######## design 1 ########
Fig. 1: design 1, signal metal coverage by tile
The bar under the picture is 20 um long. 17 x 19 tiles, from dark blue (low) to red (high), scaled to the fullest tile. Values are wire area over tile area, all layers added.
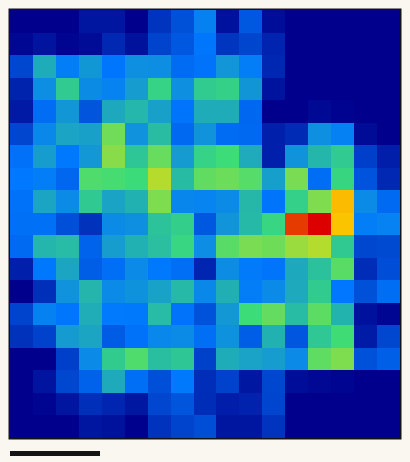

$ cat src/rtl/secded_check_encoder.sv
// secded_check_encoder
// Write-side SEC-DED encoder: accepts 8-bit data words, computes four
// Hamming check bits plus overall parity, and presents the word through
// a two-stage registered pipeline to the storage write port.
//
// Check word layout: bits [4:1] are the syndrome-position bits and
// bit [0] is the overall parity, as the read-side comparator expects.
//
// A test-only injection path XORs an armed 13-bit mask into
// {data, check} of the next accepted word. Mask bits [12:5] hit the
// data and bits [4:0] hit the check word. Check bits are always
// computed from the clean data, so injected data errors become
// detectable.
module secded_check_encoder #(
    parameter int ADDR_W = 4,
    parameter int CNT_W  = 16
) (
    input  logic              clk,
    input  logic              reset,
    input  logic              in_valid,
    output logic              in_ready,
    input  logic [ADDR_W-1:0] in_addr,
    input  logic [7:0]        in_data,
    output logic              out_valid,
    input  logic              out_ready,
    output logic [ADDR_W-1:0] out_addr,
    output logic [7:0]        out_data,
    output logic [4:0]        out_check,
    input  logic              inj_arm,
    input  logic [12:0]       inj_mask,
    output logic              inj_pending,
    output logic [CNT_W-1:0]  word_count
);

    // Even-parity Hamming check bits followed by overall parity over data and check bits
    function automatic logic [4:0] calc_check(input logic [7:0] d);
        logic [4:1] c;
        c[1] = d[0] ^ d[1] ^ d[3] ^ d[4] ^ d[6];
        c[2] = d[0] ^ d[2] ^ d[3] ^ d[5] ^ d[6];
        c[3] = d[1] ^ d[2] ^ d[3] ^ d[7];
        c[4] = d[4] ^ d[5] ^ d[6] ^ d[7];
        return {c, (^d) ^ (^c)};
    endfunction

    logic              s1_valid;
    logic [ADDR_W-1:0] s1_addr;
    logic [7:0]        s1_data;
    logic [12:0]       s1_mask;
    logic [12:0]       armed_mask;

    logic              s2_free;
    logic              s1_advance;
    logic              accept;
    logic              drain;
    logic [12:0]       accept_mask;
    logic [12:0]       s2_word;

    // Handshake decode: S2 can take a word if empty or draining; no skid buffer, so in_ready follows out_ready combinationally
    always_comb begin
        drain       = out_valid && out_ready;
        s2_free     = !out_valid || out_ready;
        s1_advance  = s1_valid && s2_free;
        in_ready    = !reset && (!s1_valid || s1_advance);
        accept      = in_valid && in_ready;
        accept_mask = 13'd0;
        if (inj_arm) begin
            accept_mask = inj_mask;
        end else if (inj_pending) begin
            accept_mask = armed_mask;
        end
        s2_word = {s1_data, calc_check(s1_data)} ^ s1_mask;
    end

    // Injection arming: a new arm wins over an older one, and an accept consumes whatever mask applies to that word
    always_ff @(posedge clk) begin
        if (reset) begin
            inj_pending <= 1'b0;
            armed_mask  <= 13'd0;
        end else if (accept) begin
            inj_pending <= 1'b0;
            armed_mask  <= 13'd0;
        end else if (inj_arm) begin
            inj_pending <= 1'b1;
            armed_mask  <= inj_mask;
        end
    end

    // Stage 1: capture the accepted word and the mask it carries; empties when it moves into stage 2
    always_ff @(posedge clk) begin
        if (reset) begin
            s1_valid <= 1'b0;
            s1_addr  <= '0;
            s1_data  <= 8'd0;
            s1_mask  <= 13'd0;
        end else if (accept) begin
            s1_valid <= 1'b1;
            s1_addr  <= in_addr;
            s1_data  <= in_data;
            s1_mask  <= accept_mask;
        end else if (s1_advance) begin
            s1_valid <= 1'b0;
        end
    end

    // Stage 2: encoded word register feeding storage; holds steady while storage stalls
    always_ff @(posedge clk) begin
        if (reset) begin
            out_valid <= 1'b0;
            out_addr  <= '0;
            out_data  <= 8'd0;
            out_check <= 5'd0;
        end else if (s1_advance) begin
            out_valid <= 1'b1;
            out_addr  <= s1_addr;
            out_data  <= s2_word[12:5];
            out_check <= s2_word[4:0];
        end else if (drain) begin
            out_valid <= 1'b0;
        end
    end

    // Delivered-word counter, sticks at all-ones
    always_ff @(posedge clk) begin
        if (reset) begin
            word_count <= '0;
        end else if (drain && (word_count != {CNT_W{1'b1}})) begin
            word_count <= word_count + CNT_W'(1);
        end
    end

endmodule

$ cat config.mk
export PLATFORM = sky130hd
export DESIGN_NAME = secded_check_encoder
export DESIGN_NICKNAME = d
export VERILOG_FILES = /design/src/rtl/secded_check_encoder.sv
export SDC_FILE = /design/constraint.sdc
export NUM_CORES = 1
export LEC_CHECK = 0
export CORE_ASPECT_RATIO = 1.1
export CORE_UTILIZATION = 40
export DETAILED_ROUTE_END_ITERATION = 10
export GPL_TIMING_DRIVEN = 0
export MAX_ROUTING_LAYER = met4
export PLACE_DENSITY = 0.69
export SYNTH_ARGS = -nofsm -noshare
export SYNTH_HDL_FRONTEND = slang
export SYNTH_SLANG_ARGS = --single-unit
$ cat constraint.sdc
create_clock -name clk -period 3 [get_ports clk]
set_clock_uncertainty 0.2 [all_clocks]
set_input_delay 0.6 -clock clk [delete_from_list [all_inputs] [get_ports clk]]
set_output_delay 0.6 -clock clk [all_outputs]
set_load 0.02 [all_outputs]
######## design 2 ########
<file path="src/rtl/spi_rx_pkg.sv">
// Shared types and constants for the SPI frame receiver.
package spi_rx_pkg;

  typedef enum logic [1:0] {
    IDLE    = 2'd0,
    RECV    = 2'd1,
    FULL    = 2'd2,
    PRESENT = 2'd3
  } state_e;

  localparam int BYTE_W          = 8;
  localparam int FRAME_BYTES_DEF = 4;

endpackage

</file>
<file path="src/rtl/sync_edge.sv">
// Multi-flop synchroniser for one asynchronous pin, with rise/fall event detection.
module sync_edge #(
  parameter int SYNC_STAGES = 2
) (
  input  logic clk,
  input  logic reset,
  input  logic d,
  output logic q,
  output logic rise,
  output logic fall
);

  logic [SYNC_STAGES-1:0] sync_q, sync_d;
  logic                   prev_q, prev_d;

  // Shift the pin through the chain; remember the last synced value for edges.
  always_comb begin
    sync_d = {sync_q[SYNC_STAGES-2:0], d};
    prev_d = sync_q[SYNC_STAGES-1];
  end

  // Synchroniser and history registers, cleared by reset.
  always_ff @(posedge clk) begin
    if (!reset) begin
      sync_q <= '0;
      prev_q <= 1'b0;
    end else begin
      sync_q <= sync_d;
      prev_q <= prev_d;
    end
  end

  assign q    = sync_q[SYNC_STAGES-1];
  assign rise = sync_q[SYNC_STAGES-1] & ~prev_q;
  assign fall = ~sync_q[SYNC_STAGES-1] & prev_q;

endmodule

</file>
<file path="src/rtl/spi_frame_rx.sv">
// SPI frame receiver: synchronises raw SPI pins, assembles LSB-first bytes
// into a frame word and hands it out over a valid/ready handshake.
module spi_frame_rx
  import spi_rx_pkg::*;
#(
  parameter int FRAME_BYTES = FRAME_BYTES_DEF,
  parameter int SYNC_STAGES = 2
) (
  input  logic                          clk,
  input  logic                          reset,
  input  logic                          sck,
  input  logic                          load,
  input  logic                          sdi,
  output logic [BYTE_W-1:0]             byte_out,
  output logic                          byte_strobe,
  output logic [FRAME_BYTES*BYTE_W-1:0] frame_data,
  output logic                          frame_valid,
  input  logic                          frame_ready,
  output logic                          err_short,
  output logic                          err_overrun
);

  localparam int IDX_W = $clog2(FRAME_BYTES + 1);

  logic sck_rise, sck_fall_unused, sck_s_unused;
  logic load_rise, load_fall, load_s_unused;
  logic sdi_s, sdi_rise_unused, sdi_fall_unused;

  sync_edge #(.SYNC_STAGES(SYNC_STAGES)) u_sync_sck (
    .clk(clk), .reset(reset), .d(sck),
    .q(sck_s_unused), .rise(sck_rise), .fall(sck_fall_unused)
  );

  sync_edge #(.SYNC_STAGES(SYNC_STAGES)) u_sync_load (
    .clk(clk), .reset(reset), .d(load),
    .q(load_s_unused), .rise(load_rise), .fall(load_fall)
  );

  sync_edge #(.SYNC_STAGES(SYNC_STAGES)) u_sync_sdi (
    .clk(clk), .reset(reset), .d(sdi),
    .q(sdi_s), .rise(sdi_rise_unused), .fall(sdi_fall_unused)
  );

  state_e                          state_q, state_d;
  logic [BYTE_W-1:0]               sr_q, sr_d;
  logic [2:0]                      bit_cnt_q, bit_cnt_d;
  logic [IDX_W-1:0]                byte_idx_q, byte_idx_d;
  logic [BYTE_W-1:0]               byte_out_q, byte_out_d;
  logic                            byte_strobe_q, byte_strobe_d;
  logic [FRAME_BYTES*BYTE_W-1:0]   frame_q, frame_d;
  logic                            frame_valid_q, frame_valid_d;
  logic                            err_short_q, err_short_d;
  logic                            err_overrun_q, err_overrun_d;

  // Next-state and datapath: the shift happens before the completeness check,
  // so a last bit landing together with load_fall still completes the frame.
  always_comb begin
    state_d       = state_q;
    sr_d          = sr_q;
    bit_cnt_d     = bit_cnt_q;
    byte_idx_d    = byte_idx_q;
    byte_out_d    = byte_out_q;
    frame_d       = frame_q;
    frame_valid_d = frame_valid_q;
    byte_strobe_d = 1'b0;
    err_short_d   = 1'b0;
    err_overrun_d = 1'b0;

    case (state_q)
      IDLE: begin
        if (load_rise) begin
          sr_d       = '0;
          bit_cnt_d  = '0;
          byte_idx_d = '0;
          state_d    = RECV;
        end
      end

      RECV: begin
        if (sck_rise) begin
          sr_d      = {sdi_s, sr_q[BYTE_W-1:1]};
          bit_cnt_d = bit_cnt_q + 3'd1;
          if (bit_cnt_q == 3'd7) begin
            byte_out_d    = sr_d;
            byte_strobe_d = 1'b1;
            for (int i = 0; i < FRAME_BYTES; i++) begin
              if (byte_idx_q == IDX_W'(i)) frame_d[i*BYTE_W +: BYTE_W] = sr_d;
            end
            byte_idx_d = byte_idx_q + IDX_W'(1);
          end
        end
        if (load_fall) begin
          if (bit_cnt_d == 3'd0 && byte_idx_d == IDX_W'(FRAME_BYTES)) begin
            state_d       = PRESENT;
            frame_valid_d = 1'b1;
          end else begin
            err_short_d = 1'b1;
            state_d     = IDLE;
          end
        end else if (byte_idx_d == IDX_W'(FRAME_BYTES)) begin
          state_d = FULL;
        end
      end

      FULL: begin
        if (sck_rise) err_overrun_d = 1'b1;
        if (load_fall) begin
          state_d       = PRESENT;
          frame_valid_d = 1'b1;
        end
      end

      PRESENT: begin
        if (load_rise) err_overrun_d = 1'b1;
        if (frame_valid_q && frame_ready) begin
          frame_valid_d = 1'b0;
          state_d       = IDLE;
        end
      end

      default: state_d = IDLE;
    endcase
  end

  // State and output registers with synchronous active-low reset.
  always_ff @(posedge clk) begin
    if (!reset) begin
      state_q       <= IDLE;
      sr_q          <= '0;
      bit_cnt_q     <= '0;
      byte_idx_q    <= '0;
      byte_out_q    <= '0;
      byte_strobe_q <= 1'b0;
      frame_q       <= '0;
      frame_valid_q <= 1'b0;
      err_short_q   <= 1'b0;
      err_overrun_q <= 1'b0;
    end else begin
      state_q       <= state_d;
      sr_q          <= sr_d;
      bit_cnt_q     <= bit_cnt_d;
      byte_idx_q    <= byte_idx_d;
      byte_out_q    <= byte_out_d;
      byte_strobe_q <= byte_strobe_d;
      frame_q       <= frame_d;
      frame_valid_q <= frame_valid_d;
      err_short_q   <= err_short_d;
      err_overrun_q <= err_overrun_d;
    end
  end

  assign byte_out    = byte_out_q;
  assign byte_strobe = byte_strobe_q;
  assign frame_data  = frame_q;
  assign frame_valid = frame_valid_q;
  assign err_short   = err_short_q;
  assign err_overrun = err_overrun_q;

endmodule

</file>
<file path="config.mk">
export PLATFORM = sky130hd
export DESIGN_NAME = spi_frame_rx
export DESIGN_NICKNAME = d
export VERILOG_FILES = /design/src/rtl/spi_rx_pkg.sv /design/src/rtl/sync_edge.sv /design/src/rtl/spi_frame_rx.sv
export SDC_FILE = /design/constraint.sdc
export NUM_CORES = 1
export LEC_CHECK = 0
export CAP_MARGIN = 20
export CORE_MARGIN = 2
export CORE_UTILIZATION = 45
export DETAILED_ROUTE_END_ITERATION = 6
export PLACE_DENSITY_LB_ADDON = 0.3
export SYNTH_ARGS = -nofsm -noshare
export SYNTH_HDL_FRONTEND = slang
export SYNTH_HIERARCHICAL = 1
export SYNTH_SLANG_ARGS = --single-unit
</file>
<file path="constraint.sdc">
create_clock -name clk -period 1.83 [get_ports clk]
set_input_delay 0.549 -clock clk [delete_from_list [all_inputs] [get_ports clk]]
set_output_delay 0.549 -clock clk [all_outputs]
set_load 0.005 [all_outputs]
</file>
######## design 3 ########
==> src/rtl/adc_frame_tx_pkg.sv <==
// Shared types and constants for the ADC nibble-link transmitter.
package adc_frame_tx_pkg;

    typedef enum logic [2:0] {
        ST_IDLE   = 3'd0,
        ST_SETUP  = 3'd1,
        ST_STROBE = 3'd2,
        ST_HOLD   = 3'd3,
        ST_GAP    = 3'd4
    } state_t;

    localparam int unsigned FRAME_NIBBLES = 5;

    localparam logic [2:0] NIB_CUR_HI = 3'd0;
    localparam logic [2:0] NIB_CUR_LO = 3'd1;
    localparam logic [2:0] NIB_SET_HI = 3'd2;
    localparam logic [2:0] NIB_SET_LO = 3'd3;
    localparam logic [2:0] NIB_TIME   = 3'd4;

    localparam int unsigned DEF_SETUP_CYC  = 2;
    localparam int unsigned DEF_STROBE_CYC = 4;
    localparam int unsigned DEF_HOLD_CYC   = 2;
    localparam int unsigned DEF_GAP_CYC    = 16;

    typedef struct packed {
        logic [7:0] current_temp;
        logic [7:0] set_temp;
        logic [3:0] set_time;
    } snapshot_t;

    // Bits needed to hold the largest phase length minus one (at least 1).
    function automatic int unsigned cnt_width(input int unsigned a, input int unsigned b,
                                              input int unsigned c, input int unsigned d);
        int unsigned m;
        m = a;
        if (b > m) m = b;
        if (c > m) m = c;
        if (d > m) m = d;
        return (m < 2) ? 1 : $clog2(m);
    endfunction

endpackage

==> src/rtl/adc_frame_tx_if.sv <==
// Request side and nibble-link side of the frame transmitter.
interface adc_frame_tx_if;
    logic       send;
    logic [7:0] current_temp;
    logic [7:0] set_temp;
    logic [3:0] set_time;
    logic [3:0] data;
    logic       adc_int;
    logic       busy;
    logic       done;

    modport master (
        output send, current_temp, set_temp, set_time,
        input  data, adc_int, busy, done
    );

    modport slave (
        input  send, current_temp, set_temp, set_time,
        output data, adc_int, busy, done
    );
endinterface

==> src/rtl/adc_frame_tx_mux.sv <==
// Selects the nibble for a frame position from the captured snapshot.
module adc_frame_mux
    import adc_frame_tx_pkg::*;
(
    input  snapshot_t  snap,
    input  logic [2:0] index,
    output logic [3:0] nibble
);

    always_comb begin
        nibble = '0;
        case (index)
            NIB_CUR_HI: nibble = snap.current_temp[7:4];
            NIB_CUR_LO: nibble = snap.current_temp[3:0];
            NIB_SET_HI: nibble = snap.set_temp[7:4];
            NIB_SET_LO: nibble = snap.set_temp[3:0];
            NIB_TIME:   nibble = snap.set_time;
            default:    nibble = '0;
        endcase
    end

endmodule

==> src/rtl/adc_frame_tx.sv <==
// Serialises a temperature/setpoint/timer snapshot as a 5-nibble strobed frame.
// state  | meaning
// IDLE   | waiting for send, outputs quiet
// SETUP  | nibble driven, strobe low
// STROBE | strobe high, nibble held
// HOLD   | strobe low, nibble held
// GAP    | data zero, receiver resync window before done
module adc_frame_tx
    import adc_frame_tx_pkg::*;
#(
    parameter int unsigned SETUP_CYC  = DEF_SETUP_CYC,
    parameter int unsigned STROBE_CYC = DEF_STROBE_CYC,
    parameter int unsigned HOLD_CYC   = DEF_HOLD_CYC,
    parameter int unsigned GAP_CYC    = DEF_GAP_CYC
) (
    input logic           clk,
    input logic           rst,
    adc_frame_tx_if.slave link
);

    localparam int unsigned CW = cnt_width(SETUP_CYC, STROBE_CYC, HOLD_CYC, GAP_CYC);
    localparam logic [CW-1:0] SETUP_LAST  = CW'(SETUP_CYC - 1);
    localparam logic [CW-1:0] STROBE_LAST = CW'(STROBE_CYC - 1);
    localparam logic [CW-1:0] HOLD_LAST   = CW'(HOLD_CYC - 1);
    localparam logic [CW-1:0] GAP_LAST    = CW'(GAP_CYC - 1);

    state_t        state, state_n;
    logic [CW-1:0] cnt;
    logic [2:0]    index, index_n;
    snapshot_t     snap, snap_n;
    logic [3:0]    nibble;
    logic [3:0]    data_d;
    logic          adc_int_d, busy_d, done_d;

    // Mux looks at the next snapshot so nibble 0 is ready on the accept edge.
    adc_frame_mux u_mux (
        .snap   (snap_n),
        .index  (index_n),
        .nibble (nibble)
    );

    always_ff @(posedge clk or posedge rst) begin
        if (rst) begin
            state        <= ST_IDLE;
            cnt          <= '0;
            index        <= '0;
            snap         <= '0;
            link.data    <= '0;
            link.adc_int <= 1'b0;
            link.busy    <= 1'b0;
            link.done    <= 1'b0;
        end else begin
            state        <= state_n;
            index        <= index_n;
            snap         <= snap_n;
            cnt          <= (state_n != state || state == ST_IDLE) ? '0 : cnt + 1'b1;
            link.data    <= data_d;
            link.adc_int <= adc_int_d;
            link.busy    <= busy_d;
            link.done    <= done_d;
        end
    end

    always_comb begin
        state_n = state;
        index_n = index;
        snap_n  = snap;
        case (state)
            ST_IDLE: begin
                if (link.send) begin
                    state_n = ST_SETUP;
                    index_n = '0;
                    snap_n  = '{current_temp: link.current_temp,
                                set_temp:     link.set_temp,
                                set_time:     link.set_time};
                end
            end
            ST_SETUP:  if (cnt == SETUP_LAST)  state_n = ST_STROBE;
            ST_STROBE: if (cnt == STROBE_LAST) state_n = ST_HOLD;
            ST_HOLD: begin
                if (cnt == HOLD_LAST) begin
                    index_n = index + 3'd1;
                    state_n = (index == NIB_TIME) ? ST_GAP : ST_SETUP;
                end
            end
            ST_GAP:    if (cnt == GAP_LAST)    state_n = ST_IDLE;
            default:   state_n = ST_IDLE;
        endcase
    end

    always_comb begin
        data_d    = '0;
        adc_int_d = 1'b0;
        busy_d    = (state_n != ST_IDLE);
        done_d    = (state == ST_GAP) && (state_n == ST_IDLE);
        if (state_n == ST_SETUP || state_n == ST_STROBE || state_n == ST_HOLD)
            data_d = nibble;
        if (state_n == ST_STROBE)
            adc_int_d = 1'b1;
    end

endmodule

==> src/flat_wrapper.sv <==
// flat-port wrapper written by rule: the top's interface ports become plain ports
module adc_frame_tx_flat import adc_frame_tx_pkg::*;
#(
    parameter int unsigned SETUP_CYC  = DEF_SETUP_CYC,
    parameter int unsigned STROBE_CYC = DEF_STROBE_CYC,
    parameter int unsigned HOLD_CYC   = DEF_HOLD_CYC,
    parameter int unsigned GAP_CYC    = DEF_GAP_CYC
)
  (clk, rst, link_send, link_current_temp, link_set_temp, link_set_time, link_data, link_adc_int, link_busy, link_done);
  adc_frame_tx_if link_i ();
  input logic clk;
  input logic rst;
  input wire logic [$bits(link_i.send)-1:0] link_send;
  input wire logic [$bits(link_i.current_temp)-1:0] link_current_temp;
  input wire logic [$bits(link_i.set_temp)-1:0] link_set_temp;
  input wire logic [$bits(link_i.set_time)-1:0] link_set_time;
  output wire logic [$bits(link_i.data)-1:0] link_data;
  output wire logic [$bits(link_i.adc_int)-1:0] link_adc_int;
  output wire logic [$bits(link_i.busy)-1:0] link_busy;
  output wire logic [$bits(link_i.done)-1:0] link_done;
  assign link_i.send = link_send;
  assign link_i.current_temp = link_current_temp;
  assign link_i.set_temp = link_set_temp;
  assign link_i.set_time = link_set_time;
  assign link_data = link_i.data;
  assign link_adc_int = link_i.adc_int;
  assign link_busy = link_i.busy;
  assign link_done = link_i.done;
  adc_frame_tx #(.SETUP_CYC(SETUP_CYC), .STROBE_CYC(STROBE_CYC), .HOLD_CYC(HOLD_CYC), .GAP_CYC(GAP_CYC)) u_core (.clk(clk), .rst(rst), .link(link_i));
endmodule
==> config.mk <==
export PLATFORM = sky130hd
export DESIGN_NAME = adc_frame_tx_flat
export DESIGN_NICKNAME = d
export VERILOG_FILES = /design/src/rtl/adc_frame_tx_pkg.sv /design/src/rtl/adc_frame_tx_if.sv /design/src/rtl/adc_frame_tx_mux.sv /design/src/rtl/adc_frame_tx.sv /design/src/flat_wrapper.sv
export SDC_FILE = /design/constraint.sdc
export NUM_CORES = 1
export LEC_CHECK = 0
export CORE_MARGIN = 2
export CORE_UTILIZATION = 35
export CTS_BUF_LIST = sky130_fd_sc_hd__clkbuf_16
export CTS_CLUSTER_SIZE = 8
export DETAILED_ROUTE_END_ITERATION = 10
export PLACE_DENSITY = 0.62
export SLEW_MARGIN = 10
export SYNTH_ARGS = -nofsm -noshare
export SYNTH_HDL_FRONTEND = slang
export SYNTH_HIERARCHICAL = 1
export SYNTH_SLANG_ARGS = --single-unit
==> constraint.sdc <==
create_clock -name clk -period 2.8 [get_ports clk]
set_clock_uncertainty 0.05 [all_clocks]
set_input_delay 0.56 -clock clk [delete_from_list [all_inputs] [get_ports clk]]
set_output_delay 0.56 -clock clk [all_outputs]
set_load 0.02 [all_outputs]
######## design 4 ########
<file path="src/rtl/if_pkg.sv">
// Shared fetch-stage definitions: default datapath widths and the
// redirect-drain state encoding used by the prefetch unit.
package if_pkg;

  localparam int unsigned PC_WIDTH_DEF    = 32;
  localparam int unsigned INSTR_WIDTH_DEF = 32;

  typedef enum logic {
    RUN   = 1'b0,
    DRAIN = 1'b1
  } fetch_state_e;

endpackage

</file>
<file path="src/rtl/if_fifo.sv">
// Synchronous FIFO with extra-MSB wrap pointers; head entry is read
// combinationally so the consumer sees it in the same cycle.
module if_fifo #(
  parameter int unsigned WIDTH = 32,
  parameter int unsigned DEPTH = 4
) (
  input  logic                     clk,
  input  logic                     rst,
  input  logic                     flush,
  input  logic                     push,
  input  logic                     pop,
  input  logic [WIDTH-1:0]         wdata,
  output logic [WIDTH-1:0]         rdata,
  output logic                     empty,
  output logic [$clog2(DEPTH):0]   count
);

  localparam int unsigned AW = $clog2(DEPTH);
  localparam logic [AW:0] PTR_ONE = (AW + 1)'(1);

  logic [WIDTH-1:0] mem [DEPTH];
  logic [AW:0]      wr_ptr;
  logic [AW:0]      rd_ptr;
  logic             full;
  logic             do_push;
  logic             do_pop;

  assign empty   = (wr_ptr == rd_ptr);
  assign full    = (wr_ptr[AW] != rd_ptr[AW]) && (wr_ptr[AW-1:0] == rd_ptr[AW-1:0]);
  assign count   = wr_ptr - rd_ptr;
  assign do_pop  = pop && !empty;
  assign do_push = push && (!full || do_pop);
  assign rdata   = mem[rd_ptr[AW-1:0]];

  // NOTE: state registers use non-blocking assignment so every flop samples pre-edge values.
  always_ff @(posedge clk or negedge rst) begin
    if (!rst) begin
      wr_ptr <= '0;
      rd_ptr <= '0;
    end else if (flush) begin
      wr_ptr <= '0;
      rd_ptr <= '0;
    end else begin
      if (do_push) wr_ptr <= wr_ptr + PTR_ONE;
      if (do_pop)  rd_ptr <= rd_ptr + PTR_ONE;
    end
  end

  // NOTE: storage is deliberately not reset; validity is tracked by the pointers only.
  always_ff @(posedge clk) begin
    if (do_push) mem[wr_ptr[AW-1:0]] <= wdata;
  end

endmodule

</file>
<file path="src/rtl/if_prefetch_unit.sv">
// Instruction prefetch: credit-limited request issue, in-order response
// buffering, and redirect handling that discards stale responses.
module if_prefetch_unit
  import if_pkg::*;
#(
  parameter int unsigned         PC_WIDTH    = PC_WIDTH_DEF,
  parameter int unsigned         INSTR_WIDTH = INSTR_WIDTH_DEF,
  parameter int unsigned         DEPTH       = 4,
  parameter logic [PC_WIDTH-1:0] RESET_PC    = '0
) (
  input  logic                   clk,
  input  logic                   rst,
  input  logic                   freeze,
  input  logic                   branch_taken,
  input  logic [PC_WIDTH-1:0]    branch_addr,
  output logic                   imem_req_valid,
  input  logic                   imem_req_ready,
  output logic [PC_WIDTH-1:0]    imem_addr,
  input  logic                   imem_rsp_valid,
  input  logic [INSTR_WIDTH-1:0] imem_rsp_data,
  output logic                   instr_valid,
  output logic [INSTR_WIDTH-1:0] instr,
  output logic [PC_WIDTH-1:0]    pc4
);

  localparam int unsigned        CW        = $clog2(DEPTH) + 1;
  localparam logic [CW:0]        DEPTH_LIM = (CW + 1)'(DEPTH);
  localparam logic [CW-1:0]      CNT_ONE   = CW'(1);
  localparam logic [PC_WIDTH-1:0] PC_STEP  = PC_WIDTH'(4);

  fetch_state_e           state_q, state_d;
  logic [CW-1:0]          drop_cnt_q, drop_cnt_d;
  logic [CW-1:0]          outstanding;
  logic [CW-1:0]          buf_count;
  logic [CW-1:0]          drop_load;
  logic [PC_WIDTH-1:0]    fetch_pc;
  logic [PC_WIDTH-1:0]    head_pc;
  logic [INSTR_WIDTH-1:0] head_instr;
  logic                   buf_empty;
  logic                   req_fire;
  logic                   rsp_fire;
  logic                   rsp_keep;
  logic                   pop;

  // Credit: buffered entries plus in-flight requests may never exceed DEPTH.
  assign imem_req_valid = rst && !branch_taken &&
                          (({1'b0, buf_count} + {1'b0, outstanding}) < DEPTH_LIM);
  assign imem_addr      = fetch_pc;
  assign req_fire       = imem_req_valid && imem_req_ready;

  // A response with nothing outstanding can only belong to a pre-reset request.
  assign rsp_fire  = imem_rsp_valid && (outstanding != '0);
  assign rsp_keep  = rsp_fire && (state_q == RUN) && !branch_taken;
  assign drop_load = outstanding - (rsp_fire ? CNT_ONE : '0);

  assign instr_valid = !buf_empty;
  assign pop         = instr_valid && !freeze && !branch_taken;
  assign instr       = instr_valid ? head_instr : '0;
  assign pc4         = instr_valid ? head_pc + PC_STEP : '0;

  if_fifo #(
    .WIDTH (INSTR_WIDTH),
    .DEPTH (DEPTH)
  ) u_buf (
    .clk   (clk),
    .rst   (rst),
    .flush (branch_taken),
    .push  (rsp_keep),
    .pop   (pop),
    .wdata (imem_rsp_data),
    .rdata (head_instr),
    .empty (buf_empty),
    .count (buf_count)
  );

  always_ff @(posedge clk or negedge rst) begin
    if (!rst) begin
      outstanding <= '0;
      fetch_pc    <= RESET_PC;
      head_pc     <= RESET_PC;
    end else begin
      case ({req_fire, rsp_fire})
        2'b10:   outstanding <= outstanding + CNT_ONE;
        2'b01:   outstanding <= outstanding - CNT_ONE;
        default: ;
      endcase
      if (branch_taken) begin
        fetch_pc <= branch_addr;
        head_pc  <= branch_addr;
      end else begin
        if (req_fire) fetch_pc <= fetch_pc + PC_STEP;
        if (pop)      head_pc  <= head_pc + PC_STEP;
      end
    end
  end

  always_ff @(posedge clk or negedge rst) begin
    if (!rst) begin
      state_q    <= RUN;
      drop_cnt_q <= '0;
    end else begin
      state_q    <= state_d;
      drop_cnt_q <= drop_cnt_d;
    end
  end

  // NOTE: defaults first so no path through this block leaves a latch behind.
  always_comb begin
    state_d    = state_q;
    drop_cnt_d = drop_cnt_q;
    if (branch_taken) begin
      drop_cnt_d = drop_load;
      state_d    = (drop_load != '0) ? DRAIN : RUN;
    end else if ((state_q == DRAIN) && rsp_fire) begin
      drop_cnt_d = drop_cnt_q - CNT_ONE;
      if (drop_cnt_q == CNT_ONE) state_d = RUN;
    end
  end

endmodule
</file>
<file path="config.mk">
export PLATFORM = sky130hd
export DESIGN_NAME = if_prefetch_unit
export DESIGN_NICKNAME = d
export VERILOG_FILES = /design/src/rtl/if_pkg.sv /design/src/rtl/if_fifo.sv /design/src/rtl/if_prefetch_unit.sv
export SDC_FILE = /design/constraint.sdc
export NUM_CORES = 1
export LEC_CHECK = 0
export ABC_CLOCK_PERIOD_IN_PS = 4700
export CORE_MARGIN = 3
export CORE_UTILIZATION = 50
export CTS_CLUSTER_SIZE = 24
export DETAILED_ROUTE_END_ITERATION = 8
export GPL_ROUTABILITY_DRIVEN = 1
export PLACE_DENSITY = 0.76
export SLEW_MARGIN = 10
export SYNTH_ARGS = -nofsm -noshare
export SYNTH_HDL_FRONTEND = slang
export SYNTH_SLANG_ARGS = --single-unit
</file>
<file path="constraint.sdc">
create_clock -name clk -period 4.7 [get_ports clk]
set_input_delay 0.47 -clock clk [delete_from_list [all_inputs] [get_ports clk]]
set_output_delay 0.47 -clock clk [all_outputs]
set_load 0.01 [all_outputs]
</file>

==> layout pictures side by side <==
Placement by cell class.
(a)
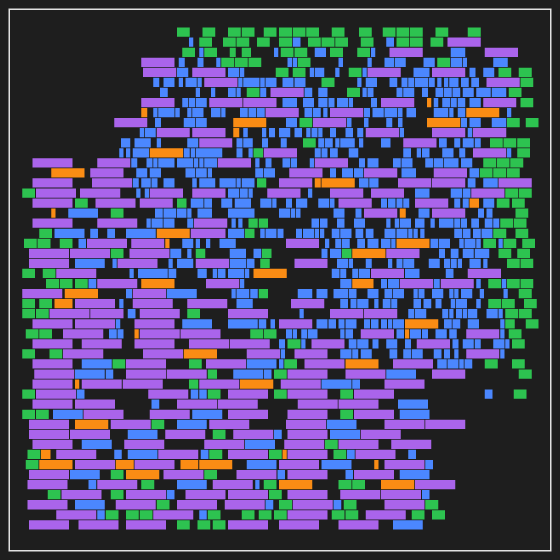
(b)
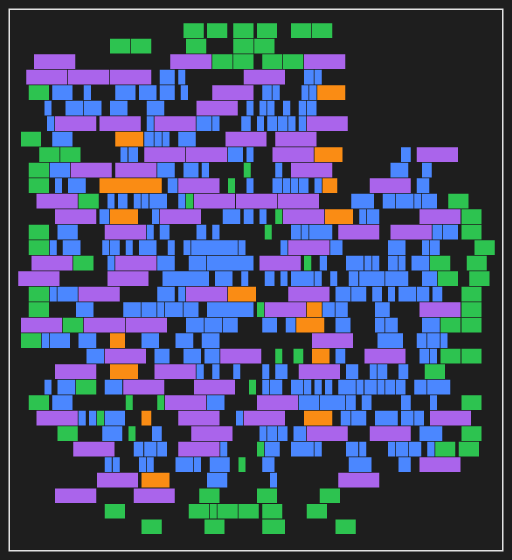
(c)
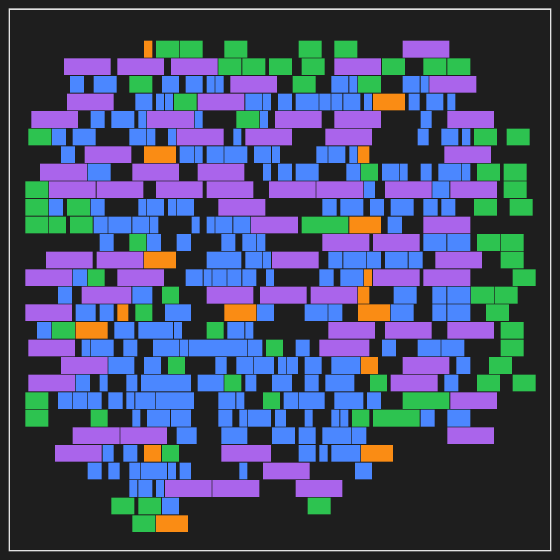
(d)
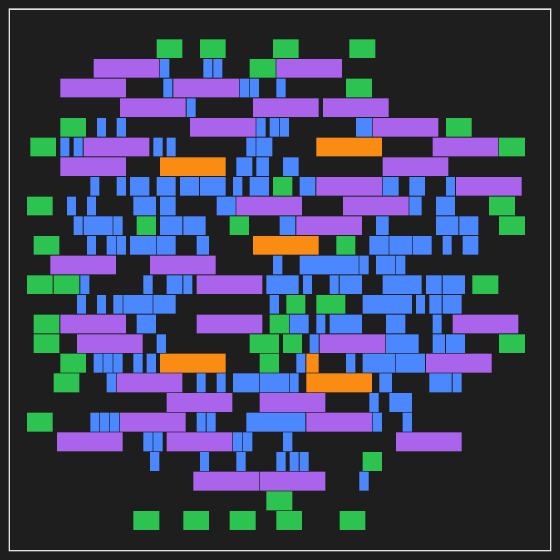
(c): design 2
(d): design 3
(b): design 1
(a): design 4
The one with the most cells is (a).
The one with the fewest cells is (d).

Fig. 2: design 2, signal metal coverage by tile
The bar under the picture is 20 um long. 17 x 17 tiles, from dark blue (low) to red (high), scaled to the fullest tile. Values are wire area over tile area, all layers added.
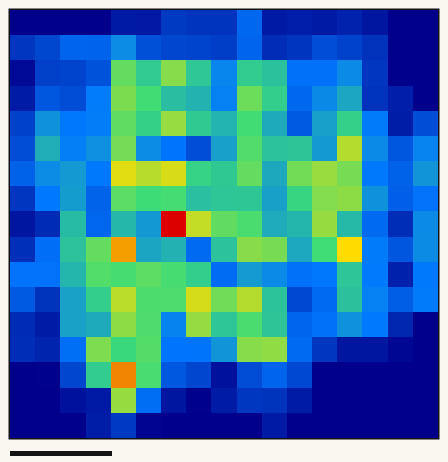
The emptiest ninth of the die: bottom right. The fullest tile reaches 0.51. 15% of the tiles are nearly empty. The mean over all tiles is 0.14. The densest ninth of the die: middle. 19% of the tiles are over half the peak.

Fig. 3: design 2, sizing map
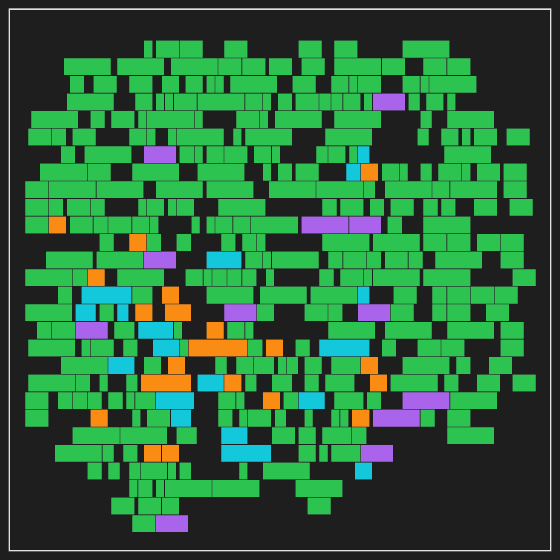
Key: orange = _3 and _4 cells [cells 20, most used buf_4]; cyan = _2 cells [cells 18]; green = _0 and _1 cells [cells 306, most used dfxtp_1]; purple = _6 and larger [cells 12, most used clkbuf_8]

==> Changelog: implementation, design 2 <==
## Flow update

- Outcome: finished, final reports clean
- Final core utilization: 0.614
- Top Usage Layer GRT: met2
- Tightest Pin Transition: 0.383 ns
- Cell Pwr Density: 724 nW/um2
- Vias in the first global route: 2077
- Fin crit share: 0.970
- R2R cell count: 7
- Delay-heaviest family, CP: buffers and inverters
- Worst EP arrival: 1.23 ns
- Nets@finish: 365
- Die height: 83.6 um
- Worst Hold Margin: 0.437 ns
- Max-Slew Margin vs Limit: 0.745
- Crit. path cell count: 1
- Pin count of the biggest net entering global routing: 43
- Post-CTS setup buffers: 0
- Share of cells above drive strength 1: 0.140
- Antenna Cells: 0
- Max IR drop VDD: 0.000541 V
- Global-route wire length before repair: 10200 um
- Clock Path Buffers: 2
- Final Total Pwr: 2.68 mW
- Cell Area, Placed: 3510 um2
- Clock buffers: 11
- # Taps: 75
- TritonCTS clock tree: built
- Comb_multi_in: 201
- Comb/total area: 0.383
- Core Util at FP: 0.473
[design 2: registers in the layout, summed over array words and instances (netlist names), named ones only]
name and count:
frame_data 32, byte_out 8, sr_q 7, bit_cnt_q 3, byte_idx_q 3, u_sync_load/sync_q 2
u_sync_sck/sync_q 2, u_sync_sdi/sync_q 2, byte_strobe 1, err_overrun 1, err_short 1, frame_valid 1
state_q 1, u_sync_load/prev_q 1, u_sync_sck/prev_q 1
[design 2: timing repair]
action	in CTS	in global routing
hold buffers	0	0
resized	2	9
endpoints found under the hold margin	0	0
setup endpoints to repair	17	36
pin swaps	0	0
[design 2: power breakdown]
group          internal (mW)  leakage (nW)  total (mW)  switching (mW)
sequential              1.47         0.543        1.48         0.00731
clock                  0.485        0.0791        1.03           0.550
combinational         0.0779         0.611       0.168          0.0898
total                   2.03          1.23        2.68           0.647
[design 2: path summary, 6_finish.rpt]
path | slack (ns) | start | endpoint
hold reg to reg | 0.44 | u_sync_sdi/sync_q[0] | u_sync_sdi/sync_q[1]
setup reg to reg | 0.09 | bit_cnt_q[0] | frame_data[7]
hold / removal | 0.44 | u_sync_sdi/sync_q[0] | u_sync_sdi/sync_q[1]
setup / recovery | 0.05 | frame_valid | frame_valid
Fig. 4: design 3, signal metal coverage by tile
The bar under the picture is 20 um long. 15 x 15 tiles, from dark blue (low) to red (high), scaled to the fullest tile. Values are wire area over tile area, all layers added.
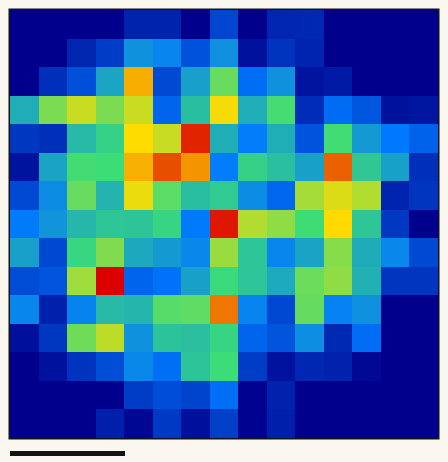
The fullest tile reaches 0.37. The densest ninth of the die: middle. 22% of the tiles are nearly empty. The mean over all tiles is 0.10. The emptiest ninth of the die: bottom right. 19% of the tiles are over half the peak.

Fig. 5: design 3, local utilization
The bar under the picture is 20 um long. 7 x 7 tiles, from dark blue (low) to red (high), 0 to 100% covered.
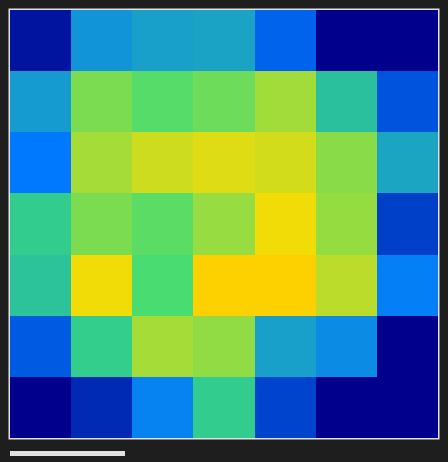
12% of the tiles are nearly empty. 4.1% of the tiles are over 75% full. The fullest tile reaches 76%. The mean over all tiles is 40%. The densest ninth of the die: middle.

==> Changelog: implementation, design 3 <==
## Flow update

- Clock Path Buffers: 2
- CORE AREA: 4790 um2
- Clk pwr share: 0.440
- Buffer share of cell area: 0.163
- Unique cell types: 34
- Clock buffers: 5
- Outcome: finished, final reports clean
- Max Cap Viol: 0
- Ys async rst share: 1.00
- Final core utilization: 0.489
- TritonCTS buffer count: 5
- Combinational Power Share: 0.073
- Port Buf Inserts: 29
- Max IR drop VDD: 0.000306 V
- Cell Pwr Density: 490 nW/um2
- Sequential area share after synthesis: 0.529
- Nets@finish: 250
- WL per Instance: 12.6 um
- Area Overhead vs Synth: 33.6%
- Final Total Pwr: 1.15 mW
- Comb_multi_in: 135
- CP required: 2.91 ns
- FF+latch count: 37
- Hold Crit Depth: 2
- Routed via count: 1353
- Row count: 25
-- design 3: logic make-up (layout without fill, tap and decap cells) --
kind of cell	Yosys count	after routing	share of synthesized area
simple gates	103	103	0.280
flops	37	37	0.529
compound gates	18	18	0.0708
buf+inv	12	50	0.0343
mux	7	7	0.0422
fa+ha+maj	4	4	0.0286
xor+xnor	3	3	0.0150
-- design 3: registers in the layout, summed over array words and instances (netlist names) --
name / flops
u_core/link.busy: 1
u_core/link.data: 4
u_core/state: 3
u_core/link.adc_int: 1
u_core/index: 3
u_core/snap: 20
u_core/link.done: 1
u_core/cnt: 4
-- design 3: cell usage in the layout, fill, tap and decap left out, types with 2 or more instances in the layout --
cell type / n
nor2_1: 8
ha_1: 4
and2b_2: 2
inv_1: 4
nor3_1: 2
a21oi_1: 2
clkbuf_16: 5
o22ai_1: 3
xor2_1: 2
mux2_2: 3
mux2i_1: 2
buf_6: 2
a22oi_1: 5
buf_4: 9
nand2_1: 67
mux2i_4: 2
and2_1: 5
nand3_1: 2
a21oi_2: 2
clkdlybuf4s50_1: 29
nor3b_1: 8
dfrtp_1: 37
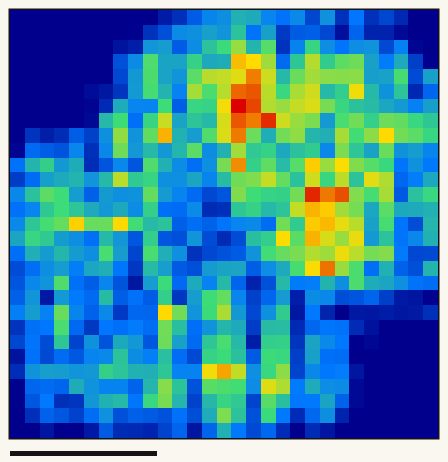
Fig. 6. Signal metal coverage by tile (design 4).
The bar under the picture is 50 um long. 29 x 29 tiles, from dark blue (low) to red (high), scaled to the fullest tile. Values are wire area over tile area, all layers added.
20% of the tiles are over half the peak. The mean over all tiles is 0.18. The fullest tile reaches 0.59.

==> Changelog: implementation, design 4 <==
## Flow update

- Outcome: finished, final reports clean
- Post-synthesis chip area from yosys: 9810 um2
- Pint: 3.68 mW
- Core Util at FP: 0.516
- Global-route wire length before repair: 38300 um
- Met2 GRT Util: 0.366
- Inverters: 25
- Final non-filler cell total: 1214
- Met2 Wirelength: 11500 um
- CTS root buffer: clkbuf_16
- Yosys Instances: 773
- Leading area contributor after synthesis: edfxtp_1
- Comb/total area: 0.305
- Post-CTS resize count: 0
- Area leader share: 0.392
- FF+latch count: 205
- Setup_tns: 0 ns
- Cell Pwr Density: 416 nW/um2
- Routed via count: 6791
- Mapped Avg Cell Area: 12.7 um2
- Critical Path Fanout Max: 34
- Reg power frac: 0.418
- Cell Area, Placed: 11800 um2
- Top Usage Layer GRT: met2
- Min Tclk post-route: 3.73 ns
- Maximum clock rate: 268 MHz
- CP required: 4.23 ns
[design 4: synthesized netlist by cell type, types with 2 or more instances]
library cell	count
mux2i_1	2
dfrtp_1	77
a31oi_1	2
o311ai_0	7
nand2b_1	6
a21oi_1	16
inv_1	24
o211ai_1	6
nand3_1	29
clkbuf_1	32
nor2_1	57
o31a_1	3
and4b_1	2
edfxtp_1	128
o31ai_1	2
or2_2	2
fa_1	2
nand3b_1	3
ha_1	16
xor2_1	31
nor4_1	15
and2_1	9
xnor2_1	46
and3_1	9
nand2_1	51
or3_1	6
mux4_2	32
mux2_2	16
or4_1	3
o21ai_0	28
nor3_1	18
buf_1	9
and4_1	6
nand4_1	24
nor2b_1	33
a21boi_0	9
[design 4: worst paths after layout]
path | start | endpoint | slack [ns] | cells after the start
max | u_buf.wr_ptr[0] | instr[27] | 0.97 | 7
min | rst | outstanding[2] | 0.41 | 2
max reg2reg | u_buf.wr_ptr[0] | imem_addr[26] | 1.14 | 14
min reg2reg | outstanding[0] | outstanding[0] | 0.54 | 1
max in group asynchronous | rst | u_buf.rd_ptr[0] | 3.18 | 3
min in group clk | outstanding[0] | outstanding[0] | 0.54 | 1
Fig. 7: design 1, sizing map
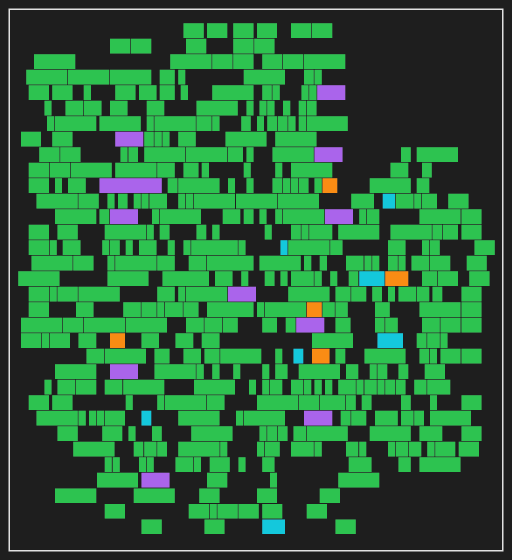
Key: purple = _6 and larger [cells 11, most used clkbuf_8]; orange = _3 and _4 cells [cells 5, most used clkinvlp_4]; cyan = _2 cells [cells 7]; green = _0 and _1 cells [cells 398, most used dfxtp_1]

Notes on Fig. 1 above:
The emptiest ninth of the die: top right. 9.0% of the tiles are over half the peak. The fullest tile reaches 0.58. The mean over all tiles is 0.14.

==> Changelog: implementation, design 1 <==
## Flow update

- Setup WS post-layout: 0.128 ns
- CTS clk-pin slew, worst paths: 0.08 ns
- Outcome: finished, final reports clean
- Met2 GRT Util: 0.341
- Fin. max-slew vios: 0
- Antenna viol nets, final: 0
- Most used cell, CP: clkdlybuf4s50_1
- Post-CTS resize count: 5
- Leading area contributor after synthesis: dfxtp_1
- Number of enable flip-flop cells: 0
- Clock buffers: 10
- DR WL met3: 278 um
- Logic area: 1560 um2
- R2R cell count: 6
- Crit Path Class: input port to output port
- Port Buf Inserts: 64
- Final core utilization: 0.545
- Register area: 1480 um2
- Flop share of the area: 0.362
- Maximum clock rate: 348 MHz
- Ys async rst share: 0
- Post-synthesis chip area from yosys: 3130 um2
- Ys Warns: 0
- Post-DP HPWL: 5390 um
- Final non-filler cell total: 526
- Main area contributors after synthesis: dfxtp_1 47%, nand2_1 6.0%, nor2_1 4.6%
- Num ports: 66
- Tightest Pin Transition: 0.665 ns
- Max IR drop VDD: 0.000330 V
- CP Capture Type: output port
- Gpl congestion: 0.874
- CTS root buffer: clkbuf_8
- TritonCTS buffer count: 9
- Setup_tns: 0 ns
- Sequential area share after synthesis: 0.474
- Unique cell types: 39
- Comb/total area: 0.380
- Element type at the critical path start: input port
- Routed via count: 2685
- Layout clock area frac: 0.0498
- Max Cap Viol: 0
- Crit path largest cell delay: 0.55 ns
- Most frequent logic cell in the layout: dfxtp_1
- Comb_multi_in: 245
- Top Layer Used: met4
design 1: power by group:
part           switching (mW)  total [mW]  internal, mW
logic                   0.143       0.303         0.160
registers              0.0372        1.07          1.03
clock network           0.378       0.785         0.406
design 1: worst paths after layout:
| kind | startpoint | to | slack, ns |
|---|---|---|---|
| hold reg to reg | s1_addr[3] | out_addr[3] | 0.25 |
| hold / removal | s1_addr[3] | out_addr[3] | 0.25 |
| setup / recovery | out_ready | in_ready | 0.13 |
| setup reg to reg | out_valid | s1_mask[4] | 0.74 |
design 1: flip-flops by register name (all words and copies together), names as in the netlist:
name and count:
armed_mask 13, inj_pending 1, s1_addr 4, word_count 16
out_valid 1, out_addr 4, out_data 8, s1_valid 1
s1_mask 13, out_check 5, s1_data 8
design 1: worst max-delay path: cells and delay by family:
kind,cells,cell delay [ns]
compound gates,1,0.13
simple gates,1,0.33
buf+inv,2,1.02
design 1: kinds of logic after synthesis:
kind of cell / count (synthesis) / synth area share
XOR/XNOR: 23 / 0.0820
AND/OR/NAND/NOR: 130 / 0.193
AND-OR/OR-AND: 70 / 0.148
buffers and inverters: 24 / 0.0288
adder cells (fa/ha/maj): 1 / 0.00400
multiplexers: 21 / 0.0704
flip-flops: 74 / 0.474

######## design 5 ########
## src/rtl/note_judge_if.sv

```systemverilog
// note_judge_if: chart push channel and judgement result channel of the timing-judgement stage.
interface note_judge_if;
  logic note_wr;
  logic [1:0] note_lane;
  logic [19:0] note_time;
  logic note_ready;
  logic judge_valid;
  logic [1:0] judge_grade;
  logic [1:0] judge_lane;
  modport master (output note_wr, note_lane, note_time, input note_ready, judge_valid, judge_grade, judge_lane);
  modport slave (input note_wr, note_lane, note_time, output note_ready, judge_valid, judge_grade, judge_lane);
endinterface

```

## src/rtl/note_judge.sv

```systemverilog
// note_judge: song clock, per-lane note queues and press timing grades with score/combo tracking.
module note_judge #(
  parameter int PERFECT_WIN = 40,
  parameter int GREAT_WIN = 80,
  parameter int GOOD_WIN = 120,
  parameter int FIFO_DEPTH = 4
) (
  input logic clk,
  input logic rst_n,
  input logic tick_ms,
  input logic start,
  input logic [3:0] keys,
  note_judge_if.slave bus,
  output logic [19:0] song_ms,
  output logic [31:0] score,
  output logic [15:0] combo,
  output logic [15:0] max_combo,
  output logic overflow
);
  localparam int AW = $clog2(FIFO_DEPTH);
  typedef enum logic {IDLE, RUN} state_t;
  state_t state, state_n;
  logic running;
  logic [3:0] keys_q, pend, press, full, empty, clr_mask;
  logic [19:0] mem [4][FIFO_DEPTH];
  logic [AW:0] wp [4];
  logic [AW:0] rp [4];
  logic [1:0] scan, grade;
  logic [20:0] h, t, d;
  logic ne, late, early, miss, hit, clr, push, dropped;
  logic [31:0] pts;
  logic [32:0] score_sum;
  logic [31:0] score_n;
  logic [15:0] combo_n, max_n;
  always_ff @(posedge clk or negedge rst_n)
    if (!rst_n) state <= IDLE;
    else state <= state_n;
  always_comb state_n = start ? RUN : state;
  always_comb running = state == RUN;
  always_comb begin
    for (int i = 0; i < 4; i++) begin
      full[i] = (wp[i] - rp[i]) == (AW+1)'(FIFO_DEPTH);
      empty[i] = wp[i] == rp[i];
    end
  end
  assign bus.note_ready = !full[bus.note_lane];
  assign push = bus.note_wr & bus.note_ready;
  assign dropped = bus.note_wr & ~bus.note_ready;
  assign press = keys & ~keys_q;
  // Lane under service compares its queue head against the song clock with one bit of headroom.
  assign h = {1'b0, mem[scan][rp[scan][AW-1:0]]};
  assign t = {1'b0, song_ms};
  assign ne = ~empty[scan];
  assign late = ne & (t > h + 21'(GOOD_WIN));
  assign early = h > t + 21'(GOOD_WIN);
  assign miss = running & late;
  assign hit = running & ~late & pend[scan] & ne & ~early;
  assign clr = running & ~late & pend[scan];
  assign clr_mask = clr ? 4'(1) << scan : 4'd0;
  assign d = t >= h ? t - h : h - t;
  assign grade = miss ? 2'd3 : d <= 21'(PERFECT_WIN) ? 2'd0 : d <= 21'(GREAT_WIN) ? 2'd1 : 2'd2;
  assign pts = d <= 21'(PERFECT_WIN) ? 32'd300 : d <= 21'(GREAT_WIN) ? 32'd100 : 32'd50;
  assign score_sum = {1'b0, score} + {1'b0, pts};
  assign score_n = !hit ? score : score_sum[32] ? 32'hFFFF_FFFF : score_sum[31:0];
  assign combo_n = miss ? 16'd0 : !hit ? combo : &combo ? combo : combo + 16'd1;
  assign max_n = combo_n > max_combo ? combo_n : max_combo;
  always_ff @(posedge clk)
    if (push) mem[bus.note_lane][wp[bus.note_lane][AW-1:0]] <= bus.note_time;
  always_ff @(posedge clk or negedge rst_n)
    if (!rst_n) begin
      keys_q <= '0;
      scan <= '0;
      pend <= '0;
      song_ms <= '0;
      score <= '0;
      combo <= '0;
      max_combo <= '0;
      overflow <= 1'b0;
      bus.judge_valid <= 1'b0;
      bus.judge_grade <= '0;
      bus.judge_lane <= '0;
      for (int i = 0; i < 4; i++) begin
        wp[i] <= '0;
        rp[i] <= '0;
      end
    end else begin
      keys_q <= keys;
      scan <= scan + 2'd1;
      if (start) begin
        pend <= '0;
        song_ms <= '0;
        score <= '0;
        combo <= '0;
        max_combo <= '0;
        overflow <= 1'b0;
        bus.judge_valid <= 1'b0;
        for (int i = 0; i < 4; i++) begin
          wp[i] <= '0;
          rp[i] <= '0;
        end
      end else begin
        if (running & tick_ms & ~&song_ms) song_ms <= song_ms + 20'd1;
        overflow <= overflow | dropped;
        pend <= (pend & ~clr_mask) | (press & {4{running}});
        bus.judge_valid <= miss | hit;
        if (miss | hit) begin
          bus.judge_grade <= grade;
          bus.judge_lane <= scan;
        end
        score <= score_n;
        combo <= combo_n;
        max_combo <= max_n;
        for (int i = 0; i < 4; i++) begin
          if (push && bus.note_lane == 2'(i)) wp[i] <= wp[i] + 1'b1;
          if ((miss | hit) && scan == 2'(i)) rp[i] <= rp[i] + 1'b1;
        end
      end
    end
endmodule

```

## src/flat_wrapper.sv

```systemverilog
// flat-port wrapper written by rule: the top's interface ports become plain ports
module note_judge_flat 
#(
  parameter int PERFECT_WIN = 40,
  parameter int GREAT_WIN = 80,
  parameter int GOOD_WIN = 120,
  parameter int FIFO_DEPTH = 4
)
  (clk, rst_n, tick_ms, start, keys, song_ms, score, combo, max_combo, overflow, bus_note_wr, bus_note_lane, bus_note_time, bus_note_ready, bus_judge_valid, bus_judge_grade, bus_judge_lane);
  note_judge_if bus_i ();
  input logic clk;
  input logic rst_n;
  input logic tick_ms;
  input logic start;
  input logic [3:0] keys;
  output logic [19:0] song_ms;
  output logic [31:0] score;
  output logic [15:0] combo;
  output logic [15:0] max_combo;
  output logic overflow;
  input wire logic [$bits(bus_i.note_wr)-1:0] bus_note_wr;
  input wire logic [$bits(bus_i.note_lane)-1:0] bus_note_lane;
  input wire logic [$bits(bus_i.note_time)-1:0] bus_note_time;
  output wire logic [$bits(bus_i.note_ready)-1:0] bus_note_ready;
  output wire logic [$bits(bus_i.judge_valid)-1:0] bus_judge_valid;
  output wire logic [$bits(bus_i.judge_grade)-1:0] bus_judge_grade;
  output wire logic [$bits(bus_i.judge_lane)-1:0] bus_judge_lane;
  assign bus_i.note_wr = bus_note_wr;
  assign bus_i.note_lane = bus_note_lane;
  assign bus_i.note_time = bus_note_time;
  assign bus_note_ready = bus_i.note_ready;
  assign bus_judge_valid = bus_i.judge_valid;
  assign bus_judge_grade = bus_i.judge_grade;
  assign bus_judge_lane = bus_i.judge_lane;
  note_judge #(.PERFECT_WIN(PERFECT_WIN), .GREAT_WIN(GREAT_WIN), .GOOD_WIN(GOOD_WIN), .FIFO_DEPTH(FIFO_DEPTH)) u_core (.clk(clk), .rst_n(rst_n), .tick_ms(tick_ms), .start(start), .keys(keys), .bus(bus_i), .song_ms(song_ms), .score(score), .combo(combo), .max_combo(max_combo), .overflow(overflow));
endmodule
```

## config.mk

```make
export PLATFORM = sky130hd
export DESIGN_NAME = note_judge_flat
export DESIGN_NICKNAME = d
export VERILOG_FILES = /design/src/rtl/note_judge_if.sv /design/src/rtl/note_judge.sv /design/src/flat_wrapper.sv
export SDC_FILE = /design/constraint.sdc
export NUM_CORES = 1
export LEC_CHECK = 0
export CAP_MARGIN = 20
export CELL_PAD_IN_SITES_DETAIL_PLACEMENT = 0
export CELL_PAD_IN_SITES_GLOBAL_PLACEMENT = 2
export CORE_ASPECT_RATIO = 1.75
export CORE_MARGIN = 4
export CORE_UTILIZATION = 40
export CTS_BUF_LIST = sky130_fd_sc_hd__clkbuf_4
export DETAILED_ROUTE_END_ITERATION = 8
export GPL_TIMING_DRIVEN = 0
export PLACE_DENSITY = 0.8
export SLEW_MARGIN = 20
export SYNTH_ARGS = -nofsm -noshare
export SYNTH_HDL_FRONTEND = slang
export SYNTH_SLANG_ARGS = --single-unit
```

## constraint.sdc

```tcl
create_clock -name clk -period 12.5 [get_ports clk]
set_input_delay 2.5 -clock clk [delete_from_list [all_inputs] [get_ports clk]]
set_output_delay 2.5 -clock clk [all_outputs]
set_load 0.01 [all_outputs]
```

######## design 6 ########
<file path="src/rtl/seg7_reader.sv">
// seg7_reader: snoops a scanned, multiplexed 7-segment bus and rebuilds the
// displayed hex word. Each digit is captured once its (select, segment) pair
// has been stable long enough; a frame is emitted when every digit was seen.
module seg7_reader #(
    parameter int NDIG   = 8,
    parameter int STABLE = 2
) (
    input  logic                clock,
    input  logic                reset,
    input  logic [7:0]          seg_in,
    input  logic [NDIG-1:0]     dig_sel,
    output logic [4*NDIG-1:0]   value,
    output logic [NDIG-1:0]     dp,
    output logic [NDIG-1:0]     digit_err,
    output logic                err,
    output logic                valid
);

    typedef enum logic [1:0] {
        S_WAIT   = 2'd0,
        S_SETTLE = 2'd1,
        S_HELD   = 2'd2
    } state_t;

    localparam logic [3:0] CAP_CNT = 4'(STABLE - 1);

    // Registered input pair. The FSM state and counter describe the pair
    // currently held here; next-state logic examines the pair being loaded
    // on the coming edge (dig_sel/seg_in), so a digit is captured on the very
    // edge that registers its STABLE-th identical sample.
    logic [7:0]        r_seg_q;
    logic [NDIG-1:0]   r_sel_q;
    state_t            state_q, state_d;
    logic [3:0]        cnt_q, cnt_d;
    logic              capture;

    logic [NDIG-1:0]   seen_q, seen_d;
    logic [4*NDIG-1:0] sh_nib_q, sh_nib_d;
    logic [NDIG-1:0]   sh_dp_q, sh_dp_d;
    logic [NDIG-1:0]   sh_err_q, sh_err_d;

    logic [4*NDIG-1:0] value_q, value_d;
    logic [NDIG-1:0]   dp_q, dp_d;
    logic [NDIG-1:0]   derr_q, derr_d;
    logic              err_q, err_d;
    logic              valid_q, valid_d;

    logic              sel_onehot;
    logic              pair_same;
    logic [4:0]        dec;   // {unrecognised, nibble}

    // Inverse of the board's hex-to-segment decoder on segments a..g.
    function automatic logic [4:0] seg_decode(input logic [6:0] p);
        logic [4:0] r;
        case (p)
            7'h7E:   r = 5'h00;
            7'h30:   r = 5'h01;
            7'h6D:   r = 5'h02;
            7'h79:   r = 5'h03;
            7'h33:   r = 5'h04;
            7'h5B:   r = 5'h05;
            7'h5F:   r = 5'h06;
            7'h70:   r = 5'h07;
            7'h7F:   r = 5'h08;
            7'h7B:   r = 5'h09;
            7'h77:   r = 5'h0A;
            7'h1F:   r = 5'h0B;
            7'h0D:   r = 5'h0C;
            7'h3D:   r = 5'h0D;
            7'h4F:   r = 5'h0E;
            7'h47:   r = 5'h0F;
            default: r = 5'h10;
        endcase
        return r;
    endfunction

    assign sel_onehot = $onehot(dig_sel);
    assign pair_same  = (dig_sel == r_sel_q) && (seg_in == r_seg_q);

    // Input register, FSM state and stability counter.
    always_ff @(posedge clock or posedge reset) begin
        if (reset) begin
            r_seg_q <= '0;
            r_sel_q <= '0;
            state_q <= S_WAIT;
            cnt_q   <= '0;
        end else begin
            r_seg_q <= seg_in;
            r_sel_q <= dig_sel;
            state_q <= state_d;
            cnt_q   <= cnt_d;
        end
    end

    // Next state: count identical samples, capture once STABLE are seen.
    always_comb begin
        state_d = state_q;
        cnt_d   = cnt_q;
        capture = 1'b0;
        if (!sel_onehot) begin
            state_d = S_WAIT;
            cnt_d   = '0;
        end else if (!pair_same) begin
            // A one-hot select can never equal a WAIT-state select, so this
            // branch also covers leaving WAIT.
            cnt_d   = '0;
            state_d = S_SETTLE;
            if (cnt_d == CAP_CNT) begin
                state_d = S_HELD;
                capture = 1'b1;
            end
        end else if (state_q == S_SETTLE) begin
            cnt_d = (cnt_q == 4'hF) ? cnt_q : cnt_q + 4'd1;
            if (cnt_d == CAP_CNT) begin
                state_d = S_HELD;
                capture = 1'b1;
            end
        end
    end

    // Datapath: shadow write on capture, frame hand-off when mask is full.
    always_comb begin
        dec      = seg_decode(seg_in[7:1]);
        sh_nib_d = sh_nib_q;
        sh_dp_d  = sh_dp_q;
        sh_err_d = sh_err_q;
        seen_d   = (&seen_q) ? '0 : seen_q;
        value_d  = value_q;
        dp_d     = dp_q;
        derr_d   = derr_q;
        err_d    = err_q;
        valid_d  = 1'b0;
        for (int i = 0; i < NDIG; i++) begin
            if (capture && dig_sel[i]) begin
                sh_nib_d[i*4 +: 4] = dec[3:0];
                sh_dp_d[i]         = seg_in[0];
                sh_err_d[i]        = dec[4];
                seen_d[i]          = 1'b1;
            end
        end
        if (&seen_q) begin
            value_d = sh_nib_q;
            dp_d    = sh_dp_q;
            derr_d  = sh_err_q;
            err_d   = |sh_err_q;
            valid_d = 1'b1;
        end
    end

    // Shadow, seen-mask and output registers.
    always_ff @(posedge clock or posedge reset) begin
        if (reset) begin
            seen_q   <= '0;
            sh_nib_q <= '0;
            sh_dp_q  <= '0;
            sh_err_q <= '0;
            value_q  <= '0;
            dp_q     <= '0;
            derr_q   <= '0;
            err_q    <= 1'b0;
            valid_q  <= 1'b0;
        end else begin
            seen_q   <= seen_d;
            sh_nib_q <= sh_nib_d;
            sh_dp_q  <= sh_dp_d;
            sh_err_q <= sh_err_d;
            value_q  <= value_d;
            dp_q     <= dp_d;
            derr_q   <= derr_d;
            err_q    <= err_d;
            valid_q  <= valid_d;
        end
    end

    assign value     = value_q;
    assign dp        = dp_q;
    assign digit_err = derr_q;
    assign err       = err_q;
    assign valid     = valid_q;

endmodule

</file>
<file path="config.mk">
export PLATFORM = sky130hd
export DESIGN_NAME = seg7_reader
export DESIGN_NICKNAME = d
export VERILOG_FILES = /design/src/rtl/seg7_reader.sv
export SDC_FILE = /design/constraint.sdc
export NUM_CORES = 1
export LEC_CHECK = 0
export ABC_CLOCK_PERIOD_IN_PS = 3500
export CORE_MARGIN = 3
export CORE_UTILIZATION = 37
export CTS_CLUSTER_DIAMETER = 150
export DETAILED_ROUTE_END_ITERATION = 16
export PLACE_DENSITY = 0.57
export SLEW_MARGIN = 40
export SYNTH_ARGS = -nofsm -noshare
export SYNTH_HDL_FRONTEND = slang
export SYNTH_SLANG_ARGS = --single-unit
</file>
<file path="constraint.sdc">
create_clock -name clock -period 3.5 [get_ports clock]
set_input_delay 0.35 -clock clock [delete_from_list [all_inputs] [get_ports clock]]
set_output_delay 0.35 -clock clock [all_outputs]
set_load 0.05 [all_outputs]
</file>
######## design 7 ########
## src/rtl/rf_dbg_access_ctrl_if.sv

```systemverilog
// Debug request/response, writeback and register-file port bundle
// for the debug register access controller.
interface rf_dbg_access_ctrl_if #(
  parameter int XLEN      = 32,
  parameter int RF_AWIDTH = 5
);
  logic                 dbg_halted_i;
  logic                 dbg_req_valid_i;
  logic                 dbg_req_ready_o;
  logic                 dbg_req_we_i;
  logic [RF_AWIDTH-1:0] dbg_req_addr_i;
  logic [XLEN-1:0]      dbg_req_wdata_i;
  logic                 dbg_rsp_valid_o;
  logic                 dbg_rsp_ready_i;
  logic [XLEN-1:0]      dbg_rsp_rdata_o;
  logic                 dbg_rsp_err_o;
  logic                 wb_wr_req_i;
  logic [RF_AWIDTH-1:0] wb_rd_addr_i;
  logic [XLEN-1:0]      wb_rd_data_i;
  logic                 rf_wr_req_o;
  logic [RF_AWIDTH-1:0] rf_rd_addr_o;
  logic [XLEN-1:0]      rf_rd_data_o;
  logic                 rf_rs1_sel_o;
  logic [RF_AWIDTH-1:0] rf_rs1_addr_o;
  logic [XLEN-1:0]      rf_rs1_data_i;
  logic                 stall_o;

  modport slave (
    input  dbg_halted_i, dbg_req_valid_i, dbg_req_we_i,
    input  dbg_req_addr_i, dbg_req_wdata_i, dbg_rsp_ready_i,
    input  wb_wr_req_i, wb_rd_addr_i, wb_rd_data_i,
    input  rf_rs1_data_i,
    output dbg_req_ready_o, dbg_rsp_valid_o,
    output dbg_rsp_rdata_o, dbg_rsp_err_o,
    output rf_wr_req_o, rf_rd_addr_o, rf_rd_data_o,
    output rf_rs1_sel_o, rf_rs1_addr_o, stall_o
  );

  modport master (
    output dbg_halted_i, dbg_req_valid_i, dbg_req_we_i,
    output dbg_req_addr_i, dbg_req_wdata_i, dbg_rsp_ready_i,
    output wb_wr_req_i, wb_rd_addr_i, wb_rd_data_i,
    output rf_rs1_data_i,
    input  dbg_req_ready_o, dbg_rsp_valid_o,
    input  dbg_rsp_rdata_o, dbg_rsp_err_o,
    input  rf_wr_req_o, rf_rd_addr_o, rf_rd_data_o,
    input  rf_rs1_sel_o, rf_rs1_addr_o, stall_o
  );
endinterface

```

## src/rtl/rf_dbg_access_ctrl.sv

```systemverilog
// Debug-module register file access sequencer; shares the single
// write port with writeback, which always wins.
module rf_dbg_access_ctrl #(
  parameter int XLEN         = 32,
  parameter int RF_AWIDTH    = 5,
  parameter int STARVE_LIMIT = 4
) (
  input  logic               clk,
  input  logic               rst,
  rf_dbg_access_ctrl_if.slave bus
);
  localparam int CW = $clog2(STARVE_LIMIT + 1);

  typedef enum logic [1:0] {
    S_IDLE,
    S_RD,
    S_WR,
    S_RSP
  } state_t;

  state_t               r_state;
  logic [RF_AWIDTH-1:0] r_addr;
  logic [XLEN-1:0]      r_wdata;
  logic [XLEN-1:0]      r_rdata;
  logic                 r_err;
  logic [CW-1:0]        r_cnt;

  logic w_accept;
  logic w_grant;
  logic w_starved;

  assign w_accept  = bus.dbg_req_valid_i && (r_state == S_IDLE);
  assign w_grant   = (r_state == S_WR) && !bus.wb_wr_req_i;
  assign w_starved = (r_cnt == CW'(STARVE_LIMIT));

  always_ff @(posedge clk or posedge rst) begin
    if (rst) begin
      r_state <= S_IDLE;
      r_addr  <= '0;
      r_wdata <= '0;
      r_rdata <= '0;
      r_err   <= 1'b0;
      r_cnt   <= '0;
    end else begin
      unique case (r_state)
        S_IDLE: begin
          if (w_accept) begin
            r_addr  <= bus.dbg_req_addr_i;
            r_wdata <= bus.dbg_req_wdata_i;
            r_rdata <= '0;
            r_err   <= !bus.dbg_halted_i;
            r_cnt   <= '0;
            if (!bus.dbg_halted_i)
              r_state <= S_RSP;
            else if (bus.dbg_req_we_i)
              r_state <= S_WR;
            else
              r_state <= S_RD;
          end
        end
        S_RD: begin
          r_rdata <= (r_addr == '0) ? '0 : bus.rf_rs1_data_i;
          r_state <= S_RSP;
        end
        S_WR: begin
          if (bus.wb_wr_req_i) begin
            if (!w_starved)
              r_cnt <= r_cnt + 1'b1;
          end else begin
            r_cnt   <= '0;
            r_state <= S_RSP;
          end
        end
        S_RSP: begin
          if (bus.dbg_rsp_ready_i)
            r_state <= S_IDLE;
        end
        default: r_state <= S_IDLE;
      endcase
    end
  end

  assign bus.dbg_req_ready_o = (r_state == S_IDLE);
  assign bus.dbg_rsp_valid_o = (r_state == S_RSP);
  assign bus.dbg_rsp_rdata_o = (r_state == S_RSP) ? r_rdata : '0;
  assign bus.dbg_rsp_err_o   = (r_state == S_RSP) && r_err;
  assign bus.rf_rs1_sel_o    = (r_state == S_RD);
  assign bus.rf_rs1_addr_o   = (r_state == S_RD) ? r_addr : '0;
  assign bus.stall_o         = (r_state == S_WR) && w_starved;

  always_comb begin
    bus.rf_wr_req_o  = 1'b0;
    bus.rf_rd_addr_o = '0;
    bus.rf_rd_data_o = '0;
    if (bus.wb_wr_req_i) begin
      bus.rf_wr_req_o  = 1'b1;
      bus.rf_rd_addr_o = bus.wb_rd_addr_i;
      bus.rf_rd_data_o = bus.wb_rd_data_i;
    end else if (w_grant) begin
      bus.rf_wr_req_o  = 1'b1;
      bus.rf_rd_addr_o = r_addr;
      bus.rf_rd_data_o = r_wdata;
    end
  end
endmodule

```

## src/flat_wrapper.sv

```systemverilog
// flat-port wrapper written by rule: the top's interface ports become plain ports
module rf_dbg_access_ctrl_flat 
#(
  parameter int XLEN         = 32,
  parameter int RF_AWIDTH    = 5,
  parameter int STARVE_LIMIT = 4
)
  (clk, rst, bus_dbg_halted_i, bus_dbg_req_valid_i, bus_dbg_req_we_i, bus_dbg_req_addr_i, bus_dbg_req_wdata_i, bus_dbg_rsp_ready_i, bus_wb_wr_req_i, bus_wb_rd_addr_i, bus_wb_rd_data_i, bus_rf_rs1_data_i, bus_dbg_req_ready_o, bus_dbg_rsp_valid_o, bus_dbg_rsp_rdata_o, bus_dbg_rsp_err_o, bus_rf_wr_req_o, bus_rf_rd_addr_o, bus_rf_rd_data_o, bus_rf_rs1_sel_o, bus_rf_rs1_addr_o, bus_stall_o);
  rf_dbg_access_ctrl_if #(.XLEN(XLEN), .RF_AWIDTH(RF_AWIDTH)) bus_i ();
  input  logic clk;
  input  logic rst;
  input wire logic [$bits(bus_i.dbg_halted_i)-1:0] bus_dbg_halted_i;
  input wire logic [$bits(bus_i.dbg_req_valid_i)-1:0] bus_dbg_req_valid_i;
  input wire logic [$bits(bus_i.dbg_req_we_i)-1:0] bus_dbg_req_we_i;
  input wire logic [$bits(bus_i.dbg_req_addr_i)-1:0] bus_dbg_req_addr_i;
  input wire logic [$bits(bus_i.dbg_req_wdata_i)-1:0] bus_dbg_req_wdata_i;
  input wire logic [$bits(bus_i.dbg_rsp_ready_i)-1:0] bus_dbg_rsp_ready_i;
  input wire logic [$bits(bus_i.wb_wr_req_i)-1:0] bus_wb_wr_req_i;
  input wire logic [$bits(bus_i.wb_rd_addr_i)-1:0] bus_wb_rd_addr_i;
  input wire logic [$bits(bus_i.wb_rd_data_i)-1:0] bus_wb_rd_data_i;
  input wire logic [$bits(bus_i.rf_rs1_data_i)-1:0] bus_rf_rs1_data_i;
  output wire logic [$bits(bus_i.dbg_req_ready_o)-1:0] bus_dbg_req_ready_o;
  output wire logic [$bits(bus_i.dbg_rsp_valid_o)-1:0] bus_dbg_rsp_valid_o;
  output wire logic [$bits(bus_i.dbg_rsp_rdata_o)-1:0] bus_dbg_rsp_rdata_o;
  output wire logic [$bits(bus_i.dbg_rsp_err_o)-1:0] bus_dbg_rsp_err_o;
  output wire logic [$bits(bus_i.rf_wr_req_o)-1:0] bus_rf_wr_req_o;
  output wire logic [$bits(bus_i.rf_rd_addr_o)-1:0] bus_rf_rd_addr_o;
  output wire logic [$bits(bus_i.rf_rd_data_o)-1:0] bus_rf_rd_data_o;
  output wire logic [$bits(bus_i.rf_rs1_sel_o)-1:0] bus_rf_rs1_sel_o;
  output wire logic [$bits(bus_i.rf_rs1_addr_o)-1:0] bus_rf_rs1_addr_o;
  output wire logic [$bits(bus_i.stall_o)-1:0] bus_stall_o;
  assign bus_i.dbg_halted_i = bus_dbg_halted_i;
  assign bus_i.dbg_req_valid_i = bus_dbg_req_valid_i;
  assign bus_i.dbg_req_we_i = bus_dbg_req_we_i;
  assign bus_i.dbg_req_addr_i = bus_dbg_req_addr_i;
  assign bus_i.dbg_req_wdata_i = bus_dbg_req_wdata_i;
  assign bus_i.dbg_rsp_ready_i = bus_dbg_rsp_ready_i;
  assign bus_i.wb_wr_req_i = bus_wb_wr_req_i;
  assign bus_i.wb_rd_addr_i = bus_wb_rd_addr_i;
  assign bus_i.wb_rd_data_i = bus_wb_rd_data_i;
  assign bus_i.rf_rs1_data_i = bus_rf_rs1_data_i;
  assign bus_dbg_req_ready_o = bus_i.dbg_req_ready_o;
  assign bus_dbg_rsp_valid_o = bus_i.dbg_rsp_valid_o;
  assign bus_dbg_rsp_rdata_o = bus_i.dbg_rsp_rdata_o;
  assign bus_dbg_rsp_err_o = bus_i.dbg_rsp_err_o;
  assign bus_rf_wr_req_o = bus_i.rf_wr_req_o;
  assign bus_rf_rd_addr_o = bus_i.rf_rd_addr_o;
  assign bus_rf_rd_data_o = bus_i.rf_rd_data_o;
  assign bus_rf_rs1_sel_o = bus_i.rf_rs1_sel_o;
  assign bus_rf_rs1_addr_o = bus_i.rf_rs1_addr_o;
  assign bus_stall_o = bus_i.stall_o;
  rf_dbg_access_ctrl #(.XLEN(XLEN), .RF_AWIDTH(RF_AWIDTH), .STARVE_LIMIT(STARVE_LIMIT)) u_core (.clk(clk), .rst(rst), .bus(bus_i));
endmodule
```

## config.mk

```make
export PLATFORM = sky130hd
export DESIGN_NAME = rf_dbg_access_ctrl_flat
export DESIGN_NICKNAME = d
export VERILOG_FILES = /design/src/rtl/rf_dbg_access_ctrl_if.sv /design/src/rtl/rf_dbg_access_ctrl.sv /design/src/flat_wrapper.sv
export SDC_FILE = /design/constraint.sdc
export NUM_CORES = 1
export LEC_CHECK = 0
export CAP_MARGIN = 0
export CELL_PAD_IN_SITES_DETAIL_PLACEMENT = 0
export CELL_PAD_IN_SITES_GLOBAL_PLACEMENT = 1
export CORE_MARGIN = 5
export CORE_UTILIZATION = 29
export CTS_CLUSTER_SIZE = 20
export DETAILED_ROUTE_END_ITERATION = 8
export PLACE_DENSITY = 0.92
export REMOVE_ABC_BUFFERS = 1
export SYNTH_ARGS = -nofsm -noshare
export SYNTH_HDL_FRONTEND = slang
export SYNTH_SLANG_ARGS = --single-unit
```

## constraint.sdc

```tcl
create_clock -name clk -period 2.8 [get_ports clk]
set_input_delay 0.28 -clock clk [delete_from_list [all_inputs] [get_ports clk]]
set_output_delay 0.28 -clock clk [all_outputs]
set_load 0.01 [all_outputs]
```

######## design 8 ########
`config.mk`:
```
export PLATFORM = sky130hd
export DESIGN_NAME = writeback
export DESIGN_NICKNAME = d
export VERILOG_FILES = /design/src/rtl/cpu_pkg.sv /design/src/rtl/writeback_tag_fifo.sv /design/src/rtl/writeback.sv
export SDC_FILE = /design/constraint.sdc
export NUM_CORES = 1
export LEC_CHECK = 0
export ABC_AREA = 1
export CORE_ASPECT_RATIO = 0.8
export CORE_MARGIN = 5
export CORE_UTILIZATION = 64
export DETAILED_ROUTE_END_ITERATION = 10
export DONT_BUFFER_PORTS = 1
export MAX_ROUTING_LAYER = met4
export PLACE_DENSITY_LB_ADDON = 0.12
export SKIP_CTS_REPAIR_TIMING = 1
export SYNTH_ARGS = -nofsm -noshare
export SYNTH_HDL_FRONTEND = slang
export SYNTH_SLANG_ARGS = --single-unit
export TNS_END_PERCENT = 100
```
`constraint.sdc`:
```
create_clock -name clk -period 2 [get_ports clk]
set_input_delay 0.4 -clock clk [delete_from_list [all_inputs] [get_ports clk]]
set_output_delay 0.4 -clock clk [all_outputs]
set_load 0.01 [all_outputs]
```
`src/rtl/cpu_pkg.sv`:
```
// Shared CPU types: register index, datapath word and the default load-tag depth.
package cpu_pkg;

  typedef logic [4:0]  reg_idx_t;
  typedef logic [31:0] xlen_t;

  localparam int unsigned LD_DEPTH_DEF = 4;

endpackage

```
`src/rtl/writeback_tag_fifo.sv`:
```
// In-order tag FIFO holding the destination register of every outstanding load.
module tag_fifo
  import cpu_pkg::*;
#(
  parameter int unsigned DEPTH = LD_DEPTH_DEF
) (
  input  logic               clk,
  input  logic               reset,
  input  logic               push,
  input  logic               pop,
  input  reg_idx_t           push_rd,
  output reg_idx_t           head_rd,
  output logic               full,
  output logic               empty,
  output logic [DEPTH*5-1:0] entries,
  output logic [DEPTH-1:0]   entry_valid
);

  localparam int unsigned PW = $clog2(DEPTH);
  localparam int unsigned CW = PW + 1;

  reg_idx_t        mem_r [DEPTH];
  logic [PW-1:0]   wr_ptr_r;
  logic [PW-1:0]   rd_ptr_r;
  logic [CW-1:0]   count_r;
  logic            push_ok_s;
  logic            pop_ok_s;
  logic [PW-1:0]   off_s;

  assign full      = (count_r == CW'(DEPTH));
  assign empty     = (count_r == {CW{1'b0}});
  assign pop_ok_s  = pop & ~empty;
  // A pop in the same cycle frees the slot, so a push while full is still taken.
  assign push_ok_s = push & (~full | pop_ok_s);
  assign head_rd   = mem_r[rd_ptr_r];

  // Storage, pointers and occupancy count.
  always_ff @(posedge clk) begin
    if (reset) begin
      wr_ptr_r <= {PW{1'b0}};
      rd_ptr_r <= {PW{1'b0}};
      count_r  <= {CW{1'b0}};
      for (int i = 0; i < int'(DEPTH); i++) begin
        mem_r[i] <= 5'd0;
      end
    end else begin
      if (push_ok_s) begin
        mem_r[wr_ptr_r] <= push_rd;
        wr_ptr_r        <= wr_ptr_r + PW'(1'b1);
      end
      if (pop_ok_s) begin
        rd_ptr_r <= rd_ptr_r + PW'(1'b1);
      end
      case ({push_ok_s, pop_ok_s})
        2'b10:   count_r <= count_r + CW'(1'b1);
        2'b01:   count_r <= count_r - CW'(1'b1);
        default: count_r <= count_r;
      endcase
    end
  end

  // An entry is live when its distance from the read pointer is below the count.
  always_comb begin
    entry_valid = {DEPTH{1'b0}};
    entries     = {(DEPTH*5){1'b0}};
    off_s       = {PW{1'b0}};
    for (int i = 0; i < int'(DEPTH); i++) begin
      off_s            = PW'(i) - rd_ptr_r;
      entry_valid[i]   = ({1'b0, off_s} < count_r);
      entries[i*5 +: 5] = mem_r[i];
    end
  end

endmodule

```
`src/rtl/writeback.sv`:
```
// Writeback stage: owns the regfile write port, arbitrates load responses over
// execute results and stalls decode on registers with a load in flight.
module writeback
  import cpu_pkg::*;
#(
  parameter int unsigned LD_DEPTH = LD_DEPTH_DEF
) (
  input  logic     clk,
  input  logic     reset,
  input  logic     ex_valid,
  input  reg_idx_t ex_rd,
  input  xlen_t    ex_data,
  output logic     ex_ready,
  input  logic     ld_issue,
  input  reg_idx_t ld_rd,
  output logic     ld_full,
  input  logic     mem_valid,
  input  xlen_t    mem_data,
  input  reg_idx_t chk_rs1,
  input  reg_idx_t chk_rs2,
  input  reg_idx_t chk_rd,
  output logic     stall,
  output reg_idx_t wreg,
  output xlen_t    wdata,
  output logic     wen
);

  reg_idx_t                head_rd_s;
  logic                    fifo_full_s;
  logic                    fifo_empty_s;
  logic [LD_DEPTH*5-1:0]   entries_s;
  logic [LD_DEPTH-1:0]     entry_valid_s;
  logic                    mem_take_s;
  logic                    sel_take_s;
  reg_idx_t                sel_rd_s;
  xlen_t                   sel_data_s;
  logic                    sel_wen_s;
  logic                    hit_s;
  reg_idx_t                ent_s;

  tag_fifo #(.DEPTH(LD_DEPTH)) u_fifo (
    .clk         (clk),
    .reset       (reset),
    .push        (ld_issue),
    .pop         (mem_valid),
    .push_rd     (ld_rd),
    .head_rd     (head_rd_s),
    .full        (fifo_full_s),
    .empty       (fifo_empty_s),
    .entries     (entries_s),
    .entry_valid (entry_valid_s)
  );

  assign ex_ready   = ~mem_valid;
  assign ld_full    = fifo_full_s;
  assign mem_take_s = mem_valid & ~fifo_empty_s;
  assign sel_wen_s  = sel_take_s & (sel_rd_s != 5'd0);
  assign stall      = hit_s;

  // Source select: a load response always wins over an execute result.
  always_comb begin
    sel_take_s = 1'b0;
    sel_rd_s   = 5'd0;
    sel_data_s = 32'd0;
    if (mem_take_s) begin
      sel_take_s = 1'b1;
      sel_rd_s   = head_rd_s;
      sel_data_s = mem_data;
    end else if (ex_valid && ex_ready) begin
      sel_take_s = 1'b1;
      sel_rd_s   = ex_rd;
      sel_data_s = ex_data;
    end else begin
      sel_take_s = 1'b0;
    end
  end

  // Hazard compare of decode operands against every live load tag; x0 never matches.
  always_comb begin
    hit_s = 1'b0;
    ent_s = 5'd0;
    for (int i = 0; i < int'(LD_DEPTH); i++) begin
      ent_s = entries_s[i*5 +: 5];
      hit_s = hit_s | (entry_valid_s[i] & (ent_s != 5'd0) &
                       ((ent_s == chk_rs1) | (ent_s == chk_rs2) | (ent_s == chk_rd)));
    end
  end

  // Registered regfile write port; wen is a one-cycle pulse per accepted write.
  always_ff @(posedge clk) begin
    if (reset) begin
      wen   <= 1'b0;
      wreg  <= 5'd0;
      wdata <= 32'd0;
    end else begin
      wen <= sel_wen_s;
      if (sel_take_s) begin
        wreg  <= sel_rd_s;
        wdata <= sel_data_s;
      end else begin
        wreg  <= wreg;
        wdata <= wdata;
      end
    end
  end

endmodule

```
Fig. 8: design 5, sizing map
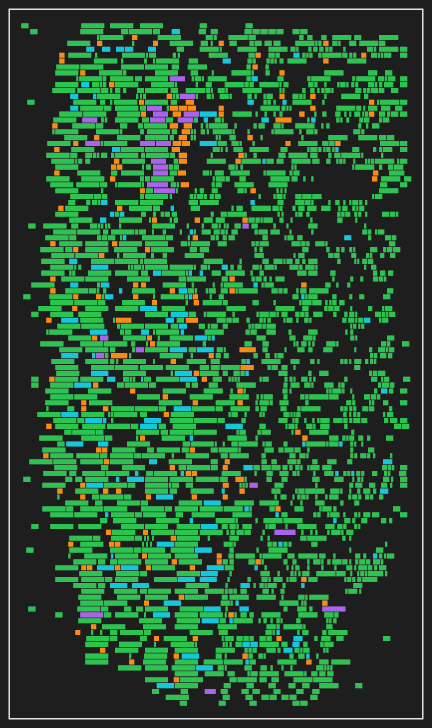
Key: green = _0 and _1 cells [cells 1890, most used edfxtp_1]; purple = _6 and larger [cells 25, most used buf_12]; cyan = _2 cells [cells 136, most used mux4_2]; orange = _3 and _4 cells [cells 168, most used clkbuf_4]

==> Changelog: implementation, design 5 <==
## Flow update

- Outcome: finished, final reports clean
- Crit Path Class: flip-flop to flip-flop
- Reg power frac: 0.551
- Adder Share, Synth: 0.0677
- GR Util met1: 0.250
- Mapped Area: 23200 um2
- Met3 usage: 0.0321
- Setup_tns: 0 ns
- Cell Pwr Density: 108 nW/um2
- Die height: 327 um
- CORE AREA: 57300 um2
- Main area contributors after synthesis: edfxtp_1 41%, dfrtp_1 13%, ha_1 6.5%
- Sequential area share after synthesis: 0.548
- TritonCTS buffer count: 101
- WL per Instance: 24.1 um
- Element type at the critical path start: flip-flop
- RSZ-0062 raised after global routing: no
- Nets@finish: 2293
- Hold buffer count at CTS: 0
- Most frequent logic cell in the layout: edfxtp_1
- Layout Cell Area excl Fill: 27200 um2
- Tot GR Track Use: 0.230
- Count of tool warnings: 52
- CP required: 13.18 ns
- Yosys Instances: 1898
- Post-CTS setup buffers: 0
- Pre-CTS WS: -0.0543 ns
- Antenna violations before repair: 2
- Post-CTS resize count: 0
design 5: cell type report:
type                            instances  area [um2]
Fill cell                            5219       30100
Sequential cell                       445       12700
Multi-Input combinational cell       1280        9890
Timing Repair Buffer                  137        1570
Clock buffer                          135        1010
Tap cell                              767         960
Buffer                                 86         409
Inverter                               87         327
Clock inverter                         49         270
Antenna cell                            3        7.51
design 5: power groups by stage:
stage | clock (mW) | sequential [mW] | combinational (mW)
after floorplan | 0 | 1.64 | 0.0788
after global placement | 0 | 1.64 | 0.154
after detailed placement | 0 | 1.64 | 0.165
after CTS | 1.18 | 1.61 | 0.166
after global routing | 1.26 | 1.61 | 0.179
final | 1.15 | 1.61 | 0.164
design 5: worst max-delay path: cells and delay by family, from the launching register on:
family                     cells  cell delay (ns)
buffers and inverters          9             3.60
adders and majority gates      2             0.72
muxes                          3             1.38
DFF                            1             0.44
and+or+nand+nor                9             2.75
AOI/OAI and AO/OA             10             2.39
design 5: layer usage:
metal | up-vias | share of wire
li1 | 7609 | -
met1 | 8228 | 0.36
met2 | 538 | 0.55
met3 | 158 | 0.042
met4 | 0 | 0.050
met5 | - | 0
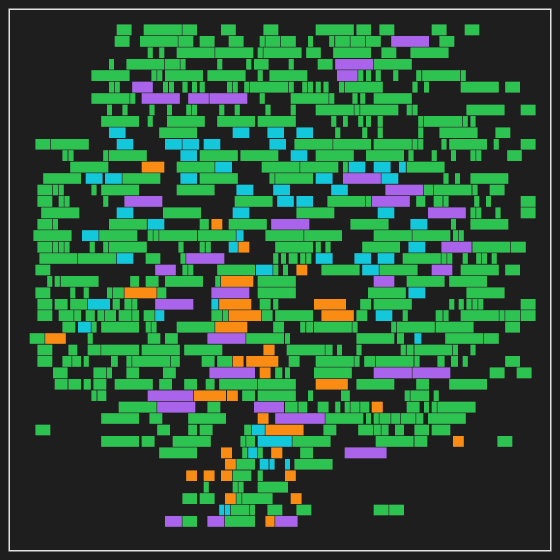
Fig. 9. Sizing map (design 6).
Key: green = _0 and _1 cells [cells 474, most used nand2_1]; orange = _3 and _4 cells [cells 33, most used buf_4]; cyan = _2 cells [cells 55, most used mux2_2]; purple = _6 and larger [cells 32, most used clkbuf_16]

==> Changelog: implementation, design 6 <==
## Flow update

- Comb area leader: simple AND/OR/NAND/NOR gates
- CP required: 3.79 ns
- Syn_nets: 525
- Die height: 129 um
- CP Launch Point: dig_sel[0]
- Clock Path Buffers: 2
- Met2 GRT Util: 0.241
- Hold_sp: dig_sel[1]
- Crit Path Class: input port to flip-flop
- Most numerous logic cells after layout: 153 x nand2_1, 128 x dfrtp_1, 63 x clkdlybuf4s50_1
- Clock skew: 0.00702 ns
- Tot GR Track Use: 0.159
- Critical Path Fanout Max: 7
- Min-delay worst type: input port to flip-flop
- CORE AREA: 14600 um2
- Final hold viol count: 0
- Fin crit share: 0.958
- MUX area fraction: 0.0847
- Power Clock: 1.76 mW
- Chip Width: 129 um
- Adder Share, Synth: 0.0257
- Met2 Wirelength: 5670 um
- Outcome: finished, final reports clean
## design 6: synth_stat cells, drive strengths merged (2+ instances only)
| library cell | n | area [um2] |
|---|---|---|
| nand4 | 15 | 214 |
| mux2i | 2 | 20.0 |
| mux2 | 40 | 450 |
| fa | 4 | 80.1 |
| ha | 5 | 62.6 |
| nor3 | 2 | 10.0 |
| and4b | 3 | 30.0 |
| o21ai | 10 | 50.0 |
| buf | 11 | 85.1 |
| xnor2 | 19 | 166 |
| a22oi | 8 | 60.1 |
| or2 | 3 | 18.8 |
| nor2 | 10 | 37.5 |
| dfrtp | 128 | 3200 |
| clkbuf | 13 | 48.8 |
| nand2b | 4 | 25.0 |
| inv | 27 | 101 |
| a21oi | 3 | 15.0 |
| nor4 | 4 | 46.3 |
| nand3 | 6 | 30.0 |
| nand2 | 154 | 578 |
| a31oi | 6 | 37.5 |
## design 6: final cells by class
type	instances	area (um2)
Fill cell	1295	7380
Sequential cell	128	3200
Multi-Input combinational cell	318	2150
Timing Repair Buffer	89	916
Clock buffer	26	519
Tap cell	184	230
Inverter	28	113
Clock inverter	5	75.1
Fig. 10: design 7, local utilization
The bar under the picture is 20 um long. 12 x 12 tiles, from dark blue (low) to red (high), 0 to 100% covered.
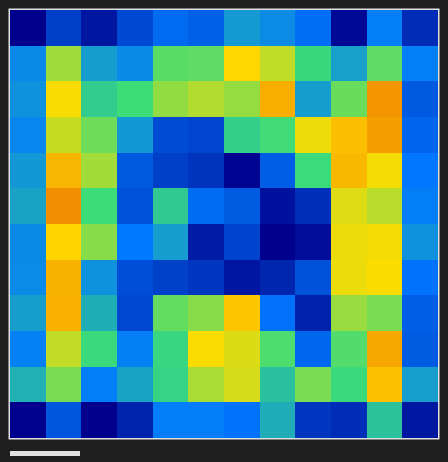
4.2% of the tiles are nearly empty. The mean over all tiles is 39%. 9.7% of the tiles are over 75% full. The emptiest ninth of the die: middle. The fullest tile reaches 84%.

==> Changelog: implementation, design 7 <==
## Flow update

- Setup_tns: 0 ns
- CTS root buffer: clkbuf_16
- MUX area fraction: 0.127
- Latency at later pin: 0.32 ns
- Unique cell types: 27
- Antenna violations before repair: 0
- Post-CTS resize count: 0
- Routed via count: 3272
- Final non-filler cell total: 716
- Dominant flop cell: dfrtp_1
- Post-Syn Instances: 355
- Outcome: finished, final reports clean
- Buffer share of cell area: 0.326
- Non-clk bufs: 198
- Net Sw Frac: 0.320
- Mapped Area: 3690 um2
- CP Capture Type: output port
- Clock Path Buffers: 2
- Pin count of the biggest net entering global routing: 77
- Comb_multi_in: 249
- Chip Width: 123 um
- Compound-Gate Fraction of Synth Area: 0.145
- Sequential group power: 1.88 mW
- Ys async rst share: 1.00
- Tot GR Track Use: 0.148
- CTS clk-pin slew, worst paths: 0.06 ns
- Final core utilization: 0.489
- TritonCTS buffer count: 9
- Share of cells above drive strength 1: 0.127
- Inverters: 5
- TritonCTS clock tree: built
- Antenna Cells: 1
- Fin. max-slew vios: 0
- Clock buffers: 9
[design 7: routing by layer]
layer / GRT usage / part of all wire / routed length, um / vias up
met3: 0.0571 / 0.12 / 1320 / 11
met4: 0.0462 / 0.015 / 164 / 0
met2: 0.237 / 0.45 / 5010 / 161
met5: 0 / 0 / 0 / -
li1: - / - / - / 1583
met1: 0.185 / 0.41 / 4560 / 1517
[design 7: Yosys cell counts (2+ instances only)]
library cell	count	area (um2)
a22o_1	32	280
a22o_2	2	20.0
and2_1	37	231
buf_1	3	11.3
buf_2	9	45.0
buf_6	3	33.8
clkbuf_1	11	41.3
dfrtp_1	75	1880
ha_1	6	75.1
inv_1	5	18.8
mux2_2	38	428
mux2i_1	4	40.0
nand2_1	75	282
nand2b_1	2	12.5
nand3_1	3	15.0
nor2b_1	3	18.8
o21ai_0	37	185
[design 7: per-stage QoR]
| stage | hold WS (ns) | total power [mW] |
|---|---|---|
| 2_1_floorplan | 0.392 | 3.19 |
| 3_3_place_gp | 0.458 | 4.31 |
| 3_5_place_dp | 0.476 | 4.40 |
| 4_1_cts | 0.399 | 5.74 |
| 5_1_grt | 0.451 | 6.07 |
| 6_report | 0.379 | 5.65 |
Fig. 11: design 8, placement by cell class
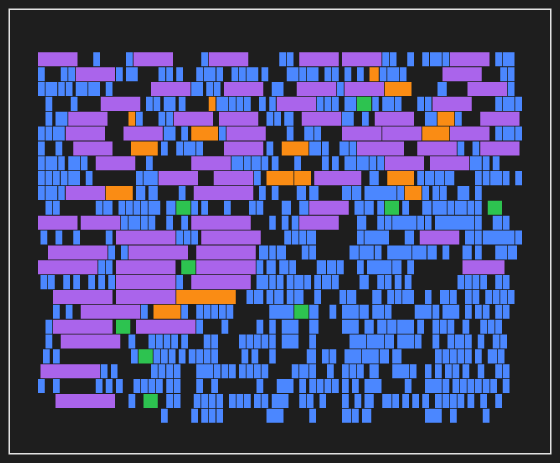
Key: orange = clock drivers and dummy loads [cells 16]; purple = flops [cells 67]; blue = combinational and other logic [cells 529]; green = other buffers and delay cells [cells 9]

==> Changelog: implementation, design 8 <==
## Flow update

- Setup violators final: 1
- Maximum clock rate: 475 MHz
- Reg power frac: 0.474
- Sequential area share after synthesis: 0.381
- Vias in the first global route: 3355
- Hold Crit Depth: 1
- Failing checks: negative setup slack
- CTS root buffer: clkbuf_8
- Setup WS post-layout: -0.107 ns
- Switching power total: 1.30 mW
- Element type at the critical path start: flip-flop
- Outcome: finished, violations left
- Crit Reg-Reg Startpoint: u_fifo.count_r[2]
- Worst EP arrival: 1.71 ns
- Post-synthesis chip area from yosys: 4050 um2
- CORE AREA: 6040 um2
==> design 8: layout make-up <==
type | count | area (um2)
clock buffer | 10 | 128
clock inverter | 6 | 65.1
fill | 534 | 1750
inverter | 74 | 280
multi-input combinational | 455 | 2090
sequential | 67 | 1550
tap | 81 | 101
timing repair buffer | 9 | 67.6
==> design 8: how the worst max path moves through the flow <==
stage | startpoint | end | slack (ns) | cells past startpoint
finish | u_fifo.rd_ptr_r[0] | stall | -0.11 | 10
global route | u_fifo.mem_r[3][3] | stall | -0.22 | 10
CTS | u_fifo.rd_ptr_r[0] | stall | -0.28 | 10
detailed placement | u_fifo.rd_ptr_r[0] | stall | 0.08 | 10
global placement | u_fifo.rd_ptr_r[0] | stall | 0.15 | 10
floorplan | mem_valid | u_fifo.count_r[2] | 0.22 | 9
==> design 8: through the flow <==
stage / util / worst slack [ns] / total power, mW / TNS (ns)
2_1_floorplan: - / 0.220 / 2.52 / 0
3_3_place_gp: 0.668 / 0.146 / 2.64 / 0
3_5_place_dp: 0.668 / 0.0836 / 2.67 / 0
4_1_cts: 0.700 / -0.277 / 3.75 / -0.277
5_1_grt: 0.710 / -0.215 / 4.02 / -0.215
6_report: 0.710 / -0.107 / 3.78 / -0.107

==> gallery <==
Congestion heat map.
shot_01.png
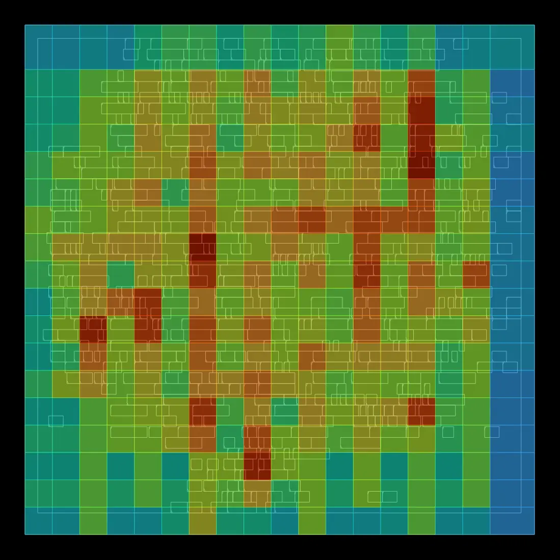
shot_02.png
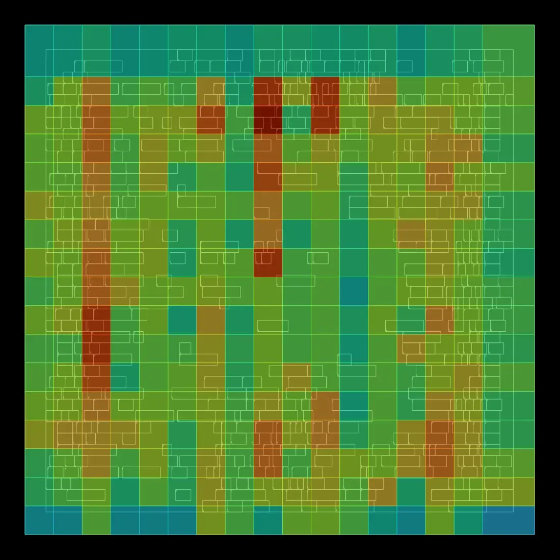
shot_03.png
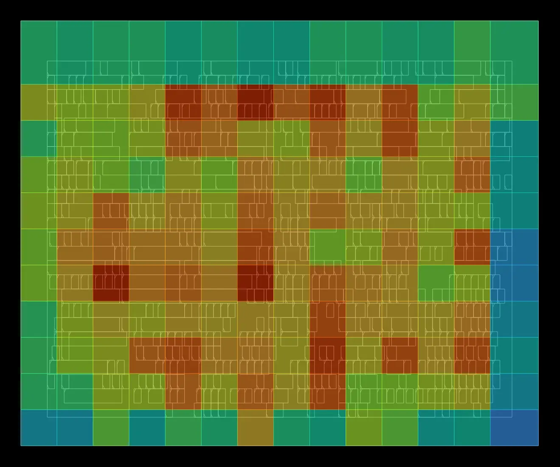
shot_04.png
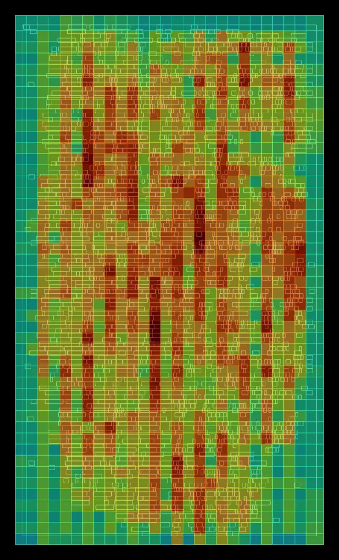
- shot_03.png = design 8
- shot_04.png = design 5
- shot_01.png = design 6
- shot_02.png = design 7
- highest track usage: shot_03.png
- most wire per cell: shot_04.png



==> layout pictures side by side <==
Placement by cell class.
panel A
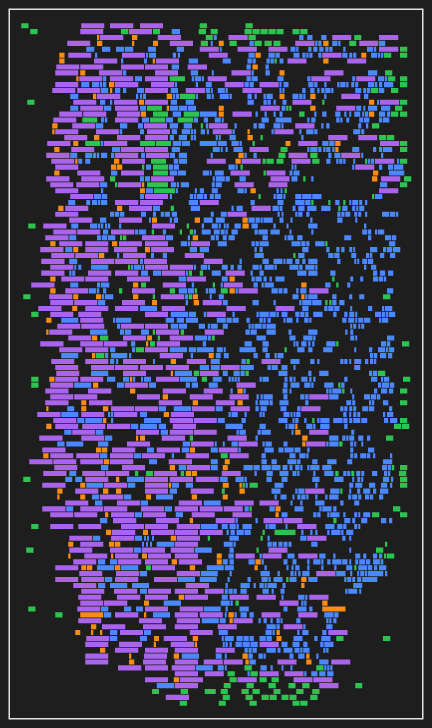
panel B
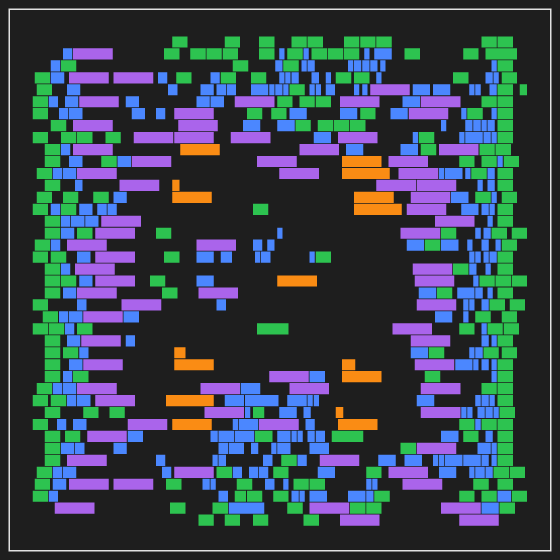
panel C
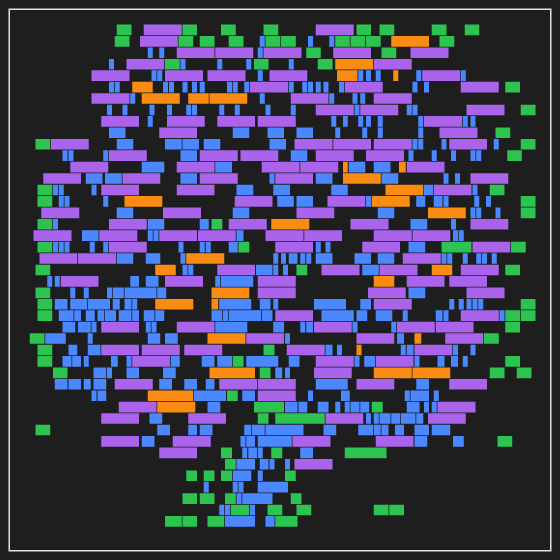
Panel B is design 7.
Panel C is design 6.
Panel A is design 5.
The one with the most sequential cells is panel A.

Key to panel A:
Key: orange = clock drivers and dummy loads [cells 184]; green = other buffers and delay cells [cells 223]; blue = combinational and other logic [cells 1367]; purple = flops [cells 445]


==> notes/layouts.md <==
Pictures saved along the way, in no particular order.

Sizing map.
picture 1
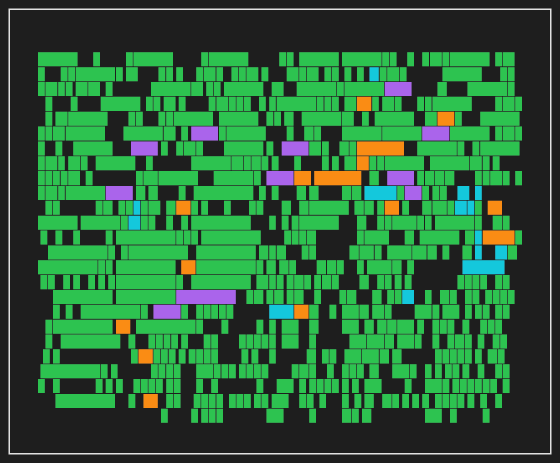
picture 2
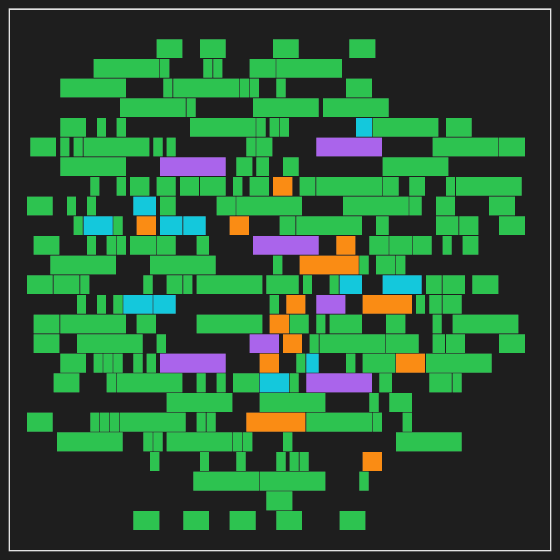
picture 3
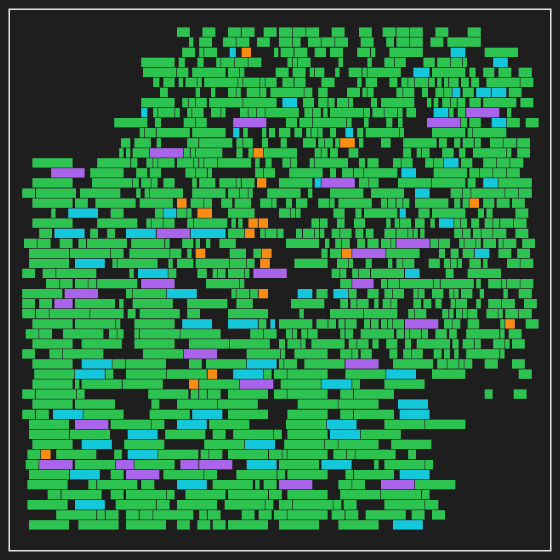
picture 4
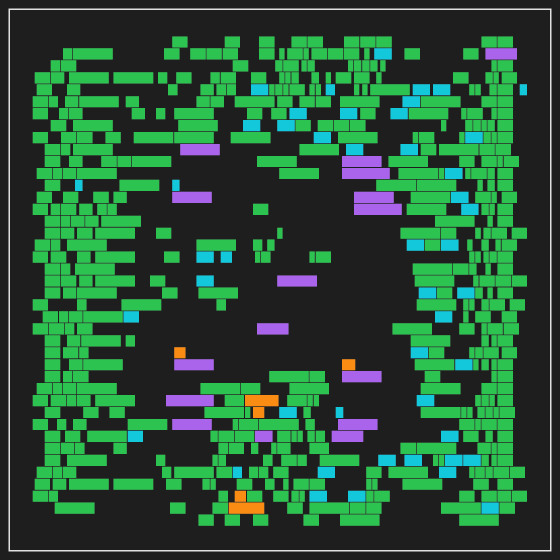
The one with the most cells is picture 3.
Picture 4 comes from design 7.
Picture 1 comes from design 8.
Picture 3 comes from design 4.
Picture 2 comes from design 3.

Key to picture 2:
Key: purple = _6 and larger [cells 7, most used clkbuf_16]; green = _0 and _1 cells [cells 191, most used nand2_1]; orange = _3 and _4 cells [cells 13, most used buf_4]; cyan = _2 cells [cells 11, most used mux2_2]

Power and IR drop assume default switching activity.
